# design 1

Design 1, cell placement:
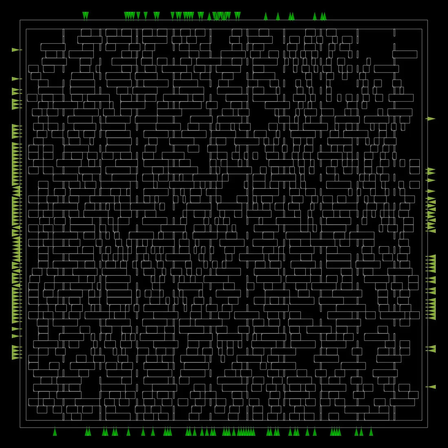
Design 1, close-up of the layout:
Region (56, 26) to (96, 66) um. Cells in grey, sequential cells in the stronger grey; small squares are vias.
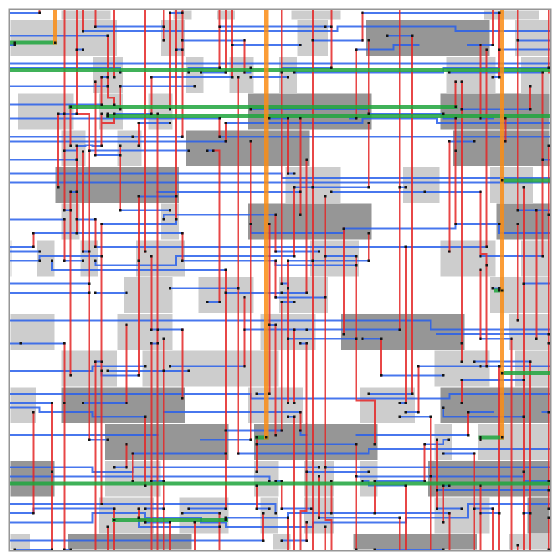
Design 1, metal layers overlaid:
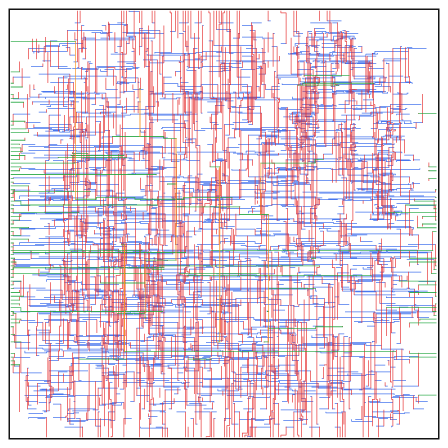
File: src/rtl/stream_writer.sv
// stream_writer: streams nine post-collision distributions per cell to their neighbour addresses.
// Optional STREAM_BOUNCEBACK_EN reflects vertical-edge distributions back into the source cell.
module stream_writer #(
  parameter int GRID_W = 64,
  parameter int GRID_H = 32,
  parameter int ADDR_W = 11
) (
  input  logic               clk,
  input  logic               rst,
  input  logic               clear,
  input  logic signed [15:0] f_null,
  input  logic signed [15:0] f_n,
  input  logic signed [15:0] f_ne,
  input  logic signed [15:0] f_e,
  input  logic signed [15:0] f_se,
  input  logic signed [15:0] f_s,
  input  logic signed [15:0] f_sw,
  input  logic signed [15:0] f_w,
  input  logic signed [15:0] f_nw,
  input  logic               in_valid,
  output logic               in_ready,
  output logic               wr_valid,
  input  logic               wr_ready,
  output logic [ADDR_W-1:0]  wr_addr,
  output logic [3:0]         wr_dir,
  output logic [15:0]        wr_data,
  output logic               frame_done
);
  localparam int XW = GRID_W > 1 ? $clog2(GRID_W) : 1;
  localparam int YW = GRID_H > 1 ? $clog2(GRID_H) : 1;
  localparam logic [XW-1:0] X_MAX = XW'(GRID_W - 1);
  localparam logic [YW-1:0] Y_MAX = YW'(GRID_H - 1);

  typedef enum logic {IDLE, EMIT} state_t;

  state_t state_q, state_d;
  logic [XW-1:0] x_q, x_d, nx;
  logic [YW-1:0] y_q, y_d, ny;
  logic [3:0] k_q, k_d, dir;
  logic [8:0][15:0] f_q, f_d;
  logic in_ready_q, fd_q, fd_d;
  logic acc, hs, xp, xm, yp, ym;

  assign acc = in_valid && in_ready_q;
  assign hs = state_q == EMIT && wr_ready;
  assign xp = k_q inside {4'd2, 4'd3, 4'd4};
  assign xm = k_q inside {4'd6, 4'd7, 4'd8};
  assign yp = k_q inside {4'd1, 4'd2, 4'd8};
  assign ym = k_q inside {4'd4, 4'd5, 4'd6};

  // Neighbour of the source cell for direction k, periodic unless bounced.
  always_comb begin
    nx = xp ? (x_q == X_MAX ? '0 : x_q + 1'b1) : xm ? (x_q == '0 ? X_MAX : x_q - 1'b1) : x_q;
    ny = yp ? (y_q == Y_MAX ? '0 : y_q + 1'b1) : ym ? (y_q == '0 ? Y_MAX : y_q - 1'b1) : y_q;
    dir = k_q;
`ifdef STREAM_BOUNCEBACK_EN
    if ((ym && y_q == '0) || (yp && y_q == Y_MAX)) begin
      nx = x_q;
      ny = y_q;
      dir = k_q > 4'd4 ? k_q - 4'd4 : k_q + 4'd4;
    end
`endif
  end

  assign in_ready = in_ready_q;
  assign wr_valid = state_q == EMIT;
  assign wr_dir = dir;
  assign wr_data = f_q[k_q];
  assign wr_addr = ADDR_W'(ny) * ADDR_W'(GRID_W) + ADDR_W'(nx);
  assign frame_done = fd_q;

  always_comb begin
    state_d = state_q;
    k_d = k_q;
    x_d = x_q;
    y_d = y_q;
    f_d = f_q;
    fd_d = 1'b0;
    if (clear) begin
      state_d = IDLE;
      k_d = '0;
      x_d = '0;
      y_d = '0;
    end else if (acc) begin
      state_d = EMIT;
      k_d = '0;
      f_d = {f_nw, f_w, f_sw, f_s, f_se, f_e, f_ne, f_n, f_null};
    end else if (hs && k_q == 4'd8) begin
      state_d = IDLE;
      k_d = '0;
      x_d = x_q == X_MAX ? '0 : x_q + 1'b1;
      y_d = x_q == X_MAX ? (y_q == Y_MAX ? '0 : y_q + 1'b1) : y_q;
      fd_d = x_q == X_MAX && y_q == Y_MAX;
    end else if (hs) begin
      k_d = k_q + 4'd1;
    end
  end

  always_ff @(posedge clk or posedge rst) begin
    if (rst) begin
      state_q <= IDLE;
      k_q <= '0;
      x_q <= '0;
      y_q <= '0;
      f_q <= '0;
      fd_q <= 1'b0;
      in_ready_q <= 1'b0;
    end else begin
      state_q <= state_d;
      k_q <= k_d;
      x_q <= x_d;
      y_q <= y_d;
      f_q <= f_d;
      fd_q <= fd_d;
      in_ready_q <= state_d == IDLE;
    end
  end
endmodule

File: config.mk
export PLATFORM = sky130hd
export DESIGN_NAME = stream_writer
export DESIGN_NICKNAME = d
export VERILOG_FILES = /design/src/rtl/stream_writer.sv
export SDC_FILE = /design/constraint.sdc
export NUM_CORES = 1
export LEC_CHECK = 0
export CAP_MARGIN = 15
export CELL_PAD_IN_SITES_DETAIL_PLACEMENT = 2
export CELL_PAD_IN_SITES_GLOBAL_PLACEMENT = 2
export CORE_MARGIN = 2
export CORE_UTILIZATION = 36
export DETAILED_ROUTE_END_ITERATION = 16
export MAX_ROUTING_LAYER = met4
export PLACE_DENSITY_LB_ADDON = 0.1
export SLEW_MARGIN = 25
export SYNTH_ARGS = -nofsm -noshare
export SYNTH_HDL_FRONTEND = slang
export SYNTH_SLANG_ARGS = --single-unit
export TNS_END_PERCENT = 1
File: constraint.sdc
create_clock -name clk -period 7.9 [get_ports clk]
set_input_delay 0.79 -clock clk [delete_from_list [all_inputs] [get_ports clk]]
set_output_delay 0.79 -clock clk [all_outputs]
set_load 0.1 [all_outputs]
==> results.sh <==
# flow metrics
export IMPL_vias_per_cell=5.31
export IMPL_pg_seq_uw=1090
export IMPL_yosys_area_sq_um=7990
export IMPL_netlist_area_sq_um=7990
export IMPL_seq_area_share_pct=37.9
export IMPL_mux_area_share_pct=29.2
export IMPL_most_common_cell="dfrtp_1"
export IMPL_status="finished, final reports clean"
export IMPL_area_delta_synth_final_pct=34.1
export IMPL_ys_ff=162
export IMPL_synth_adder_area_share_pct=1.57
export IMPL_critical_path_class="flop to output port"
export IMPL_pre_cts_slack_ns=3.46
export IMPL_fin_crit_ns=5.04
export IMPL_layout_cells_most_common="clkdlybuf4s50_1"
export IMPL_path_cells="buf_4, nor2b_1, nand2_1, o21ai_0, a21oi_1, o22ai_1, clkdlybuf4s50_1"
export IMPL_crit_arrival_ns=4.25
export IMPL_top_layer="met4"
export IMPL_aoi_share_pct=7.73
export IMPL_firstDrtPassIters=4
export IMPL_seq_area_sq_um=4060
export IMPL_wl_met1_um=11300
export IMPL_finalPower_uw=2670
export IMPL_nClkBuffers=18
export IMPL_area_leaders="dfrtp_1, mux2_2, mux4_2"
export IMPL_use_met2_pct=36.9
export IMPL_post_dp_hpwl_um=18500
export IMPL_flops=162
export IMPL_clock_skew_ns=0.0130
export IMPL_p_seq_share_pct=40.8
export IMPL_relSlewSlack_pct=27.2
export IMPL_mostFrequentLayoutCells="clkdlybuf4s50_1, dfrtp_1, mux2_2"
export IMPL_top_area_share_pct=50.7
export IMPL_p_int_uw=1830
export IMPL_ys_seq_share_pct=50.7
export IMPL_layout_area_top_class="sequential cells"
export IMPL_postLayoutCoreUtil_pct=49.1
About 'cell placement' of design 1:
final non-filler cell total: 1,118
Fillers: 2,148
Cell Rows: 54
Well Taps: 280
core area: 21,800 sq um

About 'close-up of the layout' of design 1:
| layer | colour |
|---|---|
| metal 1 | blue |
| metal 2 | red |
| metal 4 | orange |
| metal 3 | green |
cells with their middle in the window: 63
sequential cells in the window: 13
most frequent: mux2_2 (15), dfrtp_1 (13)
netlist names of flops here include: f_q (13)

About 'metal layers overlaid' of design 1:
| layer | colour | wire length |
|---|---|---|
| metal 3 | green | 1,480 um |
| metal 4 | orange | 302 um |
| metal 1 | blue | 11,300 um |
| metal 2 | red | 12,500 um |
Routed WL per cell: 22.8 um
vias post-DR: 5,942
total track usage: 23.0%

[flip-flops by register name (all words and copies together), names as in the netlist]
name	cells
f_q	144
wr_valid	1
x_q	6
wr_dir	4
in_ready	1
frame_done	1
y_q	5
[worst paths after layout]
kind	from	endpoint	slack, ns
max in group asynchronous	rst	f_q[87]	5.78
setup reg to reg	wr_dir[0]	y_q[2]	5.03
hold / removal	f_q[63]	f_q[63]	0.50
hold reg to reg	f_q[63]	f_q[63]	0.50
min in group asynchronous	rst	f_q[83]	0.85
setup / recovery	wr_dir[2]	wr_data[12]	2.86

# design 2

===== config.mk =====
export PLATFORM = sky130hd
export DESIGN_NAME = pcm_sample_pacer
export DESIGN_NICKNAME = d
export VERILOG_FILES = /design/src/rtl/pcm_sample_pacer.sv
export SDC_FILE = /design/constraint.sdc
export NUM_CORES = 1
export LEC_CHECK = 0
export CAP_MARGIN = 20
export CORE_MARGIN = 4
export CORE_UTILIZATION = 56
export DETAILED_ROUTE_END_ITERATION = 8
export PLACE_DENSITY_LB_ADDON = 0.05
export SETUP_SLACK_MARGIN = 0.15
export SLEW_MARGIN = 5
export SYNTH_ARGS = -nofsm -noshare
export SYNTH_HDL_FRONTEND = slang
export SYNTH_SLANG_ARGS = --single-unit

===== constraint.sdc =====
create_clock -name pwm_clk -period 6.78 [get_ports pwm_clk]
set_clock_uncertainty 0.2 [all_clocks]
set_input_delay 1.017 -clock pwm_clk [delete_from_list [all_inputs] [get_ports pwm_clk]]
set_output_delay 1.017 -clock pwm_clk [all_outputs]
set_load 0.01 [all_outputs]

===== src/rtl/pcm_sample_pacer.sv =====
// Sample FIFO that releases one signed PCM sample every SAMPLE_DIV clocks,
// scaled by an unsigned Q1.7 gain with saturation, for the PWM converter.
module pcm_sample_pacer #(
  parameter int DEPTH      = 16,
  parameter int SAMPLE_DIV = 2048
) (
  input  logic                      pwm_clk,
  input  logic                      rst,
  input  logic signed [15:0]        s_data,
  input  logic                      s_valid,
  output logic                      s_ready,
  input  logic        [7:0]         gain,
  input  logic                      clr_underflow,
  output logic signed [15:0]        pcm_out,
  output logic                      pcm_valid,
  output logic [$clog2(DEPTH):0]    fifo_level,
  output logic                      underflow,
  output logic                      underflow_sticky
);

  localparam int AW = $clog2(DEPTH);
  localparam int CW = (SAMPLE_DIV > 2) ? $clog2(SAMPLE_DIV) : 1;

  logic signed [15:0] mem [DEPTH];
  logic [AW-1:0]      wr_ptr;
  logic [AW-1:0]      rd_ptr;
  logic [CW-1:0]      cnt;
  logic               tick_p0;
  logic               push_p0;
  logic               pop_p0;
  logic               empty_p0;
  logic signed [15:0] head_p0;

  // Q1.7 scaling: 25-bit signed product, arithmetic >>> 7, clamp to 16 bits.
  function automatic logic signed [15:0] sat_scale(input logic signed [15:0] x,
                                                   input logic        [7:0]  g);
    logic signed [24:0] prod;
    logic signed [17:0] shr;
    prod = x * $signed({1'b0, g});
    shr  = prod[24:7];
    if (shr > 18'sd32767)
      sat_scale = 16'sh7FFF;
    else if (shr < -18'sd32768)
      sat_scale = 16'sh8000;
    else
      sat_scale = shr[15:0];
  endfunction

  assign s_ready  = (fifo_level != (AW+1)'(DEPTH));
  assign empty_p0 = (fifo_level == '0);
  assign tick_p0  = (cnt == CW'(SAMPLE_DIV - 1));
  assign push_p0  = s_valid && s_ready;
  assign pop_p0   = tick_p0 && !empty_p0;
  assign head_p0  = mem[rd_ptr];

  // Sample storage carries no reset; the pointers define what is valid.
  always_ff @(posedge pwm_clk) begin
    if (push_p0)
      mem[wr_ptr] <= s_data;
  end

  always_ff @(posedge pwm_clk or posedge rst) begin
    if (rst) begin
      cnt    <= '0;
      wr_ptr <= '0;
      rd_ptr <= '0;
      fifo_level <= '0;
    end else begin
      cnt <= tick_p0 ? '0 : cnt + 1'b1;
      if (push_p0)
        wr_ptr <= wr_ptr + 1'b1;
      if (pop_p0)
        rd_ptr <= rd_ptr + 1'b1;
      case ({push_p0, pop_p0})
        2'b10:   fifo_level <= fifo_level + 1'b1;
        2'b01:   fifo_level <= fifo_level - 1'b1;
        default: fifo_level <= fifo_level;
      endcase
    end
  end

  // Output stage: one cycle after tick; pcm_out holds on underflow to avoid a click.
  always_ff @(posedge pwm_clk or posedge rst) begin
    if (rst) begin
      pcm_out          <= '0;
      pcm_valid        <= 1'b0;
      underflow        <= 1'b0;
      underflow_sticky <= 1'b0;
    end else begin
      pcm_valid <= tick_p0;
      underflow <= tick_p0 && empty_p0;
      if (pop_p0)
        pcm_out <= sat_scale(head_p0, gain);
      if (tick_p0 && empty_p0)
        underflow_sticky <= 1'b1;
      else if (clr_underflow)
        underflow_sticky <= 1'b0;
    end
  end

endmodule


Design 2, met3 routing:
Bar = 50 um.
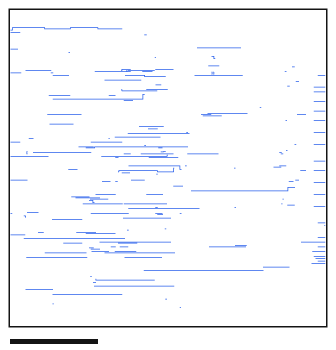
longest straight run: 68.1 um
share of all routed wire: 4.9%
Routed Wire Length: 38,900 um
met3 global-route usage: 2.62%

==> results.sh <==
# flow metrics
export IMPL_inverters=153
export IMPL_worst_pin_slew_ns=0.755
export IMPL_flops=299
export IMPL_crit_family="adder cells"
export IMPL_postLayoutCoreUtil_pct=71.3
export IMPL_io_pins=53
export IMPL_clkPwrFrac_pct=20.6
export IMPL_netlist_area_sq_um=16700
export IMPL_crit_path_start="rd_ptr[0]"
export IMPL_drt_initial_drc_count=679
export IMPL_ys_seq_share_pct=52.6
export IMPL_post_dp_hpwl_um=24400
export IMPL_status="finished, final reports clean"
export IMPL_leakage_uw=0.00811
export IMPL_die_w_um=180
export IMPL_r2r_setup_slack_ns=0.01
export IMPL_holdPathStages=1
export IMPL_htree_levels=1
export IMPL_power_top_group="combinational cells"
export IMPL_power_switching_uw=3310
export IMPL_fmax_ghz=0.148
export IMPL_ctsLongestPathBuffers=3
export IMPL_layout_area_top_class="sequential cells"
export IMPL_cap_violations=0
export IMPL_cp_common_cell="fa_1"
export IMPL_largest_area_cell="edfxtp_1"
export IMPL_fin_crit_ns=6.77
export IMPL_ant_nets=0
export IMPL_synth_distinct_cells=65
export IMPL_p_int_uw=5380
Design 2, close-up of the layout:
Region (70, 34) to (110, 74) um. Cells in grey, sequential cells in the stronger grey; small squares are vias.
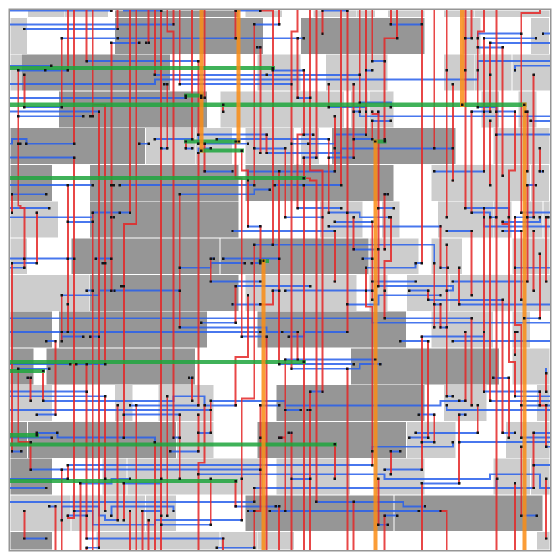
| layer | colour |
|---|---|
| metal 4 | orange |
| metal 2 | red |
| metal 1 | blue |
| metal 3 | green |
sequential cells in the window: 21
cells with their middle in the window: 75
most frequent: edfxtp_1 (19), nand2_1 (7), buf_4 (7)
netlist names of flops here include: mem (19), rd_ptr (2)

[cell families after synthesis]
logic type	Yosys count	synth area share (%)
compound gates	170	7.42
xor+xnor	38	2.04
fa+ha+maj	158	16.5
buf+inv	206	4.90
flops	299	52.6
mux	98	8.33
simple gates	275	8.20
[flip-flops by register name (all words and copies together), names as in the netlist]
name	flops
fifo_level	5
wr_ptr	4
underflow	1
pcm_out	16
rd_ptr	4
cnt	11
underflow_sticky	1
pcm_valid	1
mem	256
[repair_timing]
item,4_1_cts,5_1_grt
gates cloned,4,5
hold endpoints to repair,0,0
setup buffers,18,50
pin swaps,18,82
resized,46,122
setup endpoints to repair,15,15

# design 3

Design 3, cell placement:
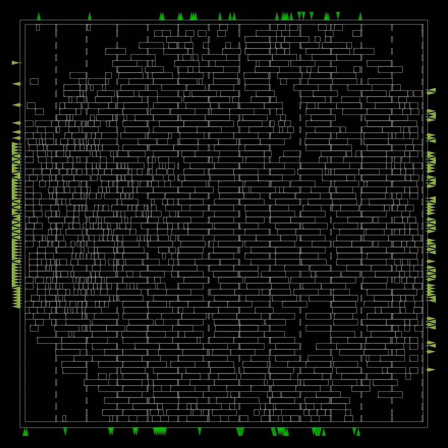
===== src/rtl/core_ifu_queue.sv =====
// Instruction fetch unit: PC generation, in-order memory requests and a DEPTH-entry
// prefetch queue feeding decode, with jump flush and stale-response dropping.
module core_ifu_queue #(
  parameter int                ADDR_W   = 32,
  parameter int                INST_W   = 32,
  parameter int                DEPTH    = 4,
  parameter logic [ADDR_W-1:0] RESET_PC = '0
) (
  input  logic                     clk,
  input  logic                     rst,
  input  logic                     jump_flag_in,
  input  logic [ADDR_W-1:0]        jump_addr_in,
  input  logic                     hold_flag_in,
  output logic                     req_valid_out,
  output logic [ADDR_W-1:0]        req_addr_out,
  input  logic                     req_ready_in,
  input  logic                     resp_valid_in,
  input  logic [INST_W-1:0]        resp_data_in,
  output logic                     inst_valid_out,
  output logic [INST_W-1:0]        inst_out,
  output logic [ADDR_W-1:0]        inst_addr_out,
  input  logic                     inst_ready_in,
  output logic [$clog2(DEPTH):0]   level_out
);

  localparam int PW = $clog2(DEPTH);
  localparam int CW = PW + 1;
  localparam logic [INST_W-1:0] NOP = INST_W'(32'h0000_0013);

  logic [ADDR_W-1:0] r_fetch_pc;
  logic [ADDR_W-1:0] r_q_addr [DEPTH];
  logic [INST_W-1:0] r_q_inst [DEPTH];
  logic [ADDR_W-1:0] r_tag    [DEPTH];
  logic [PW-1:0]     r_rd_ptr, r_wr_ptr, r_tag_rd, r_tag_wr;
  logic [CW-1:0]     r_count, r_outstanding, r_drop;

  logic w_credit, w_req_fire, w_resp_ok, w_resp_stale, w_enq, w_deq;
  logic w_unused_jump_lsb;

  assign w_unused_jump_lsb = ^jump_addr_in[1:0];

  // Credit counts stale requests too, so every response always has a queue slot.
  assign w_credit      = ({1'b0, r_count} + {1'b0, r_outstanding}) < (CW+1)'(DEPTH);
  assign req_valid_out = rst & ~jump_flag_in & w_credit;
  assign req_addr_out  = r_fetch_pc;
  assign w_req_fire    = req_valid_out & req_ready_in;

  // A response with nothing outstanding is a protocol error and is ignored.
  assign w_resp_ok    = resp_valid_in & (r_outstanding != '0);
  assign w_resp_stale = w_resp_ok & (r_drop != '0);
  assign w_enq        = w_resp_ok & ~w_resp_stale & ~jump_flag_in;

  assign inst_valid_out = (r_count != '0);
  assign w_deq          = inst_valid_out & inst_ready_in & ~hold_flag_in & ~jump_flag_in;
  assign inst_out       = inst_valid_out ? r_q_inst[r_rd_ptr] : NOP;
  assign inst_addr_out  = inst_valid_out ? r_q_addr[r_rd_ptr] : '0;
  assign level_out      = r_count;

  always_ff @(posedge clk) begin
    if (!rst) begin
      r_fetch_pc    <= RESET_PC;
      r_rd_ptr      <= '0;
      r_wr_ptr      <= '0;
      r_tag_rd      <= '0;
      r_tag_wr      <= '0;
      r_count       <= '0;
      r_outstanding <= '0;
      r_drop        <= '0;
    end else if (jump_flag_in) begin
      r_fetch_pc    <= {jump_addr_in[ADDR_W-1:2], 2'b00};
      r_rd_ptr      <= '0;
      r_wr_ptr      <= '0;
      r_tag_rd      <= '0;
      r_tag_wr      <= '0;
      r_count       <= '0;
      r_outstanding <= r_outstanding - CW'(w_resp_ok);
      r_drop        <= r_outstanding - CW'(w_resp_ok);
    end else begin
      if (w_req_fire) begin
        r_fetch_pc <= r_fetch_pc + ADDR_W'(4);
        r_tag_wr   <= r_tag_wr + 1'b1;
      end
      if (w_enq) begin
        r_wr_ptr <= r_wr_ptr + 1'b1;
        r_tag_rd <= r_tag_rd + 1'b1;
      end
      if (w_deq) r_rd_ptr <= r_rd_ptr + 1'b1;
      if (w_resp_stale) r_drop <= r_drop - 1'b1;
      r_count       <= r_count + CW'(w_enq) - CW'(w_deq);
      r_outstanding <= r_outstanding + CW'(w_req_fire) - CW'(w_resp_ok);
    end
  end

  // Payload storage needs no reset; validity comes from the counters above.
  always_ff @(posedge clk) begin
    if (w_req_fire) r_tag[r_tag_wr] <= r_fetch_pc;
    if (rst && w_enq) begin
      r_q_addr[r_wr_ptr] <= r_tag[r_tag_rd];
      r_q_inst[r_wr_ptr] <= resp_data_in;
    end
  end

endmodule


===== config.mk =====
export PLATFORM = sky130hd
export DESIGN_NAME = core_ifu_queue
export DESIGN_NICKNAME = d
export VERILOG_FILES = /design/src/rtl/core_ifu_queue.sv
export SDC_FILE = /design/constraint.sdc
export NUM_CORES = 1
export LEC_CHECK = 0
export CORE_MARGIN = 2
export CORE_UTILIZATION = 51
export DETAILED_ROUTE_END_ITERATION = 7
export GPL_ROUTABILITY_DRIVEN = 0
export PLACE_DENSITY = 0.76
export SYNTH_ARGS = -nofsm -noshare
export SYNTH_HDL_FRONTEND = slang
export SYNTH_SLANG_ARGS = --single-unit

===== constraint.sdc =====
create_clock -name clk -period 3.2 [get_ports clk]
set_clock_uncertainty 0.15 [all_clocks]
set_input_delay 0.48 -clock clk [delete_from_list [all_inputs] [get_ports clk]]
set_output_delay 0.48 -clock clk [all_outputs]
set_load 0.005 [all_outputs]

==> results.sh <==
# flow metrics
export IMPL_wl_met1_um=14300
export IMPL_final_cells=1608
export IMPL_fin_hold_ws_ns=0.356
export IMPL_cts_setup_buffers=2
export IMPL_top_layer="met4"
export IMPL_htree_levels=2
export IMPL_p_int_uw=9210
export IMPL_largest_register="r_q_inst"
export IMPL_crit_fanout=16
export IMPL_mostFrequentLayoutCells="edfxtp_1, clkdlybuf4s50_1, mux4_2"
export IMPL_crit_cells=4
export IMPL_critical_path_class="flop to output port"
export IMPL_hold_buffers=0
export IMPL_ys_ff=419
export IMPL_synth_avg_cell_area_sq_um=18.2
export IMPL_worstHoldStart="jump_addr_in[28]"
export IMPL_cts_buffers=42
export IMPL_pg_seq_uw=6210
export IMPL_r2r_start="r_outstanding[2]"
export IMPL_fin_area_sq_um=20500
export IMPL_leakage_uw=0.00666
export IMPL_cpPeakStageDelay_ns=0.50
export IMPL_status="finished, final reports clean"
export IMPL_crit_arrival_ns=2.44
export IMPL_whs_endpoint="req_addr_out[28]"
export IMPL_seq_area_share_pct=59.0
Notes on 'cell placement' of design 3 above:
Well Taps: 442
final core utilization: 63.4%
Fillers: 2,231

## cell usage after synthesis, types with 3 or more instances
library cell	n
edfxtp_1	368
mux4_2	92
and2_1	67
dfxtp_1	51
nor2_1	36
nand2_1	32
a21oi_1	28
clkbuf_1	26
inv_1	24
nand3_1	20
ha_1	19
o21ai_0	14
nand4_1	13
buf_2	12
nor3_1	8
xnor2_1	8
a31oi_1	7
a32oi_1	6
o211ai_1	6
xor2_1	6
and3_1	5
buf_4	5
nor4_1	5
a22oi_1	4
or3_1	4
nand2b_1	3
o311ai_0	3
or2_2	3

# design 4

$ cat config.mk
export PLATFORM = sky130hd
export DESIGN_NAME = mbssoc_ram_arbiter
export DESIGN_NICKNAME = d
export VERILOG_FILES = /design/src/rtl/mbssoc_ram_arbiter_pkg.sv /design/src/rtl/mbssoc_rr_pick.sv /design/src/rtl/mbssoc_ram_arbiter.sv
export SDC_FILE = /design/constraint.sdc
export NUM_CORES = 1
export LEC_CHECK = 0
export CAP_MARGIN = 20
export CELL_PAD_IN_SITES_DETAIL_PLACEMENT = 1
export CELL_PAD_IN_SITES_GLOBAL_PLACEMENT = 1
export CORE_MARGIN = 2
export CORE_UTILIZATION = 14
export DETAILED_ROUTE_END_ITERATION = 16
export GPL_TIMING_DRIVEN = 0
export HOLD_SLACK_MARGIN = 0.08
export PLACE_DENSITY_LB_ADDON = 0.1
export SLEW_MARGIN = 20
export SYNTH_ARGS = -nofsm -noshare
export SYNTH_HDL_FRONTEND = slang
export SYNTH_SLANG_ARGS = --single-unit
$ cat constraint.sdc
create_clock -name clk -period 0.91 [get_ports clk]
set_input_delay 0.091 -clock clk [delete_from_list [all_inputs] [get_ports clk]]
set_output_delay 0.091 -clock clk [all_outputs]
set_load 0.02 [all_outputs]
$ cat src/rtl/mbssoc_ram_arbiter_pkg.sv
// Shared MBScore constants plus arbiter state encodings and hold-counter width.
// ADDR_WIDTH may be overridden by defining the ADDR_WIDTH macro before compilation.
`ifndef ADDR_WIDTH
`define ADDR_WIDTH 16
`endif

package mbssoc_ram_arbiter_pkg;

  localparam int ADDR_WIDTH = `ADDR_WIDTH;
  localparam int CORE_NUM   = 2;

  localparam logic [0:0] ARB_IDLE  = 1'b0;
  localparam logic [0:0] ARB_GRANT = 1'b1;

  localparam int HOLD_W = 8;

  function automatic int idx_width(input int n);
    return (n > 1) ? $clog2(n) : 1;
  endfunction

endpackage

$ cat src/rtl/mbssoc_rr_pick.sv
// Combinational round-robin winner search starting at ptr+1 modulo N_REQ.
module mbssoc_rr_pick #(
  parameter int N_REQ = 2,
  parameter int IW    = 1
) (
  input  logic [N_REQ-1:0] req,
  input  logic [IW-1:0]    ptr,
  output logic [N_REQ-1:0] win_oh,
  output logic [IW-1:0]    win_idx,
  output logic             win_vld
);

  logic [IW-1:0] cand;

  always_comb begin
    win_oh  = '0;
    win_idx = '0;
    win_vld = 1'b0;
    cand    = '0;
    for (int unsigned k = 1; k <= unsigned'(N_REQ); k++) begin
      cand = IW'((32'(ptr) + k) % unsigned'(N_REQ));
      if (!win_vld && req[cand]) begin
        win_vld       = 1'b1;
        win_idx       = cand;
        win_oh[cand]  = 1'b1;
      end
    end
  end

endmodule

$ cat src/rtl/mbssoc_ram_arbiter.sv
// Round-robin single-port RAM arbiter (IDLE/GRANT FSM, registered one-hot grant).
// Define MBSSOC_ARB_TIMEOUT_EN to enable forced release after HOLD_MAX cycles and the timeout pulse.
`ifndef ADDR_WIDTH
`define ADDR_WIDTH 16
`endif

module mbssoc_ram_arbiter
  import mbssoc_ram_arbiter_pkg::*;
#(
  parameter int N_REQ    = 2,
  parameter int AW       = `ADDR_WIDTH,
  parameter int HOLD_MAX = 16
) (
  input  logic              clk,
  input  logic              rst,
  input  logic [N_REQ-1:0]  req,
  input  logic [N_REQ-1:0]  we,
  input  logic [N_REQ*AW-1:0] addr,
  output logic [N_REQ-1:0]  gnt,
  output logic [N_REQ-1:0]  pause,
  output logic              ram_re,
  output logic              ram_we,
  output logic [AW-1:0]     ram_addr,
  output logic              busy
`ifdef MBSSOC_ARB_TIMEOUT_EN
  ,
  output logic              timeout
`endif
);

  localparam int IW = idx_width(N_REQ);

  logic [0:0]        state_q, state_d;
  logic [N_REQ-1:0]  gnt_q, gnt_d;
  logic [IW-1:0]     ptr_q, ptr_d;
  logic [HOLD_W-1:0] hold_q, hold_d;

  logic [N_REQ-1:0]  win_oh;
  logic [IW-1:0]     win_idx;
  logic              win_vld;

  logic              own_req, own_we, hold_sat, force_rel, active;
  logic [AW-1:0]     own_addr;

  mbssoc_rr_pick #(
    .N_REQ (N_REQ),
    .IW    (IW)
  ) u_pick (
    .req     (req),
    .ptr     (ptr_q),
    .win_oh  (win_oh),
    .win_idx (win_idx),
    .win_vld (win_vld)
  );

  // ptr_q holds the owner index for the whole grant, so it doubles as the mux select
  assign own_req = req[ptr_q];
  assign own_we  = we[ptr_q];

  always_comb begin
    own_addr = '0;
    for (int unsigned i = 0; i < unsigned'(N_REQ); i++) begin
      if (IW'(i) == ptr_q) own_addr = addr[i*AW +: AW];
    end
  end

  assign hold_sat = (hold_q >= HOLD_W'(HOLD_MAX - 1));

`ifdef MBSSOC_ARB_TIMEOUT_EN
  assign force_rel = hold_sat && |(req & ~gnt_q);
`else
  assign force_rel = 1'b0;
`endif

  always_comb begin
    state_d = state_q;
    gnt_d   = gnt_q;
    ptr_d   = ptr_q;
    hold_d  = hold_q;
    case (state_q)
      ARB_IDLE: begin
        gnt_d = '0;
        if (win_vld) begin
          state_d = ARB_GRANT;
          gnt_d   = win_oh;
          ptr_d   = win_idx;
          hold_d  = '0;
        end
      end
      ARB_GRANT: begin
        if (!own_req || force_rel) begin
          state_d = ARB_IDLE;
          gnt_d   = '0;
        end else if (!hold_sat) begin
          hold_d = hold_q + 1'b1;
        end
      end
      default: begin
        state_d = ARB_IDLE;
        gnt_d   = '0;
      end
    endcase
  end

  always_ff @(posedge clk) begin
    if (rst) begin
      state_q <= ARB_IDLE;
      gnt_q   <= '0;
      ptr_q   <= IW'(N_REQ - 1);
      hold_q  <= '0;
    end else begin
      state_q <= state_d;
      gnt_q   <= gnt_d;
      ptr_q   <= ptr_d;
      hold_q  <= hold_d;
    end
  end

`ifdef MBSSOC_ARB_TIMEOUT_EN
  logic timeout_q;

  always_ff @(posedge clk) begin
    if (rst) timeout_q <= 1'b0;
    else     timeout_q <= (state_q == ARB_GRANT) && own_req && force_rel;
  end

  assign timeout = timeout_q;
`endif

  // Gated by rst so strobes stay quiet even before the reset edge lands mid-grant
  assign active   = (state_q == ARB_GRANT) && !rst;
  assign busy     = active;
  assign gnt      = gnt_q;
  assign pause    = req & ~gnt_q;
  assign ram_re   = active && own_req && !own_we;
  assign ram_we   = active && own_req && own_we;
  assign ram_addr = active ? own_addr : '0;

endmodule

Design 4, metal layers overlaid:
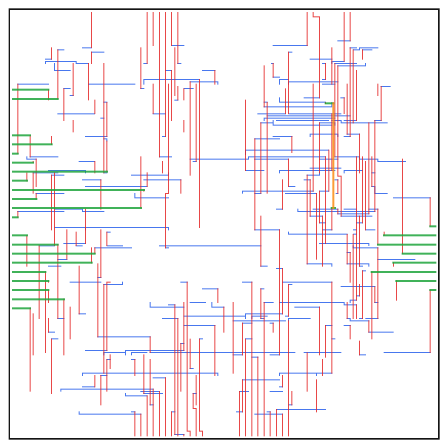
| layer | colour | wire length |
|---|---|---|
| metal 1 | blue | 782 um |
| metal 4 | orange | 15.6 um |
| metal 3 | green | 187 um |
| metal 2 | red | 1,330 um |
total track usage: 12.2%
Routed WL per cell: 12.4 um

Design 4, close-up of the layout:
Region (12, 0) to (52, 40) um. Cells in grey, sequential cells in the stronger grey; small squares are vias.
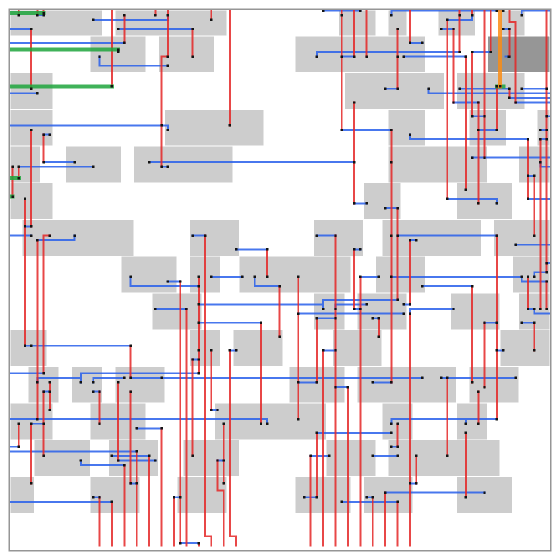
| layer | colour |
|---|---|
| metal 3 | green |
| metal 1 | blue |
| metal 2 | red |
| metal 4 | orange |
cells with their middle in the window: 64
most frequent: clkdlybuf4s50_1 (12), buf_6 (10), nor2_2 (7)
sequential cells in the window: 1
netlist names of flops here include: gnt (1)

[power breakdown]
group	total [uW]	internal (uW)	switching (uW)
Sequential	201	192	9.06
Clock	233	148	84.8
Combinational	925	535	390
Total	1360	875	484
[logic make-up after synthesis]
family / count (synthesis) / share of synthesized area [%]
AND-OR/OR-AND: 9 / 12.9
buffers and inverters: 9 / 11.9
multiplexers: 17 / 34.8
AND/OR/NAND/NOR: 28 / 24.4
flip-flops: 4 / 15.9
[registers in the layout, summed over array words and instances (netlist names)]
| register | flops |
|---|---|
| state_q | 1 |
| ptr_q | 1 |
| gnt | 2 |
==> results.sh <==
# flow metrics
export IMPL_status="finished with violations"
export IMPL_violations="negative setup slack"
export IMPL_dpl_instance_area_sq_um=1450
export IMPL_crit_cells=5
export IMPL_nNetsFinal=181
export IMPL_vias_per_cell=4.18
export IMPL_rsz0062_at_grt="yes"
export IMPL_drt_initial_drc_count=12
export IMPL_ys_ff=4
export IMPL_hold_buffers=0
export IMPL_timing_final_ws_setup_ns=-0.477
export IMPL_firstDrtPassIters=2
export IMPL_cpPeakStageDelay_ns=0.32
export IMPL_critical_path_class="flop to output port"
export IMPL_rows=21
export IMPL_clock_skew_ns=0.00492
export IMPL_leakage_uw=0.000646
export IMPL_buf_share_pct=47.4
export IMPL_layout_cells_most_common="clkdlybuf4s50_1"
export IMPL_peakVddDrop_mv=0.319
export IMPL_crit_path_start="ptr_q"
export IMPL_drive_gt1_share_pct=67.4
export IMPL_hold_violations=0
export IMPL_htree_levels=1
export IMPL_whs_endpoint="gnt[0]"
export IMPL_period_used_pct=152
export IMPL_seq_area_sq_um=85.1
export IMPL_slowest_stage="dfxtp_2"
export IMPL_use_met2_pct=23.7
export IMPL_top_area_share_pct=31.8
export IMPL_area_delta_synth_final_pct=234
export IMPL_flops=4
export IMPL_crit_family="buffers and inverters"
export IMPL_setup_viol=23
export IMPL_grt_overflow_total=0

# design 5

Design 5, met3 routing:
Bar = 10 um.
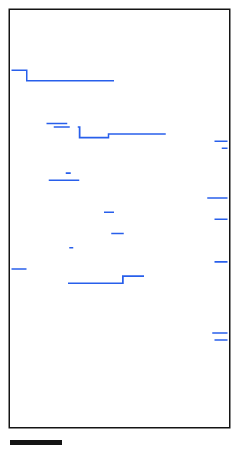
Design 5, where the registers sit:
Other sequential cells in the stronger grey, the rest of the logic in the fainter grey.
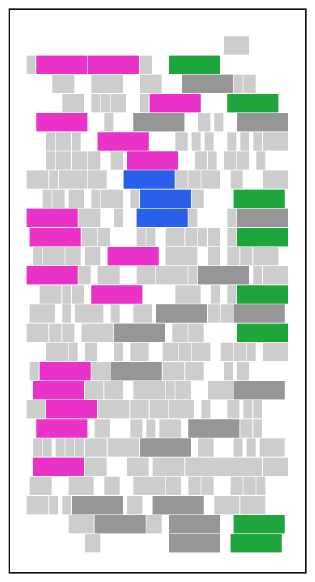
Design 5, metal layers overlaid:
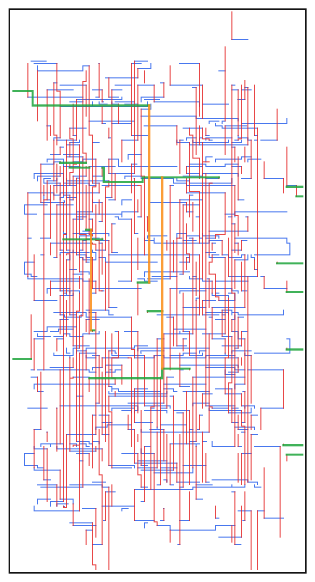
## src/rtl/ps2_frame_rx_if.sv

```systemverilog
// PS/2 receive bus: device-side lines in, received byte and strobes out.
interface ps2_frame_rx_if;
  logic       Ps2Clk;
  logic       Ps2Data;
  logic       LoadDato;
  logic [7:0] Dato;
  logic       FrameError;

  modport master (output Ps2Clk, Ps2Data, input LoadDato, Dato, FrameError);
  modport slave  (input Ps2Clk, Ps2Data, output LoadDato, Dato, FrameError);
endinterface

```

## src/rtl/ps2_frame_rx.sv

```systemverilog
// PS/2 frame receiver: start, 8 data bits LSB first, odd parity, stop, with inter-edge timeout.
// Define PS2_PARITY_CHECK_EN to discard frames whose parity is wrong; otherwise parity is sampled and ignored.
//
// state  | meaning
// IDLE   | waiting for a start bit; timeout counter held at 0
// DATA   | shifting in 8 data bits
// PARITY | next falling edge carries the parity bit
// STOP   | next falling edge carries the stop bit; load or flag error
module ps2_frame_rx #(
  parameter int TIMEOUT_CYCLES = 50000
) (
  input logic           Clock,
  input logic           Reset,
  ps2_frame_rx_if.slave bus
);

  localparam int CW = $clog2(TIMEOUT_CYCLES + 1);
  localparam logic [CW-1:0] TC_LAST = CW'(TIMEOUT_CYCLES - 1);

  typedef enum logic [1:0] {IDLE, DATA, PARITY, STOP} state_t;

  state_t        state;
  logic [2:0]    bitcnt;
  logic [7:0]    shreg;
  logic          parity_q;
  logic [CW-1:0] tcnt;
  logic [7:0]    dato_q;
  logic          load_q;
  logic          ferr_q;
  logic          clk_s1, clk_s2, clk_prev;
  logic          dat_s1, dat_s2;
  logic          fall;
  logic          parity_ok;

  assign fall = clk_prev & ~clk_s2;

`ifdef PS2_PARITY_CHECK_EN
  assign parity_ok = ^{shreg, parity_q};
`else
  // parity is still captured so the frame timing is identical; it never gates the load
  assign parity_ok = (^{shreg, parity_q}) | 1'b1;
`endif

  always_ff @(posedge Clock) begin
    if (Reset) begin
      state    <= IDLE;
      bitcnt   <= 3'd0;
      shreg    <= 8'h00;
      parity_q <= 1'b0;
      tcnt     <= '0;
      dato_q   <= 8'h00;
      load_q   <= 1'b0;
      ferr_q   <= 1'b0;
      clk_s1   <= 1'b1;
      clk_s2   <= 1'b1;
      clk_prev <= 1'b1;
      dat_s1   <= 1'b1;
      dat_s2   <= 1'b1;
    end else begin
      clk_s1   <= bus.Ps2Clk;
      clk_s2   <= clk_s1;
      clk_prev <= clk_s2;
      dat_s1   <= bus.Ps2Data;
      dat_s2   <= dat_s1;
      load_q   <= 1'b0;
      ferr_q   <= 1'b0;

      if (state == IDLE) begin
        tcnt <= '0;
        if (fall && !dat_s2) begin
          state  <= DATA;
          bitcnt <= 3'd0;
        end
      end else if (fall) begin
        tcnt <= '0;
        case (state)
          DATA: begin
            shreg  <= {dat_s2, shreg[7:1]};
            bitcnt <= bitcnt + 3'd1;
            if (bitcnt == 3'd7) state <= PARITY;
          end
          PARITY: begin
            parity_q <= dat_s2;
            state    <= STOP;
          end
          STOP: begin
            if (dat_s2 && parity_ok) begin
              dato_q <= shreg;
              load_q <= 1'b1;
            end else begin
              ferr_q <= 1'b1;
            end
            state <= IDLE;
          end
          default: state <= IDLE;
        endcase
      end else if (tcnt == TC_LAST) begin
        // device stopped clocking mid-frame: abandon it
        state  <= IDLE;
        ferr_q <= 1'b1;
        tcnt   <= '0;
      end else begin
        tcnt <= tcnt + 1'b1;
      end
    end
  end

  assign bus.LoadDato   = load_q;
  assign bus.FrameError = ferr_q;
  assign bus.Dato       = dato_q;

endmodule

```

## src/flat_wrapper.sv

```systemverilog
// flat-port wrapper written by rule: the top's interface ports become plain ports
module ps2_frame_rx_flat 
#(
  parameter int TIMEOUT_CYCLES = 50000
)
  (Clock, Reset, bus_Ps2Clk, bus_Ps2Data, bus_LoadDato, bus_Dato, bus_FrameError);
  ps2_frame_rx_if bus_i ();
  input logic Clock;
  input logic Reset;
  input wire logic [$bits(bus_i.Ps2Clk)-1:0] bus_Ps2Clk;
  input wire logic [$bits(bus_i.Ps2Data)-1:0] bus_Ps2Data;
  output wire logic [$bits(bus_i.LoadDato)-1:0] bus_LoadDato;
  output wire logic [$bits(bus_i.Dato)-1:0] bus_Dato;
  output wire logic [$bits(bus_i.FrameError)-1:0] bus_FrameError;
  assign bus_i.Ps2Clk = bus_Ps2Clk;
  assign bus_i.Ps2Data = bus_Ps2Data;
  assign bus_LoadDato = bus_i.LoadDato;
  assign bus_Dato = bus_i.Dato;
  assign bus_FrameError = bus_i.FrameError;
  ps2_frame_rx #(.TIMEOUT_CYCLES(TIMEOUT_CYCLES)) u_core (.Clock(Clock), .Reset(Reset), .bus(bus_i));
endmodule
```

## config.mk

```make
export PLATFORM = sky130hd
export DESIGN_NAME = ps2_frame_rx_flat
export DESIGN_NICKNAME = d
export VERILOG_FILES = /design/src/rtl/ps2_frame_rx_if.sv /design/src/rtl/ps2_frame_rx.sv /design/src/flat_wrapper.sv
export SDC_FILE = /design/constraint.sdc
export NUM_CORES = 1
export LEC_CHECK = 0
export CORE_ASPECT_RATIO = 2
export CORE_MARGIN = 2
export CORE_UTILIZATION = 64
export CTS_BUF_LIST = sky130_fd_sc_hd__clkbuf_4
export DETAILED_ROUTE_END_ITERATION = 10
export PLACE_DENSITY = 0.84
export SYNTH_ARGS = -nofsm -noshare
export SYNTH_HDL_FRONTEND = slang
export SYNTH_SLANG_ARGS = --single-unit
```

## constraint.sdc

```tcl
create_clock -name Clock -period 4.3 [get_ports Clock]
set_input_delay 0.645 -clock Clock [delete_from_list [all_inputs] [get_ports Clock]]
set_output_delay 0.645 -clock Clock [all_outputs]
set_load 0.01 [all_outputs]
```

==> results.sh <==
# flow metrics
export IMPL_r2r_start="u_core.state[0]"
export IMPL_relSlewSlack_pct=32.1
export IMPL_fp_util_pct=67.3
export IMPL_hold_buffers=0
export IMPL_grt_pass1_vias=1500
export IMPL_switching_share_pct=24.2
export IMPL_layout_area_top_class="sequential cells"
export IMPL_root_buffer="clkbuf_4"
export IMPL_crit_fanout=30
export IMPL_aoi_share_pct=7.00
export IMPL_inverters=6
export IMPL_layout_cells_most_common="dfxtp_1"
export IMPL_finalSetupTns_ns=0
export IMPL_drt_initial_drc_count=43
export IMPL_htree_levels=2
export IMPL_ys_cells=207
export IMPL_cpPeakStageDelay_ns=1.01
export IMPL_area_delta_synth_final_pct=10.1
export IMPL_tap_cells=29
export IMPL_place_congestion=0.769
export IMPL_crit_path_start="Reset"
export IMPL_cts_resized=0
export IMPL_status="finished, final reports clean"
export IMPL_crit_cells=3
export IMPL_grt_overflow_total=0
export IMPL_crit_required_ns=4.56
export IMPL_endpoint="u_core.state[1]"
export IMPL_worstHoldStart="u_core.dat_s1"
export IMPL_mostFrequentLayoutCells="dfxtp_1, nand2_1, nor2_1"
export IMPL_ctsLongestPathBuffers=2
export IMPL_clock_skew_ns=0.0198
export IMPL_worst_pin_slew_ns=1.02
export IMPL_p_int_uw=556
export IMPL_netlist_area_sq_um=1840
export IMPL_grt_use_met1_pct=18.7
export IMPL_cts_buffers=5
export IMPL_largest_area_cell="dfxtp_1"
export IMPL_n_fill_cell=214
export IMPL_power_switching_uw=178
export IMPL_synth_distinct_cells=31
export IMPL_nNetsFinal=229
export IMPL_finalPower_uw=734
export IMPL_path_buffers=1
## Picture notes: 'met3 routing' of design 5
share of all routed wire: 2.7%
nets with wire on the layer: 14
longest straight run: 16.6 um
Routed Wire Length: 3400 um
vias post-DR: 1,450

## Picture notes: 'where the registers sit' of design 5
| signal | colour | sequential cells |
|---|---|---|
| u_core.bus.Dato | green | 8 |
| u_core.tcnt | magenta | 16 |
| u_core.bitcnt | blue | 3 |
not coloured: 17
final core utilization: 74.1%
sequential cell area: 881 sq um

## Picture notes: 'metal layers overlaid' of design 5
| layer | colour | wire length |
|---|---|---|
| metal 1 | blue | 1,320 um |
| metal 4 | orange | 66.6 um |
| metal 3 | green | 91.2 um |
| metal 2 | red | 1,920 um |
total track usage: 22.7%
Routed WL per cell: 13.8 um

-- through the flow --
stage | cells | utilization [%] | hold WS (ns) | setup WS [ns] | cell area, sq um
after floorplan | 207 | - | 0.389 | 2.55 | 1840
after global placement | 239 | 71.2 | 0.390 | 1.45 | 1950
after detailed placement | 239 | 71.2 | 0.393 | 1.35 | 1950
after CTS | 247 | 74.1 | 0.416 | 1.72 | 2030
after global routing | 247 | 74.1 | 0.433 | 1.61 | 2030
final | 247 | 74.1 | 0.413 | 1.71 | 2030

# design 6

Design 6, close-up of the layout:
Region (22, 5) to (62, 45) um. Cells in grey, sequential cells in the stronger grey; small squares are vias.
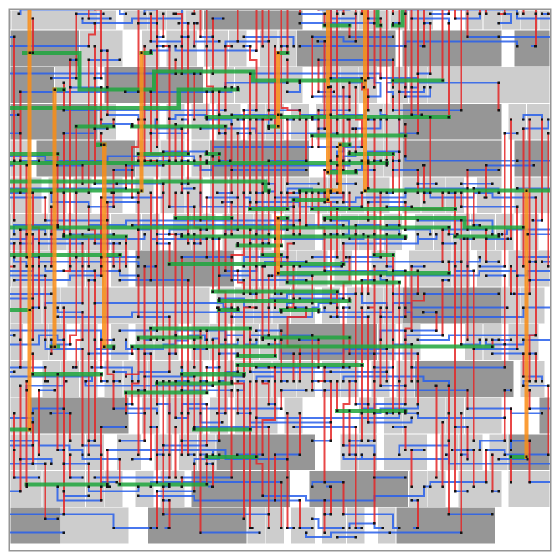
$ cat src/rtl/tetris_sequencer.sv
// Game sequencer for the Tetris datapath: owns the spawn / fall / lock /
// line-clear / game-over state machine and produces the next shape code,
// the fall speed and the score. All outputs come from registers.
module tetris_sequencer #(
  parameter int TICK_DIV   = 3500000,
  parameter int SPEED_INIT = 5,
  parameter int SPEED_STEP = 2,
  parameter int SPEED_MAX  = 25
) (
  input  logic        iVGA_CLK,
  input  logic        reset,
  input  logic        start,
  input  logic        landed,
  input  logic [9:0]  piece_y,
  input  logic        rows_full,
  input  logic        clear_done,
  output logic        tick,
  output logic        spawn,
  output logic [2:0]  shape,
  output logic        lock,
  output logic        clear_req,
  output logic [4:0]  speed,
  output logic [15:0] score,
  output logic        game_over
);

  localparam logic [2:0] S_IDLE  = 3'd0;
  localparam logic [2:0] S_SPAWN = 3'd1;
  localparam logic [2:0] S_FALL  = 3'd2;
  localparam logic [2:0] S_LOCK  = 3'd3;
  localparam logic [2:0] S_CHECK = 3'd4;
  localparam logic [2:0] S_CLEAR = 3'd5;
  localparam logic [2:0] S_OVER  = 3'd6;

  localparam logic [31:0] TICK_LAST    = 32'(TICK_DIV - 1);
  localparam logic [4:0]  SPEED_INIT_V = 5'(SPEED_INIT);
  localparam logic [5:0]  SPEED_STEP_V = 6'(SPEED_STEP);
  localparam logic [5:0]  SPEED_MAX_V  = 6'(SPEED_MAX);

  logic [2:0]  state_reg, state_next;
  logic [31:0] cnt_reg;
  logic [7:0]  lfsr_reg;
  logic [2:0]  shape_reg;
  logic [4:0]  speed_reg;
  logic [15:0] score_reg;
  logic        tick_reg;

  logic [2:0]  shape_next;
  logic [5:0]  speed_sum;
  logic [4:0]  speed_next;
  logic        new_game;
  logic        row_cleared;

  // Next-state decode; inputs are only looked at in the states that own them
  always_comb begin
    state_next = state_reg;
    case (state_reg)
      S_IDLE:  if (start) state_next = S_SPAWN;
      S_SPAWN: state_next = S_FALL;
      S_FALL:  if (landed) state_next = (piece_y == 10'd0) ? S_OVER : S_LOCK;
      S_LOCK:  state_next = S_CHECK;
      S_CHECK: state_next = rows_full ? S_CLEAR : S_SPAWN;
      S_CLEAR: if (clear_done) state_next = S_CHECK;
      S_OVER:  if (start) state_next = S_SPAWN;
      default: state_next = S_IDLE;
    endcase
  end

  // Shape mapping (code 3 folds onto the square) and saturating speed/score helpers
  always_comb begin
    shape_next  = (lfsr_reg[1:0] == 2'b11) ? 3'd0 : {1'b0, lfsr_reg[1:0]};
    speed_sum   = {1'b0, speed_reg} + SPEED_STEP_V;
    speed_next  = (speed_sum > SPEED_MAX_V) ? SPEED_MAX_V[4:0] : speed_sum[4:0];
    new_game    = ((state_reg == S_IDLE) || (state_reg == S_OVER)) && start;
    row_cleared = (state_reg == S_CLEAR) && clear_done;
  end

  // State, free-running shape LFSR and fall-tick counter
  always_ff @(posedge iVGA_CLK) begin
    if (reset) begin
      state_reg <= S_IDLE;
      lfsr_reg  <= 8'h01;
      cnt_reg   <= 32'd0;
      tick_reg  <= 1'b0;
    end else begin
      state_reg <= state_next;
      // x^8 + x^6 + x^5 + x^4 + 1, maximal length so the all-zero state is never reached
      lfsr_reg  <= {lfsr_reg[6:0], lfsr_reg[7] ^ lfsr_reg[5] ^ lfsr_reg[4] ^ lfsr_reg[3]};
      // Counter only runs in FALL, so it is zero on every FALL entry
      cnt_reg   <= ((state_reg == S_FALL) && (cnt_reg != TICK_LAST)) ? cnt_reg + 32'd1 : 32'd0;
      // A landing in the terminal count cycle suppresses that tick
      tick_reg  <= (state_reg == S_FALL) && !landed && (cnt_reg == TICK_LAST);
    end
  end

  // Shape is captured on the way into SPAWN so it is valid alongside the spawn strobe
  always_ff @(posedge iVGA_CLK) begin
    if (reset) begin
      shape_reg <= 3'd0;
    end else if (state_next == S_SPAWN) begin
      shape_reg <= shape_next;
    end
  end

  // Score and speed: cleared on a new game, bumped once per completed row handshake
  always_ff @(posedge iVGA_CLK) begin
    if (reset) begin
      score_reg <= 16'd0;
      speed_reg <= SPEED_INIT_V;
    end else if (new_game) begin
      score_reg <= 16'd0;
      speed_reg <= SPEED_INIT_V;
    end else if (row_cleared) begin
      score_reg <= (score_reg == 16'hFFFF) ? score_reg : score_reg + 16'd1;
      speed_reg <= speed_next;
    end
  end

  assign tick      = tick_reg;
  assign spawn     = (state_reg == S_SPAWN);
  assign lock      = (state_reg == S_LOCK);
  assign clear_req = (state_reg == S_CLEAR);
  assign game_over = (state_reg == S_OVER);
  assign shape     = shape_reg;
  assign speed     = speed_reg;
  assign score     = score_reg;

endmodule

$ cat config.mk
export PLATFORM = sky130hd
export DESIGN_NAME = tetris_sequencer
export DESIGN_NICKNAME = d
export VERILOG_FILES = /design/src/rtl/tetris_sequencer.sv
export SDC_FILE = /design/constraint.sdc
export NUM_CORES = 1
export LEC_CHECK = 0
export ABC_AREA = 1
export ABC_CLOCK_PERIOD_IN_PS = 2600
export CAP_MARGIN = 10
export CORE_MARGIN = 3
export CORE_UTILIZATION = 60
export DETAILED_ROUTE_END_ITERATION = 7
export PLACE_DENSITY = 0.95
export SYNTH_ARGS = -nofsm -noshare
export SYNTH_HDL_FRONTEND = slang
export SYNTH_SLANG_ARGS = --single-unit
$ cat constraint.sdc
create_clock -name iVGA_CLK -period 2.6 [get_ports iVGA_CLK]
set_clock_uncertainty 0.05 [all_clocks]
set_input_delay 0.52 -clock iVGA_CLK [delete_from_list [all_inputs] [get_ports iVGA_CLK]]
set_output_delay 0.52 -clock iVGA_CLK [all_outputs]
set_load 0.05 [all_outputs]
==> results.sh <==
# flow metrics
export IMPL_combPwrFrac_pct=6.3
export IMPL_clock_latency_late_pin_ns=0.35
export IMPL_crit_family="buffers and inverters"
export IMPL_r2r_start="cnt_reg[0]"
export IMPL_cts_setup_buffers=0
export IMPL_cts_buffers=9
export IMPL_grt_max_degree=33
export IMPL_cts_resized=0
export IMPL_wl_met1_um=3650
export IMPL_dpl_instance_area_sq_um=4030
export IMPL_r2r_end="cnt_reg[13]"
export IMPL_rr_worst_depth=9
export IMPL_edf_count=0
export IMPL_nNetsFinal=611
export IMPL_setup_viol=0
export IMPL_layout_cells_most_common="nand2_1"
export IMPL_hold_class="flop to flop"
export IMPL_grt_total_usage_pct=27.3
export IMPL_antenna_found_initial=0
export IMPL_firstDrtPassIters=7
export IMPL_relSlewSlack_pct=64.9
export IMPL_critical_path_class="flop to output port"
export IMPL_status="finished, final reports clean"
About 'close-up of the layout' of design 6:
| layer | colour |
|---|---|
| metal 2 | red |
| metal 3 | green |
| metal 1 | blue |
| metal 4 | orange |
netlist names of flops here include: cnt_reg (20), score (1)
cells with their middle in the window: 222
most frequent: nand2_1 (69), nor2_1 (47), inv_1 (23)
sequential cells in the window: 21

-- final cells by class --
type / count / area [sq um]
multi-input cells: 407 / 1920
fillers: 398 / 1380
inverters: 62 / 233
clock inverters: 4 / 72.6
well taps: 72 / 90.1
flip-flops and latches: 67 / 1340
clock buffers: 12 / 155
repair buffers: 45 / 448
-- worst max-delay path by stage --
stage,from,endpoint,slack (ns),cells past startpoint
floorplan,state_reg[0],spawn,0.47,2
global placement,state_reg[0],spawn,0.49,3
detailed placement,reset,speed[3],0.43,7
CTS,state_reg[0],spawn,0.04,3
global route,state_reg[1],game_over,0.11,3
finish,state_reg[2],clear_req,0.18,3

# design 7

Design 7, routed clock nets over the placement:
Bar = 20 um.
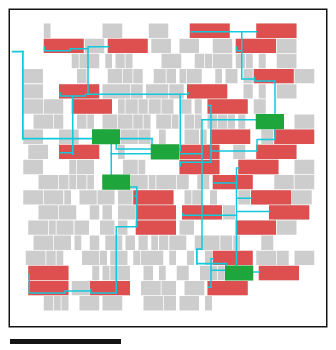
Design 7, metal layers overlaid:
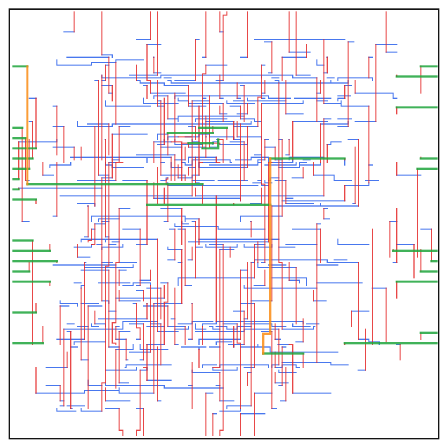
File: src/rtl/pipelined_control_unit_if.sv
// Control-unit bus: IF/ID fields and branch resolution in, per-stage controls and stalls out.
// StallCount/FlushCount exist only when CTRL_PERF_CNT_EN is defined.
interface pipelined_control_unit_if #(
    parameter int ALUOP_W = 5
`ifdef CTRL_PERF_CNT_EN
    ,
    parameter int CNT_W   = 16
`endif
) ();
    logic [5:0]         OpCode;
    logic [5:0]         Funct;
    logic [4:0]         IFID_Rs;
    logic [4:0]         IFID_Rt;
    logic               BranchTaken;
    logic               PCWrite;
    logic               IFIDWrite;
    logic               IFID_Flush;
    logic [ALUOP_W-1:0] EX_AluOp;
    logic               EX_AluSrc;
    logic [1:0]         EX_RegDest;
    logic               EX_Branch;
    logic               EX_Jump;
    logic               MEM_MemRead;
    logic               MEM_MemWrite;
    logic [1:0]         MEM_ByteSel;
    logic               WB_RegWrite;
    logic [1:0]         WB_MemToReg;
    logic               MulBusy;
`ifdef CTRL_PERF_CNT_EN
    logic [CNT_W-1:0]   StallCount;
    logic [CNT_W-1:0]   FlushCount;

    modport master (
        output OpCode, Funct, IFID_Rs, IFID_Rt, BranchTaken,
        input  PCWrite, IFIDWrite, IFID_Flush, EX_AluOp, EX_AluSrc, EX_RegDest,
               EX_Branch, EX_Jump, MEM_MemRead, MEM_MemWrite, MEM_ByteSel,
               WB_RegWrite, WB_MemToReg, MulBusy, StallCount, FlushCount
    );
    modport slave (
        input  OpCode, Funct, IFID_Rs, IFID_Rt, BranchTaken,
        output PCWrite, IFIDWrite, IFID_Flush, EX_AluOp, EX_AluSrc, EX_RegDest,
               EX_Branch, EX_Jump, MEM_MemRead, MEM_MemWrite, MEM_ByteSel,
               WB_RegWrite, WB_MemToReg, MulBusy, StallCount, FlushCount
    );
`else
    modport master (
        output OpCode, Funct, IFID_Rs, IFID_Rt, BranchTaken,
        input  PCWrite, IFIDWrite, IFID_Flush, EX_AluOp, EX_AluSrc, EX_RegDest,
               EX_Branch, EX_Jump, MEM_MemRead, MEM_MemWrite, MEM_ByteSel,
               WB_RegWrite, WB_MemToReg, MulBusy
    );
    modport slave (
        input  OpCode, Funct, IFID_Rs, IFID_Rt, BranchTaken,
        output PCWrite, IFIDWrite, IFID_Flush, EX_AluOp, EX_AluSrc, EX_RegDest,
               EX_Branch, EX_Jump, MEM_MemRead, MEM_MemWrite, MEM_ByteSel,
               WB_RegWrite, WB_MemToReg, MulBusy
    );
`endif
endinterface

File: src/rtl/pipelined_control_unit.sv
// Pipelined control unit: ID decode, ID/EX -> EX/MEM -> MEM/WB control registers, load-use and
// multiply stalls, branch flush. Saturating stall/flush counters are added under CTRL_PERF_CNT_EN.
module pipelined_control_unit #(
    parameter int ALUOP_W    = 5,
    parameter int MUL_CYCLES = 3
`ifdef CTRL_PERF_CNT_EN
    ,
    parameter int CNT_W      = 16
`endif
) (
    input  logic                    Clock,
    input  logic                    Reset,
    pipelined_control_unit_if.slave bus
);
    localparam int         MC_W  = (MUL_CYCLES > 1) ? $clog2(MUL_CYCLES) : 1;
    localparam logic [5:0] FN_JR = 6'b001000;

    typedef enum logic {IDLE, BUSY} mstate_t;

    typedef struct packed {
        logic [ALUOP_W-1:0] aluop;
        logic               alusrc;
        logic [1:0]         regdest;
        logic               branch;
        logic               jump;
        logic               memread;
        logic               memwrite;
        logic [1:0]         bytesel;
        logic               regwrite;
        logic [1:0]         memtoreg;
        logic [4:0]         rt;
    } idex_t;

    typedef struct packed {
        logic       memread;
        logic       memwrite;
        logic [1:0] bytesel;
        logic       regwrite;
        logic [1:0] memtoreg;
    } exmem_t;

    typedef struct packed {
        logic       regwrite;
        logic [1:0] memtoreg;
    } memwb_t;

    idex_t            dec;
    logic             dec_mul;
    idex_t            ex_p1;
    exmem_t           mem_p2;
    memwb_t           wb_p3;
    mstate_t          state;
    logic [MC_W-1:0]  mcnt;
    logic             busy;
    logic             load_use;
    logic             flush;
    logic             stall;

    always_comb begin
        dec     = '0;
        dec.rt  = bus.IFID_Rt;
        dec_mul = 1'b0;
        case (bus.OpCode)
            6'b000000: begin
                dec.jump     = (bus.Funct == FN_JR);
                dec.regwrite = (bus.Funct != FN_JR);
                dec.aluop    = ALUOP_W'(5'b00010);
            end
            6'b001000, 6'b001001, 6'b001010, 6'b001011,
            6'b001100, 6'b001101, 6'b001110: begin
                dec.regwrite = 1'b1;
                dec.alusrc   = 1'b1;
                dec.regdest  = 2'b01;
                dec.aluop    = ALUOP_W'({2'b10, bus.OpCode[2:0]});
            end
            6'b100000, 6'b100001, 6'b100011: begin
                dec.regwrite = 1'b1;
                dec.alusrc   = 1'b1;
                dec.memread  = 1'b1;
                dec.regdest  = 2'b01;
                dec.memtoreg = 2'b01;
                dec.bytesel  = (bus.OpCode[1:0] == 2'b00) ? 2'b01 :
                               (bus.OpCode[1:0] == 2'b01) ? 2'b11 : 2'b00;
            end
            6'b101000, 6'b101001, 6'b101011: begin
                dec.alusrc   = 1'b1;
                dec.memwrite = 1'b1;
                dec.regdest  = 2'b01;
                dec.memtoreg = 2'b11;
                dec.bytesel  = (bus.OpCode[1:0] == 2'b00) ? 2'b01 :
                               (bus.OpCode[1:0] == 2'b01) ? 2'b11 : 2'b00;
            end
            6'b000001, 6'b000100, 6'b000101, 6'b000110, 6'b000111: begin
                dec.branch = 1'b1;
                dec.aluop  = ALUOP_W'(5'b00001);
            end
            6'b000010: dec.jump = 1'b1;
            6'b011100: begin
                dec.regwrite = 1'b1;
                dec.aluop    = ALUOP_W'(5'b01100);
                dec_mul      = 1'b1;
            end
            default: ;
        endcase
    end

    // A busy multiply outranks a taken branch, which in turn outranks a load-use stall.
    assign busy     = (state == BUSY);
    assign load_use = ex_p1.memread && (ex_p1.rt != 5'd0) &&
                      ((ex_p1.rt == bus.IFID_Rs) || (ex_p1.rt == bus.IFID_Rt));
    assign flush    = !Reset && !busy && bus.BranchTaken;
    assign stall    = !Reset && (busy || (!flush && load_use));

    assign bus.PCWrite    = !stall;
    assign bus.IFIDWrite  = !stall;
    assign bus.IFID_Flush = flush;
    assign bus.MulBusy    = busy;

    always_ff @(posedge Clock) begin
        if (Reset) begin
            state  <= IDLE;
            mcnt   <= '0;
            ex_p1  <= '0;
            mem_p2 <= '0;
            wb_p3  <= '0;
        end else begin
            // MEM/WB stage boundary: always advances
            wb_p3.regwrite <= mem_p2.regwrite;
            wb_p3.memtoreg <= mem_p2.memtoreg;
            if (busy) begin
                // EX/MEM takes bubbles while ID/EX holds the multiply
                mem_p2 <= '0;
                mcnt   <= mcnt - MC_W'(1);
                if (mcnt == MC_W'(1))
                    state <= IDLE;
            end else begin
                // EX/MEM stage boundary
                mem_p2.memread  <= ex_p1.memread;
                mem_p2.memwrite <= ex_p1.memwrite;
                mem_p2.bytesel  <= ex_p1.bytesel;
                mem_p2.regwrite <= ex_p1.regwrite;
                mem_p2.memtoreg <= ex_p1.memtoreg;
                // ID/EX stage boundary
                if (flush || load_use) begin
                    ex_p1 <= '0;
                end else begin
                    ex_p1 <= dec;
                    if (dec_mul && (MUL_CYCLES > 1)) begin
                        state <= BUSY;
                        mcnt  <= MC_W'(MUL_CYCLES - 1);
                    end
                end
            end
        end
    end

    assign bus.EX_AluOp     = ex_p1.aluop;
    assign bus.EX_AluSrc    = ex_p1.alusrc;
    assign bus.EX_RegDest   = ex_p1.regdest;
    assign bus.EX_Branch    = ex_p1.branch;
    assign bus.EX_Jump      = ex_p1.jump;
    assign bus.MEM_MemRead  = mem_p2.memread;
    assign bus.MEM_MemWrite = mem_p2.memwrite;
    assign bus.MEM_ByteSel  = mem_p2.bytesel;
    assign bus.WB_RegWrite  = wb_p3.regwrite;
    assign bus.WB_MemToReg  = wb_p3.memtoreg;

`ifdef CTRL_PERF_CNT_EN
    function automatic logic [CNT_W-1:0] sat_inc(input logic [CNT_W-1:0] v);
        return (&v) ? v : v + 1'b1;
    endfunction

    logic [CNT_W-1:0] stall_cnt;
    logic [CNT_W-1:0] flush_cnt;

    always_ff @(posedge Clock) begin
        if (Reset) begin
            stall_cnt <= '0;
            flush_cnt <= '0;
        end else begin
            if (stall)
                stall_cnt <= sat_inc(stall_cnt);
            if (flush)
                flush_cnt <= sat_inc(flush_cnt);
        end
    end

    assign bus.StallCount = stall_cnt;
    assign bus.FlushCount = flush_cnt;
`endif
endmodule

File: src/flat_wrapper.sv
// flat-port wrapper written by rule: the top's interface ports become plain ports
module pipelined_control_unit_flat 
#(
    parameter int ALUOP_W    = 5,
    parameter int MUL_CYCLES = 3

)
  (Clock, Reset, bus_OpCode, bus_Funct, bus_IFID_Rs, bus_IFID_Rt, bus_BranchTaken, bus_PCWrite, bus_IFIDWrite, bus_IFID_Flush, bus_EX_AluOp, bus_EX_AluSrc, bus_EX_RegDest, bus_EX_Branch, bus_EX_Jump, bus_MEM_MemRead, bus_MEM_MemWrite, bus_MEM_ByteSel, bus_WB_RegWrite, bus_WB_MemToReg, bus_MulBusy);
  pipelined_control_unit_if #(.ALUOP_W(ALUOP_W)) bus_i ();
  input  logic Clock;
  input  logic Reset;
  input wire logic [$bits(bus_i.OpCode)-1:0] bus_OpCode;
  input wire logic [$bits(bus_i.Funct)-1:0] bus_Funct;
  input wire logic [$bits(bus_i.IFID_Rs)-1:0] bus_IFID_Rs;
  input wire logic [$bits(bus_i.IFID_Rt)-1:0] bus_IFID_Rt;
  input wire logic [$bits(bus_i.BranchTaken)-1:0] bus_BranchTaken;
  output wire logic [$bits(bus_i.PCWrite)-1:0] bus_PCWrite;
  output wire logic [$bits(bus_i.IFIDWrite)-1:0] bus_IFIDWrite;
  output wire logic [$bits(bus_i.IFID_Flush)-1:0] bus_IFID_Flush;
  output wire logic [$bits(bus_i.EX_AluOp)-1:0] bus_EX_AluOp;
  output wire logic [$bits(bus_i.EX_AluSrc)-1:0] bus_EX_AluSrc;
  output wire logic [$bits(bus_i.EX_RegDest)-1:0] bus_EX_RegDest;
  output wire logic [$bits(bus_i.EX_Branch)-1:0] bus_EX_Branch;
  output wire logic [$bits(bus_i.EX_Jump)-1:0] bus_EX_Jump;
  output wire logic [$bits(bus_i.MEM_MemRead)-1:0] bus_MEM_MemRead;
  output wire logic [$bits(bus_i.MEM_MemWrite)-1:0] bus_MEM_MemWrite;
  output wire logic [$bits(bus_i.MEM_ByteSel)-1:0] bus_MEM_ByteSel;
  output wire logic [$bits(bus_i.WB_RegWrite)-1:0] bus_WB_RegWrite;
  output wire logic [$bits(bus_i.WB_MemToReg)-1:0] bus_WB_MemToReg;
  output wire logic [$bits(bus_i.MulBusy)-1:0] bus_MulBusy;
  assign bus_i.OpCode = bus_OpCode;
  assign bus_i.Funct = bus_Funct;
  assign bus_i.IFID_Rs = bus_IFID_Rs;
  assign bus_i.IFID_Rt = bus_IFID_Rt;
  assign bus_i.BranchTaken = bus_BranchTaken;
  assign bus_PCWrite = bus_i.PCWrite;
  assign bus_IFIDWrite = bus_i.IFIDWrite;
  assign bus_IFID_Flush = bus_i.IFID_Flush;
  assign bus_EX_AluOp = bus_i.EX_AluOp;
  assign bus_EX_AluSrc = bus_i.EX_AluSrc;
  assign bus_EX_RegDest = bus_i.EX_RegDest;
  assign bus_EX_Branch = bus_i.EX_Branch;
  assign bus_EX_Jump = bus_i.EX_Jump;
  assign bus_MEM_MemRead = bus_i.MEM_MemRead;
  assign bus_MEM_MemWrite = bus_i.MEM_MemWrite;
  assign bus_MEM_ByteSel = bus_i.MEM_ByteSel;
  assign bus_WB_RegWrite = bus_i.WB_RegWrite;
  assign bus_WB_MemToReg = bus_i.WB_MemToReg;
  assign bus_MulBusy = bus_i.MulBusy;
  pipelined_control_unit #(.ALUOP_W(ALUOP_W), .MUL_CYCLES(MUL_CYCLES)) u_core (.Clock(Clock), .Reset(Reset), .bus(bus_i));
endmodule
File: config.mk
export PLATFORM = sky130hd
export DESIGN_NAME = pipelined_control_unit_flat
export DESIGN_NICKNAME = d
export VERILOG_FILES = /design/src/rtl/pipelined_control_unit_if.sv /design/src/rtl/pipelined_control_unit.sv /design/src/flat_wrapper.sv
export SDC_FILE = /design/constraint.sdc
export NUM_CORES = 1
export LEC_CHECK = 0
export CAP_MARGIN = 20
export CORE_MARGIN = 2
export CORE_UTILIZATION = 51
export CTS_BUF_LIST = sky130_fd_sc_hd__clkbuf_8
export DETAILED_ROUTE_END_ITERATION = 7
export PLACE_DENSITY_LB_ADDON = 0.15
export SYNTH_ARGS = -nofsm -noshare
export SYNTH_HDL_FRONTEND = slang
export SYNTH_SLANG_ARGS = --single-unit
File: constraint.sdc
create_clock -name Clock -period 3 [get_ports Clock]
set_input_delay 0.45 -clock Clock [delete_from_list [all_inputs] [get_ports Clock]]
set_output_delay 0.45 -clock Clock [all_outputs]
set_load 0.02 [all_outputs]
==> results.sh <==
# flow metrics
export IMPL_die_h_um=56.8
export IMPL_ys_ff=31
export IMPL_worstHoldStart="u_core.ex_p1[5]"
export IMPL_timing_final_ws_setup_ns=0.240
export IMPL_root_buffer="clkbuf_8"
export IMPL_warnings=26
export IMPL_fin_crit_ns=2.76
export IMPL_synthTopCellsByCount="dfxtp_1, nand2_1, o21ai_0"
export IMPL_drive_gt1_share_pct=6.73
export IMPL_ctsLongestPathBuffers=2
export IMPL_die_area_sq_um=3220
export IMPL_crit_family="buffers and inverters"
export IMPL_fp_util_pct=52.4
export IMPL_setup_viol=0
export IMPL_route_met2_wl_um=1330
export IMPL_fmax_ghz=0.362
export IMPL_hold_class="flop to flop"
export IMPL_pwr_density_cell_nw_per_um2=443
export IMPL_nClkBuffers=6
export IMPL_grt_pass1_vias=1146
export IMPL_worst_pin_slew_ns=0.595
export IMPL_finalSetupTns_ns=0
export IMPL_largest_area_cell="dfxtp_1"
export IMPL_synthCells=171
export IMPL_clock_sinks=31
export IMPL_clock_skew_ns=0.00832
export IMPL_status="finished, final reports clean"
export IMPL_inverters=12
export IMPL_whs_endpoint="u_core.ex_p1[5]"
export IMPL_cts_tree="yes"
export IMPL_drv_slew=0
export IMPL_ys_cells=171
export IMPL_htree_levels=2
export IMPL_synth_avg_cell_area_sq_um=8.30
export IMPL_crit_required_ns=2.55
export IMPL_crit_arrival_ns=2.31
export IMPL_relSlewSlack_pct=59.9
export IMPL_r2r_end="u_core.ex_p1[11]"
export IMPL_grt_pass1_wl_um=4690
export IMPL_cap_violations=0
export IMPL_mostFrequentLayoutCells="clkdlybuf4s50_1, dfxtp_1, nand2_1"
Notes on 'routed clock nets over the placement' of design 7 above:
[clock wires] cyan | length: 373 um
[flip-flops] red | count: 31
[clock drivers] green | count: 5
routed clock nets: 6
flops lie: spread over the die
clock share of power: 38.5%
clock latency (worst-skew pair): 0.28 ns

Notes on 'metal layers overlaid' of design 7 above:
| layer | colour | wire length |
|---|---|---|
| metal 4 | orange | 42.4 um |
| metal 1 | blue | 1,190 um |
| metal 2 | red | 1,330 um |
| metal 3 | green | 160 um |
total track usage: 18.7%
Routed Wire Length: 2720 um
vias post-DR: 1,196
Routed WL per cell: 11.4 um

kinds of logic (layout without fill, tap and decap cells):
| logic type | count (synthesis) | in the layout | share of synthesized area [%] |
|---|---|---|---|
| buffers and inverters | 29 | 66 | 10.9 |
| adders and majority gates | 1 | 1 | 0.881 |
| and+or+nand+nor | 60 | 60 | 21.1 |
| other | 1 | 1 | 0.264 |
| xor gates and xnor gates | 11 | 11 | 6.78 |
| DFF | 31 | 31 | 43.7 |
| AOI/OAI and AO/OA | 38 | 38 | 16.4 |

# design 8

Design 8, metal layers overlaid:
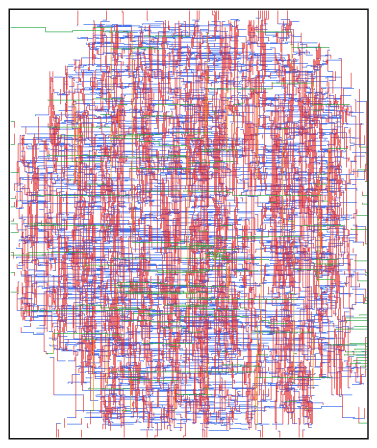
===== src/rtl/apb_wait_slave.sv =====
// rtl/apb_wait_slave.sv - APB slave with programmable wait states, six GP registers and a completion counter
module apb_wait_slave #(
  parameter logic [2:0] DEFAULT_WAIT = 3'd0
) (
  input  logic        PCLK,
  input  logic        Prst,
  input  logic        PSELx,
  input  logic        Pen,
  input  logic        Pwrite,
  input  logic [31:0] Paddr,
  input  logic [31:0] Pwdata,
  output logic [31:0] Prdata,
  output logic        Pready,
  output logic        Pslverr
);

  typedef enum logic [1:0] {S_IDLE, S_ACCESS, S_READY} state_t;

  state_t      r_state;
  logic [2:0]  r_cnt;
  logic [2:0]  r_wait;
  logic [31:0] r_gp [0:7];
  logic [31:0] r_count;
  logic [31:0] r_prdata;
  logic        r_pready;
  logic        r_pslverr;

  logic [2:0]  w_sel;
  logic        w_err;
  logic [31:0] w_rdata;
  logic        w_unused;

  assign w_sel    = Paddr[4:2];
  assign w_err    = (Paddr[11:5] != 7'd0) || (Pwrite && (w_sel == 3'd7));
  assign w_unused = &{1'b0, Paddr[31:12], Paddr[1:0]};

  // Slots 0 and 7 of r_gp stay zero; CTRL and COUNT live in their own registers.
  always_comb begin
    w_rdata = 32'd0;
    case (w_sel)
      3'd0:    w_rdata = {29'd0, r_wait};
      3'd7:    w_rdata = r_count;
      default: w_rdata = r_gp[w_sel];
    endcase
  end

  always_ff @(posedge PCLK or negedge Prst) begin
    if (!Prst) begin
      r_state   <= S_IDLE;
      r_cnt     <= 3'd0;
      r_wait    <= DEFAULT_WAIT;
      r_count   <= 32'd0;
      r_prdata  <= 32'd0;
      r_pready  <= 1'b0;
      r_pslverr <= 1'b0;
      for (int i = 0; i < 8; i++) r_gp[i] <= 32'd0;
    end else begin
      case (r_state)
        S_IDLE: begin
          r_pready  <= 1'b0;
          r_pslverr <= 1'b0;
          r_prdata  <= 32'd0;
          if (PSELx && !Pen) begin
            r_state <= S_ACCESS;
            r_cnt   <= r_wait;
          end
        end
        S_ACCESS: begin
          if (!PSELx) begin
            r_state <= S_IDLE;
          end else if (r_cnt != 3'd0) begin
            r_cnt <= r_cnt - 3'd1;
          end else begin
            r_state   <= S_READY;
            r_pready  <= 1'b1;
            r_pslverr <= w_err;
            if (!w_err) begin
              r_count <= r_count + 32'd1;
              if (Pwrite) begin
                if (w_sel == 3'd0) r_wait <= Pwdata[2:0];
                else               r_gp[w_sel] <= Pwdata;
              end else begin
                r_prdata <= w_rdata;
              end
            end
          end
        end
        S_READY: begin
          r_state   <= S_IDLE;
          r_pready  <= 1'b0;
          r_pslverr <= 1'b0;
          r_prdata  <= 32'd0;
        end
        default: r_state <= S_IDLE;
      endcase
    end
  end

  assign Prdata  = r_prdata;
  assign Pready  = r_pready;
  assign Pslverr = r_pslverr;

endmodule

===== config.mk =====
export PLATFORM = sky130hd
export DESIGN_NAME = apb_wait_slave
export DESIGN_NICKNAME = d
export VERILOG_FILES = /design/src/rtl/apb_wait_slave.sv
export SDC_FILE = /design/constraint.sdc
export NUM_CORES = 1
export LEC_CHECK = 0
export ABC_AREA = 1
export CELL_PAD_IN_SITES_DETAIL_PLACEMENT = 1
export CELL_PAD_IN_SITES_GLOBAL_PLACEMENT = 1
export CORE_ASPECT_RATIO = 1.2
export CORE_UTILIZATION = 40
export CTS_BUF_LIST = sky130_fd_sc_hd__clkbuf_4
export DETAILED_ROUTE_END_ITERATION = 8
export GPL_ROUTABILITY_DRIVEN = 0
export PLACE_DENSITY = 0.76
export SKIP_CTS_REPAIR_TIMING = 1
export SYNTH_ARGS = -nofsm -noshare
export SYNTH_HDL_FRONTEND = slang
export SYNTH_SLANG_ARGS = --single-unit
export TNS_END_PERCENT = 1

===== constraint.sdc =====
create_clock -name PCLK -period 1.7 [get_ports PCLK]
set_clock_uncertainty 0.1 [all_clocks]
set_input_delay 0.34 -clock PCLK [delete_from_list [all_inputs] [get_ports PCLK]]
set_output_delay 0.34 -clock PCLK [all_outputs]
set_load 0.03 [all_outputs]

==> results.sh <==
# flow metrics
export IMPL_p_int_uw=10100
export IMPL_violations="negative setup slack"
export IMPL_timing_final_ws_setup_ns=-0.336
export IMPL_r2r_setup_slack_ns=-0.34
export IMPL_setup_viol=240
export IMPL_crit_arrival_ns=2.58
export IMPL_vias_per_cell=5.41
export IMPL_crit_family="simple AND/OR/NAND/NOR gates"
export IMPL_flop_cell="dfrtp_1"
export IMPL_cpPeakStageDelay_ns=0.38
export IMPL_die_h_um=205
export IMPL_n_fill_cell=4263
export IMPL_cap_violations=0
export IMPL_top_area_share_pct=48.6
export IMPL_synthCells=1851
export IMPL_yosys_warnings=0
export IMPL_status="finished with violations"
export IMPL_grt_pass1_vias=14300
## Picture notes: 'metal layers overlaid' of design 8
| layer | colour | wire length |
|---|---|---|
| metal 4 | orange | 1,040 um |
| metal 3 | green | 2,340 um |
| metal 2 | red | 25.2 mm |
| metal 1 | blue | 21.0 mm |
Routed Wire Length: 49,600 um
Routed WL per cell: 19.5 um

==> per-stage QoR <==
step	instance area (sq um)	worst slack, ns	total power (uW)	util [%]
after global routing	16900	-0.434	15000	50.6
after detailed placement	15900	-0.740	8730	47.6
after CTS	16800	-0.591	14500	50.2
after global placement	15900	-0.670	8650	47.6
final	16900	-0.336	14300	50.6
after floorplan	13700	-0.0292	7510	-
==> kinds of logic after synthesis <==
group | synth area share [%]
xor gates and xnor gates | 0.448
adders and majority gates | 0.274
and+or+nand+nor | 41.2
AOI/OAI and AO/OA | 2.63
DFF | 48.6
buffers and inverters | 6.77

# design 9

Design 9, routed clock nets over the placement:
Bar = 20 um.
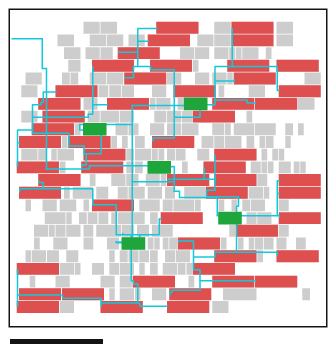
--- config.mk ---
export PLATFORM = sky130hd
export DESIGN_NAME = tmds_decoder
export DESIGN_NICKNAME = d
export VERILOG_FILES = /design/src/rtl/tmds_decoder.sv
export SDC_FILE = /design/constraint.sdc
export NUM_CORES = 1
export LEC_CHECK = 0
export CORE_UTILIZATION = 56
export DETAILED_ROUTE_END_ITERATION = 10
export PLACE_DENSITY = 0.79
export SETUP_SLACK_MARGIN = 0.15
export SYNTH_ARGS = -nofsm -noshare
export SYNTH_HDL_FRONTEND = slang
export SYNTH_SLANG_ARGS = --single-unit
--- constraint.sdc ---
create_clock -name clk -period 2.5 [get_ports clk]
set_input_delay 0.5 -clock clk [delete_from_list [all_inputs] [get_ports clk]]
set_output_delay 0.5 -clock clk [all_outputs]
set_load 0.005 [all_outputs]
--- src/rtl/tmds_decoder.sv ---
// tmds_decoder: DVI TMDS channel receiver with word alignment by bitslip search and 2-stage decode.
// Control tokens drive the alignment FSM; data words decode once locked.
module tmds_decoder #(
   parameter int LOCK_TOKENS = 8,
   parameter int TIMEOUT     = 4096,
   parameter int SLIP_SETTLE = 4
) (
   input  logic       clk,
   input  logic       rst,
   input  logic [9:0] din,
   output logic       bitslip,
   output logic       locked,
   output logic [7:0] dout,
   output logic       c0,
   output logic       c1,
   output logic       de
);
   localparam int CW = $clog2(TIMEOUT + 1);
   typedef enum logic [1:0] {SEARCH, SLIP_WAIT, LOCKED} state_t;
   state_t state;
   logic [CW-1:0] tok_cnt, gap_cnt, tok_inc, gap_inc;
   logic [9:0] d1;
   logic t1, tok;
   logic [1:0] tv1, tv;
   logic [7:0] q, dec;
   assign tok = din == 10'h354 || din == 10'h0AB || din == 10'h154 || din == 10'h2AB;
   assign tv = din == 10'h0AB ? 2'd1 : din == 10'h154 ? 2'd2 : din == 10'h2AB ? 2'd3 : 2'd0;
   assign q = d1[9] ? ~d1[7:0] : d1[7:0];
   assign dec = {q[7:1] ^ q[6:0] ^ {7{~d1[8]}}, q[0]};
   // counters saturate at TIMEOUT so they never wrap
   assign tok_inc = tok_cnt == CW'(TIMEOUT) ? tok_cnt : tok_cnt + 1'b1;
   assign gap_inc = gap_cnt == CW'(TIMEOUT) ? gap_cnt : gap_cnt + 1'b1;
   always_ff @(posedge clk or negedge rst) begin
      if (!rst) begin
         state   <= SEARCH;
         tok_cnt <= '0;
         gap_cnt <= '0;
         d1      <= '0;
         t1      <= 1'b0;
         tv1     <= 2'd0;
         bitslip <= 1'b0;
         locked  <= 1'b0;
         dout    <= '0;
         c0      <= 1'b0;
         c1      <= 1'b0;
         de      <= 1'b0;
      end else begin
         bitslip <= 1'b0;
         d1      <= din;
         t1      <= tok;
         tv1     <= tv;
         dout    <= locked && !t1 ? dec : 8'd0;
         de      <= locked && !t1;
         c0      <= locked && (t1 ? tv1[0] : c0);
         c1      <= locked && (t1 ? tv1[1] : c1);
         case (state)
            SEARCH:
               if (tok && tok_cnt >= CW'(LOCK_TOKENS - 1)) begin
                  state   <= LOCKED;
                  locked  <= 1'b1;
                  tok_cnt <= '0;
                  gap_cnt <= '0;
               end else if (!tok && gap_cnt >= CW'(TIMEOUT - 1)) begin
                  state   <= SLIP_WAIT;
                  bitslip <= 1'b1;
                  tok_cnt <= '0;
                  gap_cnt <= '0;
               end else begin
                  tok_cnt <= tok ? tok_inc : '0;
                  gap_cnt <= tok ? '0 : gap_inc;
               end
            // the pulse cycle plus SLIP_SETTLE cycles of settling
            SLIP_WAIT:
               if (gap_cnt >= CW'(SLIP_SETTLE)) begin
                  state   <= SEARCH;
                  gap_cnt <= '0;
               end else begin
                  gap_cnt <= gap_inc;
               end
            LOCKED:
               if (!tok && gap_cnt >= CW'(TIMEOUT - 1)) begin
                  state   <= SEARCH;
                  locked  <= 1'b0;
                  tok_cnt <= '0;
                  gap_cnt <= '0;
               end else begin
                  gap_cnt <= tok ? '0 : gap_inc;
               end
            default: state <= SEARCH;
         endcase
      end
   end
endmodule

==> results.sh <==
# flow metrics
export IMPL_cts_resized=0
export IMPL_power_switching_uw=520
export IMPL_drt_total_wl_um=4610
export IMPL_rr_worst_depth=6
export IMPL_switching_share_pct=28.4
export IMPL_vias_per_cell=5.59
export IMPL_p_int_uw=1310
export IMPL_status="finished, final reports clean"
export IMPL_ys_cells=222
export IMPL_grt_overflow_total=0
export IMPL_synth_xor_xnor_area_share_pct=7.97
export IMPL_synth_distinct_cells=43
export IMPL_p_seq_share_pct=57.1
export IMPL_path_buffers=2
export IMPL_aoi_share_pct=8.17
export IMPL_area_delta_synth_final_pct=18.6
export IMPL_post_dp_hpwl_um=3310
export IMPL_mux_area_share_pct=1.24
## Picture notes: 'routed clock nets over the placement' of design 9
[clock wires] cyan | length: 575 um
[clock drivers] green | count: 5
[flip-flops] red | count: 54
flops lie: spread over the die
power in the clock group: 468 uW
Final Skew: 0.00839 ns
clock share of power: 25.6%
clock latency (worst-skew pair): 0.31 ns

final cells by class:
cell class | count | area share (%)
flip-flops and latches | 54 | 47.1
repair buffers | 35 | 11.5
well taps | 50 | 2.18
clock buffers | 5 | 2.40
clock inverters | 2 | 0.524
multi-input cells | 149 | 34.4
inverters | 14 | 1.83
worst reg2reg max path: cells and delay by family, from the launching register on:
kind | cells | cell delay, ns
simple gates | 2 | 0.33
flops | 1 | 0.43
compound gates | 3 | 0.94
fa+ha+maj | 1 | 0.29
logic make-up after synthesis:
family          Yosys count
xor+xnor                 22
flops                    54
compound gates           27
simple gates             89
mux                       3
buf+inv                  19
fa+ha+maj                 8

# design 10

Design 10, where the registers sit:
Other sequential cells in the stronger grey, the rest of the logic in the fainter grey.
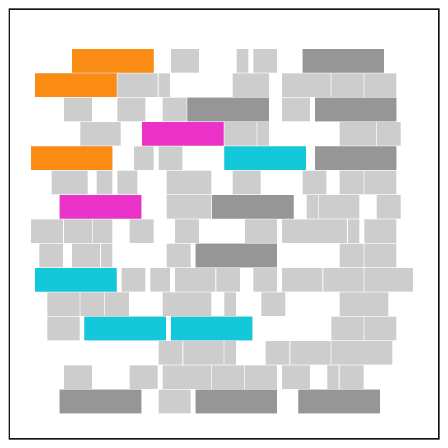
==> src/rtl/serial_subtractor_if.sv <==
// Request/result bundle for serial_subtractor: operand request (start, a, b)
// from the master, status and serial/parallel results back from the slave.
// Ports: master drives start/a/b; slave drives busy/done/diff/borrow_out/
// d_bit/d_valid, plus ovf when SERIAL_SUB_OVF_EN is defined.
interface serial_subtractor_if #(
  parameter int WIDTH = 4
);
  logic             start;
  logic [WIDTH-1:0] a;
  logic [WIDTH-1:0] b;
  logic             busy;
  logic             done;
  logic [WIDTH-1:0] diff;
  logic             borrow_out;
  logic             d_bit;
  logic             d_valid;
`ifdef SERIAL_SUB_OVF_EN
  logic             ovf;

  modport master (
    output start, a, b,
    input  busy, done, diff, borrow_out, d_bit, d_valid, ovf
  );

  modport slave (
    input  start, a, b,
    output busy, done, diff, borrow_out, d_bit, d_valid, ovf
  );
`else
  modport master (
    output start, a, b,
    input  busy, done, diff, borrow_out, d_bit, d_valid
  );

  modport slave (
    input  start, a, b,
    output busy, done, diff, borrow_out, d_bit, d_valid
  );
`endif
endinterface

==> src/rtl/serial_subtractor.sv <==
// Purpose : bit-serial two's-complement subtractor (a - b), LSB first, one
//           full-subtractor cell plus a borrow flip-flop.
// Latency : WIDTH cycles of SHIFT after the accepting edge, then a one-cycle
//           done pulse; one operation per WIDTH+2 cycles at best.
// Backpressure: none; start is only sampled in IDLE and is ignored while an
//           operation is in flight or done is being presented.
// Ports   : clk, rst (async, active high); bus (slave modport) carrying
//           start/a/b in and busy/done/diff/borrow_out/d_bit/d_valid out.
// Option  : define SERIAL_SUB_OVF_EN to add the registered signed-overflow
//           output bus.ovf.
module serial_subtractor #(
  parameter int WIDTH = 4
) (
  input  logic                  clk,
  input  logic                  rst,
  serial_subtractor_if.slave    bus
);

  localparam int CW = $clog2(WIDTH + 1);

  typedef enum logic [1:0] {
    IDLE  = 2'd0,
    SHIFT = 2'd1,
    DONE  = 2'd2
  } state_t;

  state_t           state;
  state_t           state_nxt;
  logic [WIDTH-1:0] shift_a;
  logic [WIDTH-1:0] shift_b;
  logic [WIDTH-1:0] diff_q;
  logic             borrow_q;
  logic [CW-1:0]    cnt;

  logic             busy;
  logic             done;
  logic             accept;
  logic             last;
  logic             a0;
  logic             b0;
  logic             d_cell;
  logic             borrow_cell;

  // Full-subtractor cell on the current LSBs.
  assign a0          = shift_a[0];
  assign b0          = shift_b[0];
  assign d_cell      = a0 ^ b0 ^ borrow_q;
  assign borrow_cell = (~a0 & b0) | (~(a0 ^ b0) & borrow_q);

  assign accept = (state == IDLE) && bus.start;
  // Counter still holds WIDTH-1 on the edge that processes the final bit.
  assign last   = (state == SHIFT) && (cnt == CW'(WIDTH - 1));

  // State register
  always_ff @(posedge clk or posedge rst) begin
    if (rst) begin
      state <= IDLE;
    end else begin
      state <= state_nxt;
    end
  end

  // Next-state logic
  always_comb begin
    state_nxt = state;
    case (state)
      IDLE:    if (bus.start) state_nxt = SHIFT;
      SHIFT:   if (last)      state_nxt = DONE;
      DONE:                   state_nxt = IDLE;
      default:                state_nxt = IDLE;
    endcase
  end

  // Output logic
  always_comb begin
    busy = 1'b0;
    done = 1'b0;
    case (state)
      SHIFT:   busy = 1'b1;
      DONE:    done = 1'b1;
      default: ;
    endcase
  end

  // Datapath: operands shift out LSB first, difference bits enter at the MSB
  // so the result is LSB-aligned after exactly WIDTH shifts.
  always_ff @(posedge clk or posedge rst) begin
    if (rst) begin
      shift_a  <= '0;
      shift_b  <= '0;
      diff_q   <= '0;
      borrow_q <= 1'b0;
      cnt      <= '0;
    end else if (accept) begin
      shift_a  <= bus.a;
      shift_b  <= bus.b;
      borrow_q <= 1'b0;
      cnt      <= '0;
    end else if (state == SHIFT) begin
      shift_a  <= {1'b0, shift_a[WIDTH-1:1]};
      shift_b  <= {1'b0, shift_b[WIDTH-1:1]};
      diff_q   <= {d_cell, diff_q[WIDTH-1:1]};
      borrow_q <= borrow_cell;
      cnt      <= cnt + CW'(1);
    end
  end

`ifdef SERIAL_SUB_OVF_EN
  // Operand MSBs are kept aside because the shift registers lose them.
  logic a_msb;
  logic b_msb;
  logic ovf_q;

  always_ff @(posedge clk or posedge rst) begin
    if (rst) begin
      a_msb <= 1'b0;
      b_msb <= 1'b0;
      ovf_q <= 1'b0;
    end else if (accept) begin
      a_msb <= bus.a[WIDTH-1];
      b_msb <= bus.b[WIDTH-1];
    end else if (last) begin
      // d_cell is the result MSB on the final edge.
      ovf_q <= (a_msb ^ b_msb) & (d_cell ^ a_msb);
    end
  end

  assign bus.ovf = ovf_q;
`endif

  assign bus.busy       = busy;
  assign bus.done       = done;
  assign bus.diff       = diff_q;
  assign bus.borrow_out = borrow_q;
  // Cell output is only meaningful while shifting; keep it quiet otherwise.
  assign bus.d_bit      = busy & d_cell;
  assign bus.d_valid    = busy;

endmodule
==> src/flat_wrapper.sv <==
// flat-port wrapper written by rule: the top's interface ports become plain ports
module serial_subtractor_flat 
#(
  parameter int WIDTH = 4
)
  (clk, rst, bus_start, bus_a, bus_b, bus_busy, bus_done, bus_diff, bus_borrow_out, bus_d_bit, bus_d_valid);
  serial_subtractor_if #(.WIDTH(WIDTH)) bus_i ();
  input  logic clk;
  input  logic rst;
  input wire logic [$bits(bus_i.start)-1:0] bus_start;
  input wire logic [$bits(bus_i.a)-1:0] bus_a;
  input wire logic [$bits(bus_i.b)-1:0] bus_b;
  output wire logic [$bits(bus_i.busy)-1:0] bus_busy;
  output wire logic [$bits(bus_i.done)-1:0] bus_done;
  output wire logic [$bits(bus_i.diff)-1:0] bus_diff;
  output wire logic [$bits(bus_i.borrow_out)-1:0] bus_borrow_out;
  output wire logic [$bits(bus_i.d_bit)-1:0] bus_d_bit;
  output wire logic [$bits(bus_i.d_valid)-1:0] bus_d_valid;
  assign bus_i.start = bus_start;
  assign bus_i.a = bus_a;
  assign bus_i.b = bus_b;
  assign bus_busy = bus_i.busy;
  assign bus_done = bus_i.done;
  assign bus_diff = bus_i.diff;
  assign bus_borrow_out = bus_i.borrow_out;
  assign bus_d_bit = bus_i.d_bit;
  assign bus_d_valid = bus_i.d_valid;
  serial_subtractor #(.WIDTH(WIDTH)) u_core (.clk(clk), .rst(rst), .bus(bus_i));
endmodule
==> config.mk <==
export PLATFORM = sky130hd
export DESIGN_NAME = serial_subtractor_flat
export DESIGN_NICKNAME = d
export VERILOG_FILES = /design/src/rtl/serial_subtractor_if.sv /design/src/rtl/serial_subtractor.sv /design/src/flat_wrapper.sv
export SDC_FILE = /design/constraint.sdc
export NUM_CORES = 1
export LEC_CHECK = 0
export CORE_MARGIN = 2
export CORE_UTILIZATION = 50
export CTS_CLUSTER_SIZE = 8
export DETAILED_ROUTE_END_ITERATION = 6
export PLACE_DENSITY_LB_ADDON = 0.05
export SYNTH_ARGS = -nofsm -noshare
export SYNTH_HDL_FRONTEND = slang
export SYNTH_SLANG_ARGS = --single-unit
==> constraint.sdc <==
create_clock -name clk -period 1.83 [get_ports clk]
set_input_delay 0.2745 -clock clk [delete_from_list [all_inputs] [get_ports clk]]
set_output_delay 0.2745 -clock clk [all_outputs]
set_load 0.02 [all_outputs]
==> results.sh <==
# flow metrics
export IMPL_status="finished with violations"
export IMPL_violations="negative setup slack"
export IMPL_layout_cells_most_common="dfrtp_1"
export IMPL_crit_fanout=2
export IMPL_drt_initial_drc_count=5
export IMPL_combinationalPower_uw=1200
export IMPL_firstDrtPassIters=2
export IMPL_ant_nets=0
export IMPL_clkPwrFrac_pct=11.0
export IMPL_pwr_density_cell_nw_per_um2=1770
export IMPL_critical_path_class="flop to output port"
export IMPL_inverters=9
export IMPL_setup_viol=1
export IMPL_timing_final_ws_setup_ns=-0.0160
export IMPL_path_buffers=1
About 'where the registers sit' of design 10:
| signal | colour | sequential cells |
|---|---|---|
| u_core.state | magenta | 2 |
| u_core.shift_b | cyan | 4 |
| u_core.cnt | orange | 3 |
seq pwr: 709 uW
flop share of the area: 37.0%
sequential cell area: 450 sq um
final core utilization: 68.9%

cells in the mapped netlist (2+ instances only):
cell type	instances	area share (%)
inv_1	8	3.1
ha_1	2	2.6
a211oi_2	5	6.5
buf_6	3	3.5
nor3b_1	7	5.5
mux2_2	2	2.3
dfrtp_1	18	47
nor4b_1	2	1.8
a22o_1	4	3.6
buf_4	3	2.3
nand2b_1	2	1.3
nor4b_2	4	6.3
timing repair:
action,in CTS,in global routing
gates resized,8,1
pin swaps,0,2
setup buffers,0,1
endpoints found under the setup margin,4,1

# design 11

**src/rtl/reg_writeback_unit.sv**
```systemverilog
// Write-side master for the register file: merges ALU results with in-order
// load responses, tracks outstanding load destinations and enforces WAW order.
module reg_writeback_unit #(
  parameter int DATA_W    = 16,
  parameter int ADDR_W    = 3,
  parameter int LDQ_DEPTH = 4
) (
  input  logic                   clk,
  input  logic                   reset,
  input  logic                   alu_valid,
  input  logic [ADDR_W-1:0]      alu_addr,
  input  logic [DATA_W-1:0]      alu_data,
  output logic                   alu_ready,
  input  logic                   ld_issue,
  input  logic [ADDR_W-1:0]      ld_addr,
  output logic                   ld_ready,
  input  logic                   ld_resp_valid,
  input  logic [DATA_W-1:0]      ld_resp_data,
  output logic                   writeEn,
  output logic [ADDR_W-1:0]      writeAddr,
  output logic [DATA_W-1:0]      writeData,
  output logic [(2**ADDR_W)-1:0] pending,
  output logic                   resp_err
);

  localparam int NREG  = 2**ADDR_W;
  localparam int PTR_W = $clog2(LDQ_DEPTH);
  localparam int CNT_W = $clog2(LDQ_DEPTH + 1);

  logic [ADDR_W-1:0] r_q [LDQ_DEPTH];
  logic [PTR_W-1:0]  r_wptr;
  logic [PTR_W-1:0]  r_rptr;
  logic [CNT_W-1:0]  r_count;
  logic              r_we;
  logic [ADDR_W-1:0] r_waddr;
  logic [DATA_W-1:0] r_wdata;
  logic              r_err;

  logic              w_full;
  logic              w_empty;
  logic              w_push;
  logic              w_pop;
  logic              w_alu_acc;
  logic [NREG-1:0]   w_pending;
  logic [PTR_W-1:0]  w_idx;

  assign w_full  = (r_count == CNT_W'(LDQ_DEPTH));
  assign w_empty = (r_count == '0);
  assign w_push  = ld_issue && !w_full;
  assign w_pop   = ld_resp_valid && !w_empty;

  // Walk the live ring entries starting at the head; the head still counts
  // during its pop cycle, so the bit clears one cycle after the response.
  always_comb begin
    w_pending = '0;
    w_idx     = '0;
    for (int unsigned i = 0; i < LDQ_DEPTH; i++) begin
      w_idx = r_rptr + PTR_W'(i);
      if (i < 32'(r_count))
        w_pending = w_pending | (NREG'(1) << r_q[w_idx]);
    end
  end

  assign w_alu_acc = alu_valid && !w_pop && !w_pending[alu_addr];

  always_ff @(posedge clk) begin
    if (reset) begin
      r_wptr  <= '0;
      r_rptr  <= '0;
      r_count <= '0;
      r_we    <= 1'b0;
      r_waddr <= '0;
      r_wdata <= '0;
      r_err   <= 1'b0;
    end else begin
      if (w_push) begin
        r_q[r_wptr] <= ld_addr;
        r_wptr      <= r_wptr + PTR_W'(1);
      end
      if (w_pop)
        r_rptr <= r_rptr + PTR_W'(1);
      if (w_push && !w_pop)
        r_count <= r_count + CNT_W'(1);
      else if (w_pop && !w_push)
        r_count <= r_count - CNT_W'(1);

      r_we <= w_pop || w_alu_acc;
      if (w_pop) begin
        r_waddr <= r_q[r_rptr];
        r_wdata <= ld_resp_data;
      end else if (w_alu_acc) begin
        r_waddr <= alu_addr;
        r_wdata <= alu_data;
      end

      if (ld_resp_valid && w_empty)
        r_err <= 1'b1;
    end
  end

  assign alu_ready = w_alu_acc;
  assign ld_ready  = !w_full;
  assign pending   = w_pending;
  assign writeEn   = r_we;
  assign writeAddr = r_waddr;
  assign writeData = r_wdata;
  assign resp_err  = r_err;

endmodule

```
**config.mk**
```make
export PLATFORM = sky130hd
export DESIGN_NAME = reg_writeback_unit
export DESIGN_NICKNAME = d
export VERILOG_FILES = /design/src/rtl/reg_writeback_unit.sv
export SDC_FILE = /design/constraint.sdc
export NUM_CORES = 1
export LEC_CHECK = 0
export CAP_MARGIN = 25
export CORE_MARGIN = 8
export CORE_UTILIZATION = 52
export DETAILED_ROUTE_END_ITERATION = 8
export HOLD_SLACK_MARGIN = 0.08
export PLACE_DENSITY = 0.89
export SETUP_SLACK_MARGIN = 0.1
export SYNTH_ARGS = -nofsm -noshare
export SYNTH_HDL_FRONTEND = slang
export SYNTH_SLANG_ARGS = --single-unit
```
**constraint.sdc**
```tcl
create_clock -name clk -period 5.55 [get_ports clk]
set_input_delay 0.555 -clock clk [delete_from_list [all_inputs] [get_ports clk]]
set_output_delay 0.555 -clock clk [all_outputs]
set_load 0.02 [all_outputs]
```
Design 11, met3 routing:
Bar = 20 um.
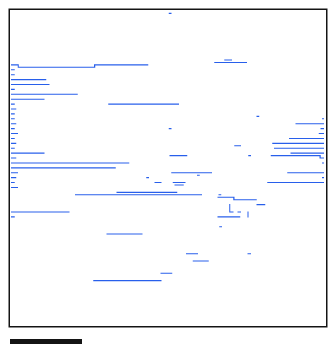
nets with wire on the layer: 62
main direction: horizontal
longest straight run: 35.0 um
wire length on this layer: 458 um
Routed Wire Length: 7210 um
met3 global-route usage: 5.72%
vias post-DR: 2,400

==> results.sh <==
# flow metrics
export IMPL_combinationalPower_uw=1010
export IMPL_layout_area_top_class="logic gates"
export IMPL_r2r_start="r_rptr[0]"
export IMPL_aoi_share_pct=21.3
export IMPL_ctsLongestPathBuffers=2
export IMPL_synth_avg_cell_area_sq_um=9.78
export IMPL_n_fill_cell=360
export IMPL_status="finished, final reports clean"
export IMPL_path_clk_slew_ns=0.07
export IMPL_die_area_sq_um=7680
export IMPL_logic_area_sq_um=1570
export IMPL_clock_latency_late_pin_ns=0.29
export IMPL_nClkBuffers=7
export IMPL_nNetsFinal=387
export IMPL_vias_per_cell=5.93
export IMPL_clkCellAreaFrac_pct=2.47
export IMPL_grt_busiest_layer="met2"
export IMPL_grt_max_degree=41
export IMPL_grt_pass1_wl_um=11900
export IMPL_ys_cells=273
export IMPL_area_delta_synth_final_pct=31.1
export IMPL_root_buffer="clkbuf_8"
export IMPL_port_buffers=73
export IMPL_synth_simple_area_share_pct=21.0
export IMPL_warnings=32
export IMPL_tap_cells=70
export IMPL_rsz0062_at_grt="no"
export IMPL_flops=42
export IMPL_ys_seq_share_pct=36.0
export IMPL_netlist_area_sq_um=2670
export IMPL_setup_viol=0
export IMPL_top_layer="met4"
export IMPL_switching_share_pct=43.2
export IMPL_whs_endpoint="resp_err"
export IMPL_cts_resized=0
export IMPL_postLayoutCoreUtil_pct=69.4
Design 11, metal layers overlaid:
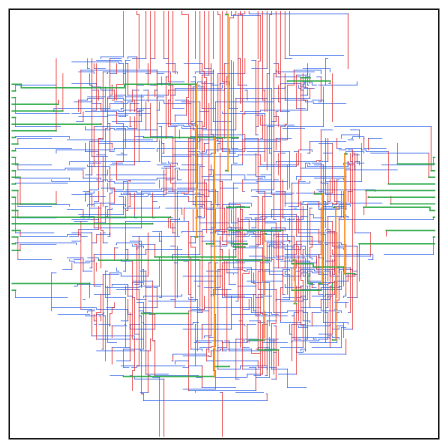
| layer | colour | wire length |
|---|---|---|
| metal 2 | red | 3,560 um |
| metal 1 | blue | 2,980 um |
| metal 3 | green | 458 um |
| metal 4 | orange | 213 um |
Routed WL per cell: 17.8 um
total track usage: 19.7%

-- stage by stage --
step / total power, uW / hold slack, ns
final: 1710 / 0.479
after global routing: 1830 / 0.544
after CTS: 1710 / 0.487
after detailed placement: 1510 / 0.465
after global placement: 1490 / 0.456
after floorplan: 1160 / 0.538
-- critical path: stages (launching register included) --
cell	delay, ns
dfxtp_1	0.66
mux4_2	0.61
o21ai_0	0.17
nor3_1	0.12
or4_1	0.54
a41oi_2	0.22
buf_4	0.28
o21a_1	0.16
buf_4	0.26
clkdlybuf4s50_1	0.67

# design 12

## src/rtl/branchpredictor_sa.sv

```systemverilog
// Set-associative branch target predictor with per-way saturating direction counters.
// Define BP_STATS_EN to add the stat_updates / stat_mispredicts counters.
module branchpredictor_sa #(
    parameter int ADDR_SIZE = 32,
    parameter int SET_BITS  = 2,
    parameter int WAYS      = 2,
    parameter int CTR_BITS  = 2
) (
    input  logic                 clk,
    input  logic                 reset,
    input  logic [ADDR_SIZE-1:0] current_pc,
    input  logic                 flush,
    input  logic                 feedback_enable,
    input  logic                 feedback_branch_taken,
    input  logic [ADDR_SIZE-1:0] feedback_branch_addr,
    input  logic [ADDR_SIZE-1:0] feedback_current_pc,
    output logic                 opinion,
    output logic                 branch_taken,
    output logic [ADDR_SIZE-1:0] branch_addr
`ifdef BP_STATS_EN
    ,
    output logic [31:0]          stat_updates,
    output logic [31:0]          stat_mispredicts
`endif
);

    localparam int SETS  = 1 << SET_BITS;
    localparam int TAG_W = ADDR_SIZE - SET_BITS - 2;
    localparam int TGT_W = ADDR_SIZE - 2;
    localparam int WAY_W = (WAYS > 1) ? $clog2(WAYS) : 1;
    localparam logic [CTR_BITS-1:0] CTR_WEAK_NT = CTR_BITS'((1 << (CTR_BITS - 1)) - 1);
    localparam logic [CTR_BITS-1:0] CTR_WEAK_T  = CTR_BITS'(1 << (CTR_BITS - 1));
    localparam logic [CTR_BITS-1:0] CTR_MAX     = {CTR_BITS{1'b1}};

    logic [WAYS-1:0]     r_valid  [SETS];
    logic [TAG_W-1:0]    r_tag    [SETS][WAYS];
    logic [TGT_W-1:0]    r_target [SETS][WAYS];
    logic [CTR_BITS-1:0] r_ctr    [SETS][WAYS];

    logic [SET_BITS-1:0] w_lk_set;
    logic [TAG_W-1:0]    w_lk_tag;
    logic                w_lk_hit;
    logic [WAY_W-1:0]    w_lk_way;
    logic [SET_BITS-1:0] w_fb_set;
    logic [TAG_W-1:0]    w_fb_tag;
    logic                w_fb_hit;
    logic [WAY_W-1:0]    w_fb_way;
    logic                w_inv_found;
    logic [WAY_W-1:0]    w_inv_way;
    logic [WAY_W-1:0]    w_ptr_cur;
    logic [WAY_W-1:0]    w_victim;
    logic                w_fb_pred;
    logic                w_unused_lsbs;

    assign w_lk_set      = current_pc[SET_BITS+1:2];
    assign w_lk_tag      = current_pc[ADDR_SIZE-1:SET_BITS+2];
    assign w_fb_set      = feedback_current_pc[SET_BITS+1:2];
    assign w_fb_tag      = feedback_current_pc[ADDR_SIZE-1:SET_BITS+2];
    assign w_victim      = w_inv_found ? w_inv_way : w_ptr_cur;
    assign w_unused_lsbs = ^{current_pc[1:0], feedback_current_pc[1:0], feedback_branch_addr[1:0]};

    function automatic logic [CTR_BITS-1:0] f_ctr_step(input logic [CTR_BITS-1:0] ctr,
                                                       input logic taken);
        logic [CTR_BITS-1:0] nxt;
        nxt = ctr;
        if (taken) begin
            nxt = (ctr == CTR_MAX) ? ctr : ctr + CTR_BITS'(1);
        end else begin
            nxt = (ctr == {CTR_BITS{1'b0}}) ? ctr : ctr - CTR_BITS'(1);
        end
        return nxt;
    endfunction

    // Lookup tag match: first valid way whose tag equals the current pc tag
    always_comb begin
        w_lk_hit = 1'b0;
        w_lk_way = '0;
        for (int i = 0; i < WAYS; i++) begin
            if (!w_lk_hit && r_valid[w_lk_set][i] && (r_tag[w_lk_set][i] == w_lk_tag)) begin
                w_lk_hit = 1'b1;
                w_lk_way = WAY_W'(i);
            end else begin
                w_lk_hit = w_lk_hit;
            end
        end
    end

    // Prediction outputs, forced to zero on a miss
    always_comb begin
        opinion      = 1'b0;
        branch_taken = 1'b0;
        branch_addr  = '0;
        if (w_lk_hit) begin
            opinion      = 1'b1;
            branch_taken = r_ctr[w_lk_set][w_lk_way][CTR_BITS-1];
            branch_addr  = {r_target[w_lk_set][w_lk_way], 2'b00};
        end else begin
            opinion      = 1'b0;
        end
    end

    // Feedback side: tag hit search plus lowest-index invalid way for allocation
    always_comb begin
        w_fb_hit    = 1'b0;
        w_fb_way    = '0;
        w_inv_found = 1'b0;
        w_inv_way   = '0;
        for (int i = 0; i < WAYS; i++) begin
            if (!w_fb_hit && r_valid[w_fb_set][i] && (r_tag[w_fb_set][i] == w_fb_tag)) begin
                w_fb_hit = 1'b1;
                w_fb_way = WAY_W'(i);
            end else begin
                w_fb_hit = w_fb_hit;
            end
            if (!w_inv_found && !r_valid[w_fb_set][i]) begin
                w_inv_found = 1'b1;
                w_inv_way   = WAY_W'(i);
            end else begin
                w_inv_found = w_inv_found;
            end
        end
        w_fb_pred = w_fb_hit ? r_ctr[w_fb_set][w_fb_way][CTR_BITS-1] : 1'b0;
    end

    // Entry storage: reset/flush invalidate, feedback updates a hit or allocates a victim
    always_ff @(posedge clk or negedge reset) begin
        if (!reset) begin
            for (int s = 0; s < SETS; s++) begin
                r_valid[s] <= '0;
                for (int w = 0; w < WAYS; w++) begin
                    r_tag[s][w]    <= '0;
                    r_target[s][w] <= '0;
                    r_ctr[s][w]    <= CTR_WEAK_NT;
                end
            end
        end else if (flush) begin
            for (int s = 0; s < SETS; s++) begin
                r_valid[s] <= '0;
                for (int w = 0; w < WAYS; w++) begin
                    r_ctr[s][w] <= CTR_WEAK_NT;
                end
            end
        end else if (feedback_enable) begin
            if (w_fb_hit) begin
                r_target[w_fb_set][w_fb_way] <= feedback_branch_addr[ADDR_SIZE-1:2];
                r_ctr[w_fb_set][w_fb_way]    <= f_ctr_step(r_ctr[w_fb_set][w_fb_way],
                                                           feedback_branch_taken);
            end else begin
                r_valid[w_fb_set][w_victim]  <= 1'b1;
                r_tag[w_fb_set][w_victim]    <= w_fb_tag;
                r_target[w_fb_set][w_victim] <= feedback_branch_addr[ADDR_SIZE-1:2];
                r_ctr[w_fb_set][w_victim]    <= feedback_branch_taken ? CTR_WEAK_T : CTR_WEAK_NT;
            end
        end
    end

    generate
        if (WAYS > 1) begin : g_rr
            logic [WAY_W-1:0] r_ptr [SETS];

            // Round-robin pointer moves only when an allocation evicts a valid way
            always_ff @(posedge clk or negedge reset) begin
                if (!reset) begin
                    for (int s = 0; s < SETS; s++) begin
                        r_ptr[s] <= '0;
                    end
                end else if (flush) begin
                    for (int s = 0; s < SETS; s++) begin
                        r_ptr[s] <= '0;
                    end
                end else if (feedback_enable && !w_fb_hit && !w_inv_found) begin
                    r_ptr[w_fb_set] <= r_ptr[w_fb_set] + WAY_W'(1);
                end
            end

            assign w_ptr_cur = r_ptr[w_fb_set];
        end else begin : g_dm
            assign w_ptr_cur = '0;
        end
    endgenerate

`ifdef BP_STATS_EN
    logic [31:0] r_stat_updates;
    logic [31:0] r_stat_mispredicts;

    // Saturating activity counters over accepted feedback
    always_ff @(posedge clk or negedge reset) begin
        if (!reset) begin
            r_stat_updates     <= 32'd0;
            r_stat_mispredicts <= 32'd0;
        end else if (flush) begin
            r_stat_updates     <= 32'd0;
            r_stat_mispredicts <= 32'd0;
        end else if (feedback_enable) begin
            if (r_stat_updates != 32'hFFFF_FFFF) begin
                r_stat_updates <= r_stat_updates + 32'd1;
            end
            if ((w_fb_pred != feedback_branch_taken) && (r_stat_mispredicts != 32'hFFFF_FFFF)) begin
                r_stat_mispredicts <= r_stat_mispredicts + 32'd1;
            end
        end
    end

    assign stat_updates     = r_stat_updates;
    assign stat_mispredicts = r_stat_mispredicts;
`endif

endmodule

```

## config.mk

```make
export PLATFORM = sky130hd
export DESIGN_NAME = branchpredictor_sa
export DESIGN_NICKNAME = d
export VERILOG_FILES = /design/src/rtl/branchpredictor_sa.sv
export SDC_FILE = /design/constraint.sdc
export NUM_CORES = 1
export LEC_CHECK = 0
export CAP_MARGIN = 5
export CORE_MARGIN = 5
export CORE_UTILIZATION = 61
export CTS_CLUSTER_DIAMETER = 200
export DETAILED_ROUTE_END_ITERATION = 8
export GPL_TIMING_DRIVEN = 0
export PLACE_DENSITY = 0.9
export SETUP_SLACK_MARGIN = 0.2
export SLEW_MARGIN = 40
export SYNTH_ARGS = -nofsm -noshare
export SYNTH_HDL_FRONTEND = slang
export SYNTH_SLANG_ARGS = --single-unit
```

## constraint.sdc

```tcl
create_clock -name clk -period 4.6 [get_ports clk]
set_input_delay 0.92 -clock clk [delete_from_list [all_inputs] [get_ports clk]]
set_output_delay 0.92 -clock clk [all_outputs]
set_load 0.02 [all_outputs]
```

Design 12, metal layers overlaid:
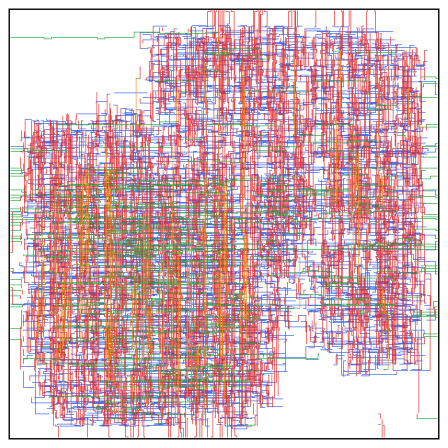
| layer | colour | wire length |
|---|---|---|
| metal 2 | red | 36.5 mm |
| metal 4 | orange | 4,710 um |
| metal 1 | blue | 27.2 mm |
| metal 3 | green | 7,090 um |
Routed Wire Length: 75,500 um
total track usage: 33.1%
Routed WL per cell: 30.0 um
vias post-DR: 17.3k

==> results.sh <==
# flow metrics
export IMPL_endpoint="branch_addr[17]"
export IMPL_n_fill_cell=2318
export IMPL_edf_count=0
export IMPL_setup_viol=29
export IMPL_crit_path_start="current_pc[2]"
export IMPL_yosys_warnings=0
export IMPL_combPwrFrac_pct=21.7
export IMPL_top_area_share_pct=47.7
export IMPL_grt_overflow_total=0
export IMPL_cts_setup_buffers=37
export IMPL_rows=74
export IMPL_finalPower_uw=13000
export IMPL_buffers=303
export IMPL_flop_cell="dfrtp_1"
export IMPL_fin_crit_ns=4.78
export IMPL_grt_pass1_wl_um=117000
export IMPL_comb_area_share_pct=41.6
export IMPL_most_common_cell="dfrtp_1"
export IMPL_layout_area_top_class="logic gates"
export IMPL_place_congestion=0.998
export IMPL_seq_area_share_pct=40.4
export IMPL_fin_area_sq_um=30500
export IMPL_inverters=15
export IMPL_die_w_um=214
export IMPL_status="finished with violations"
export IMPL_worst_pin_slew_ns=0.821
export IMPL_mostFrequentLayoutCells="dfrtp_1, mux2_2, mux4_2"
export IMPL_crit_arrival_ns=3.86
export IMPL_path_clk_slew_ns=0.06
export IMPL_fmax_ghz=0.209
export IMPL_grt_pass1_vias=18700
export IMPL_yosys_area_sq_um=25400
export IMPL_clock_sinks=492
export IMPL_timing_final_ws_setup_ns=-0.179
export IMPL_tap_cells=532
export IMPL_cpPeakStageDelay_ns=0.53
export IMPL_drv_slew=0
export IMPL_post_dp_hpwl_um=47200
export IMPL_nNetsFinal=2047
export IMPL_core_area_sq_um=41000
export IMPL_use_met2_pct=52.9
export IMPL_violations="negative setup slack"
-- kinds of logic (layout without fill, tap and decap cells) --
family,count (synthesis),count (layout),share of synthesized area [%]
buffers and inverters,155,411,3.44
AND-OR/OR-AND,74,74,1.93
other,1,2,0.0148
adder cells (fa/ha/maj),2,2,0.0789
AND/OR/NAND/NOR,222,222,5.10
flip-flops,492,492,48.5
XOR/XNOR,109,109,3.76
multiplexers,674,674,37.1
-- flip-flops by register name, summed over array words and instances, names as in the netlist --
name	flops
g_rr.r_ptr	4
r_valid	8
r_target	240
r_ctr	16
r_tag	224

# design 13

==> src/rtl/hb_link_req_arbiter.sv <==
// Credit-managed round-robin arbiter sharing one forward-link endpoint among
// num_req_p requesters, with in-order response routing back to the issuer.
module hb_link_req_arbiter #(
    parameter int num_req_p      = 3,
    parameter int packet_width_p = 128,
    parameter int rsp_width_p    = 32,
    parameter int credits_p      = 32
) (
    input  logic                                  clk_i,
    input  logic                                  reset_i,
    input  logic                                  en_i,
    input  logic [num_req_p-1:0]                  req_v_i,
    input  logic [num_req_p*packet_width_p-1:0]   req_data_i,
    output logic [num_req_p-1:0]                  req_yumi_o,
    output logic                                  pkt_v_o,
    output logic [packet_width_p-1:0]             pkt_data_o,
    input  logic                                  pkt_ready_i,
    input  logic                                  rsp_v_i,
    input  logic [rsp_width_p-1:0]                rsp_data_i,
    output logic                                  rsp_ready_o,
    output logic [num_req_p-1:0]                  rsp_v_o,
    output logic [rsp_width_p-1:0]                rsp_data_o,
    input  logic [num_req_p-1:0]                  rsp_ready_i,
    output logic [$clog2(credits_p+1)-1:0]        credits_o,
    output logic                                  idle_o
);
    localparam int id_w   = (num_req_p > 1) ? $clog2(num_req_p) : 1;
    localparam int cred_w = $clog2(credits_p + 1);
    localparam int ptr_w  = (credits_p > 1) ? $clog2(credits_p) : 1;

    logic [num_req_p-1:0][packet_width_p-1:0] req_data_a;
    logic [id_w-1:0]   ptr_r, lock_id_r, scan_id, idx_v, gnt_id, head_id;
    logic              lock_r, found, eligible, fwd_hs, rsp_hs;
    logic [cred_w-1:0] credits_r, fifo_cnt_r;
    logic [ptr_w-1:0]  wr_ptr_r, rd_ptr_r;
    logic [id_w-1:0]   fifo_mem [credits_p];
    logic              fifo_empty, fifo_full;

    function automatic logic [ptr_w-1:0] ptr_inc(input logic [ptr_w-1:0] p);
        return (p == ptr_w'(credits_p - 1)) ? '0 : p + 1'b1;
    endfunction

    function automatic logic [id_w-1:0] id_inc(input logic [id_w-1:0] id);
        return (id == id_w'(num_req_p - 1)) ? '0 : id + 1'b1;
    endfunction

    assign req_data_a = req_data_i;
    assign fifo_empty = (fifo_cnt_r == '0);
    assign fifo_full  = (fifo_cnt_r == cred_w'(credits_p));
    assign eligible   = (credits_r != '0) && !fifo_full;

    // Round-robin scan starting at ptr_r, wrapping past the last requester.
    always_comb begin
        found   = 1'b0;
        scan_id = '0;
        idx_v   = '0;
        for (int k = 0; k < num_req_p; k++) begin
            idx_v = id_w'((int'(ptr_r) + k) % num_req_p);
            if (!found && req_v_i[idx_v]) begin
                found   = 1'b1;
                scan_id = idx_v;
            end
        end
    end

    // A packet offered under backpressure stays pinned until it is taken,
    // independent of en_i, so drain never strands a half-presented packet.
    assign gnt_id     = lock_r ? lock_id_r : scan_id;
    assign pkt_v_o    = lock_r ? req_v_i[lock_id_r] : (en_i && eligible && found);
    assign pkt_data_o = req_data_a[gnt_id];
    assign fwd_hs     = pkt_v_o && pkt_ready_i;
    assign req_yumi_o = fwd_hs ? (num_req_p'(1) << gnt_id) : '0;

    assign head_id     = fifo_mem[rd_ptr_r];
    assign rsp_v_o     = (rsp_v_i && !fifo_empty) ? (num_req_p'(1) << head_id) : '0;
    assign rsp_ready_o = !fifo_empty && rsp_ready_i[head_id];
    assign rsp_data_o  = rsp_data_i;
    assign rsp_hs      = rsp_v_i && rsp_ready_o;

    assign credits_o = credits_r;
    assign idle_o    = fifo_empty && !lock_r;

    always_ff @(posedge clk_i) begin
        if (fwd_hs)
            fifo_mem[wr_ptr_r] <= gnt_id;
    end

    always_ff @(posedge clk_i) begin
        if (reset_i) begin
            ptr_r      <= '0;
            lock_r     <= 1'b0;
            lock_id_r  <= '0;
            wr_ptr_r   <= '0;
            rd_ptr_r   <= '0;
            fifo_cnt_r <= '0;
            credits_r  <= cred_w'(credits_p);
        end else begin
            if (fwd_hs) begin
                ptr_r    <= id_inc(gnt_id);
                wr_ptr_r <= ptr_inc(wr_ptr_r);
                lock_r   <= 1'b0;
            end else if (pkt_v_o) begin
                lock_r    <= 1'b1;
                lock_id_r <= gnt_id;
            end
            if (rsp_hs)
                rd_ptr_r <= ptr_inc(rd_ptr_r);
            case ({fwd_hs, rsp_hs})
                2'b10: begin
                    fifo_cnt_r <= fifo_cnt_r + 1'b1;
                    credits_r  <= credits_r - 1'b1;
                end
                2'b01: begin
                    fifo_cnt_r <= fifo_cnt_r - 1'b1;
                    credits_r  <= credits_r + 1'b1;
                end
                default: ;
            endcase
        end
    end

    // A response with nothing outstanding is ignored (rsp_ready_o stays low).
    rsp_without_req: assert property (@(posedge clk_i) disable iff (reset_i)
                                      !(rsp_v_i && fifo_empty));
endmodule

==> config.mk <==
export PLATFORM = sky130hd
export DESIGN_NAME = hb_link_req_arbiter
export DESIGN_NICKNAME = d
export VERILOG_FILES = /design/src/rtl/hb_link_req_arbiter.sv
export SDC_FILE = /design/constraint.sdc
export NUM_CORES = 1
export LEC_CHECK = 0
export CAP_MARGIN = 25
export CORE_AREA = 2 2 232 234
export DETAILED_ROUTE_END_ITERATION = 16
export DIE_AREA = 0 0 234 236
export PLACE_DENSITY = 0.44
export SLEW_MARGIN = 10
export SYNTH_ARGS = -nofsm -noshare
export SYNTH_HDL_FRONTEND = slang
export SYNTH_SLANG_ARGS = --single-unit
export TNS_END_PERCENT = 10
==> constraint.sdc <==
create_clock -name clk_i -period 10.27 [get_ports clk_i]
set_clock_uncertainty 0.2 [all_clocks]
set_input_delay 2.054 -clock clk_i [delete_from_list [all_inputs] [get_ports clk_i]]
set_output_delay 2.054 -clock clk_i [all_outputs]
set_load 0.03 [all_outputs]
==> results.sh <==
# flow metrics
export IMPL_status="finished, final reports clean"
export IMPL_inverters=18
export IMPL_fp_util_pct=14.5
export IMPL_crit_required_ns=8.02
export IMPL_flops=96
export IMPL_leakage_uw=0.00475
export IMPL_fmax_ghz=0.120
export IMPL_r2r_end="credits_o[5]"
export IMPL_period_used_pct=81.0
export IMPL_drt_initial_drc_count=409
export IMPL_clkCellAreaFrac_pct=2.36
export IMPL_yosys_warnings=0
export IMPL_fin_hold_ws_ns=0.289
export IMPL_wl_met3_um=6440
export IMPL_die_h_um=236
export IMPL_edf_count=64
export IMPL_synthTopCellsByCount="mux2i_1, o2bb2ai_1, edfxtp_1"
export IMPL_buf_share_pct=39.4
export IMPL_firstDrtPassIters=5
export IMPL_antenna_found_initial=42
export IMPL_n_fill_cell=5665
export IMPL_cts_tree="yes"
export IMPL_die_area_sq_um=55200
export IMPL_ys_ff=96
export IMPL_synth_simple_area_share_pct=10.0
export IMPL_power_top_group="combinational cells"
export IMPL_vias_per_cell=4.32
export IMPL_pwr_density_cell_nw_per_um2=189
export IMPL_async_flop_share_pct=0
export IMPL_p_seq_share_pct=18.7
export IMPL_worst_pin_slew_ns=0.985
export IMPL_endpoint="pkt_data_o[102]"
export IMPL_core_area_sq_um=53100
export IMPL_synth_avg_cell_area_sq_um=10.4
export IMPL_drv_slew=0
export IMPL_path_clk_slew_ns=0.07
export IMPL_grt_max_degree=111
export IMPL_aoi_share_pct=20.2
export IMPL_ctsLongestPathBuffers=2
-- routing by layer --
metal | up-vias | global-route usage [%]
li1 | 3779 | -
met1 | 3960 | 23.4
met2 | 395 | 31.3
met3 | 86 | 10.6
met4 | 24 | 5.04
met5 | - | 2.14
-- worst max-delay path: cells and delay by family --
kind,cells,cell delay (ns)
buffers and inverters,4,2.39
multiplexers,3,0.69
AND-OR/OR-AND,4,0.75
-- flip-flops by register name, indices dropped and copies added (netlist names), named ones only --
signal	count
fifo_mem	64
credits_o	6
fifo_cnt_r	6
rd_ptr_r	5
wr_ptr_r	5
lock_id_r	2
ptr_r	2
lock_r	1
Design 13, routed clock nets over the placement:
Bar = 50 um.
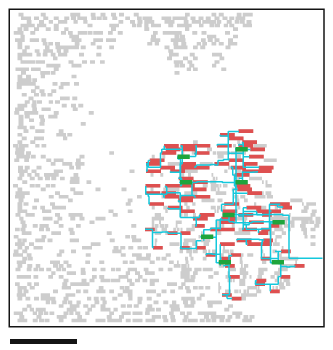
[flip-flops] red | count: 96
[clock drivers] green | count: 9
[clock wires] cyan | length: 1,250 um
routed clock nets: 10
clock share of power: 14.1%
clock latency (worst-skew pair): 0.35 ns
power in the clock group: 369 uW

Design 13, metal layers overlaid:
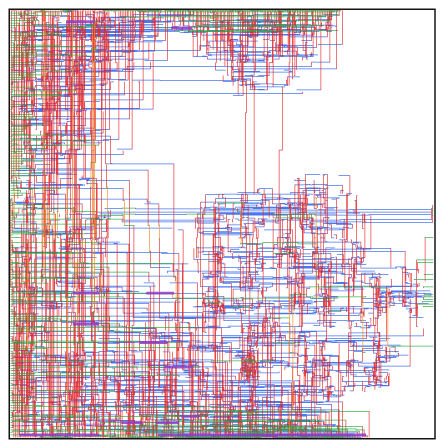
| layer | colour | wire length |
|---|---|---|
| metal 4 | orange | 1,260 um |
| metal 3 | green | 6,440 um |
| metal 1 | blue | 22.5 mm |
| metal 5 | purple | 276 um |
| metal 2 | red | 25.8 mm |
Routed WL per cell: 29.5 um
vias post-DR: 8,244
Routed Wire Length: 56,300 um



==> gallery <==
Routed clock nets over the placement.
(a)
Bar = 20 um.
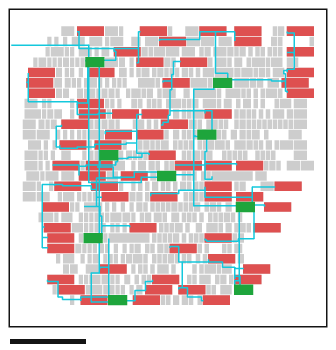
(b)
Bar = 10 um.
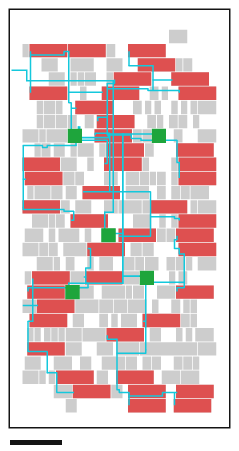
(c)
Bar = 20 um.
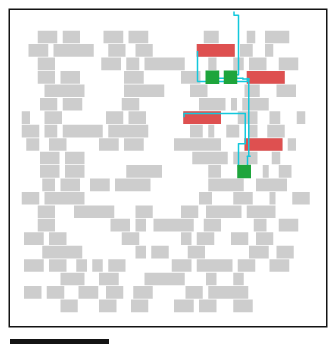
(d)
Bar = 50 um.
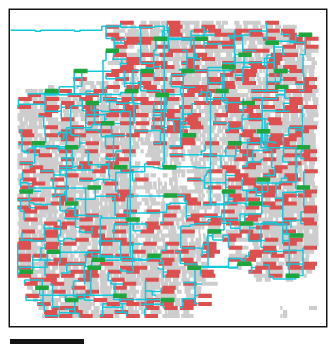
(e)
Bar = 10 um.
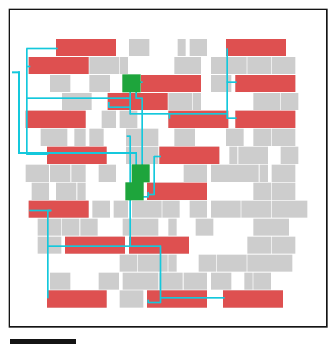
(f)
Bar = 50 um.
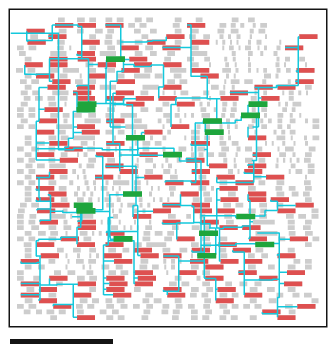
- largest die: (d)
- most sequential cells: (d)
design 5: (b)
design 4: (c)
design 1: (f)
design 12: (d)
design 10: (e)
design 6: (a)


==> screenshots <==
Met3 routing.
Plate I
Bar = 50 um.
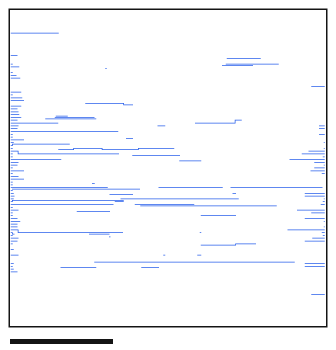
Plate II
Bar = 50 um.
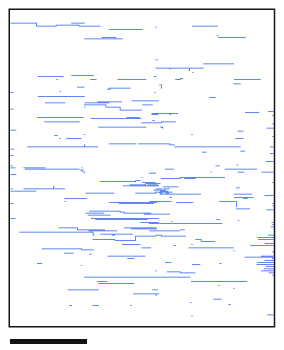
Plate III
Bar = 50 um.
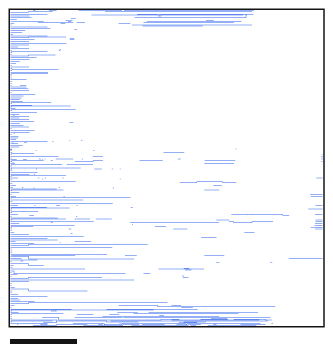
Plate IV
Bar = 20 um.
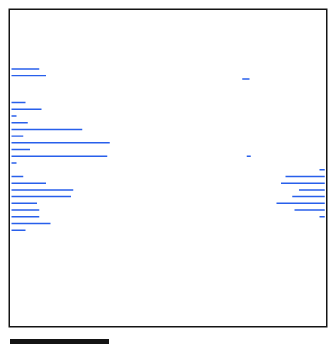
Plate V
Bar = 50 um.
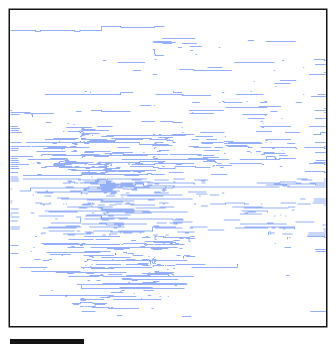
Plate VI
Bar = 20 um.
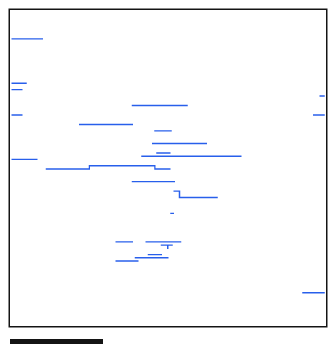
For design 12, see Plate V.
For design 1, see Plate I.
For design 4, see Plate IV.
For design 8, see Plate II.
For design 9, see Plate VI.
For design 13, see Plate III.
- largest die: Plate III

No activity file was given, so power comes from the tool's default toggle rates.
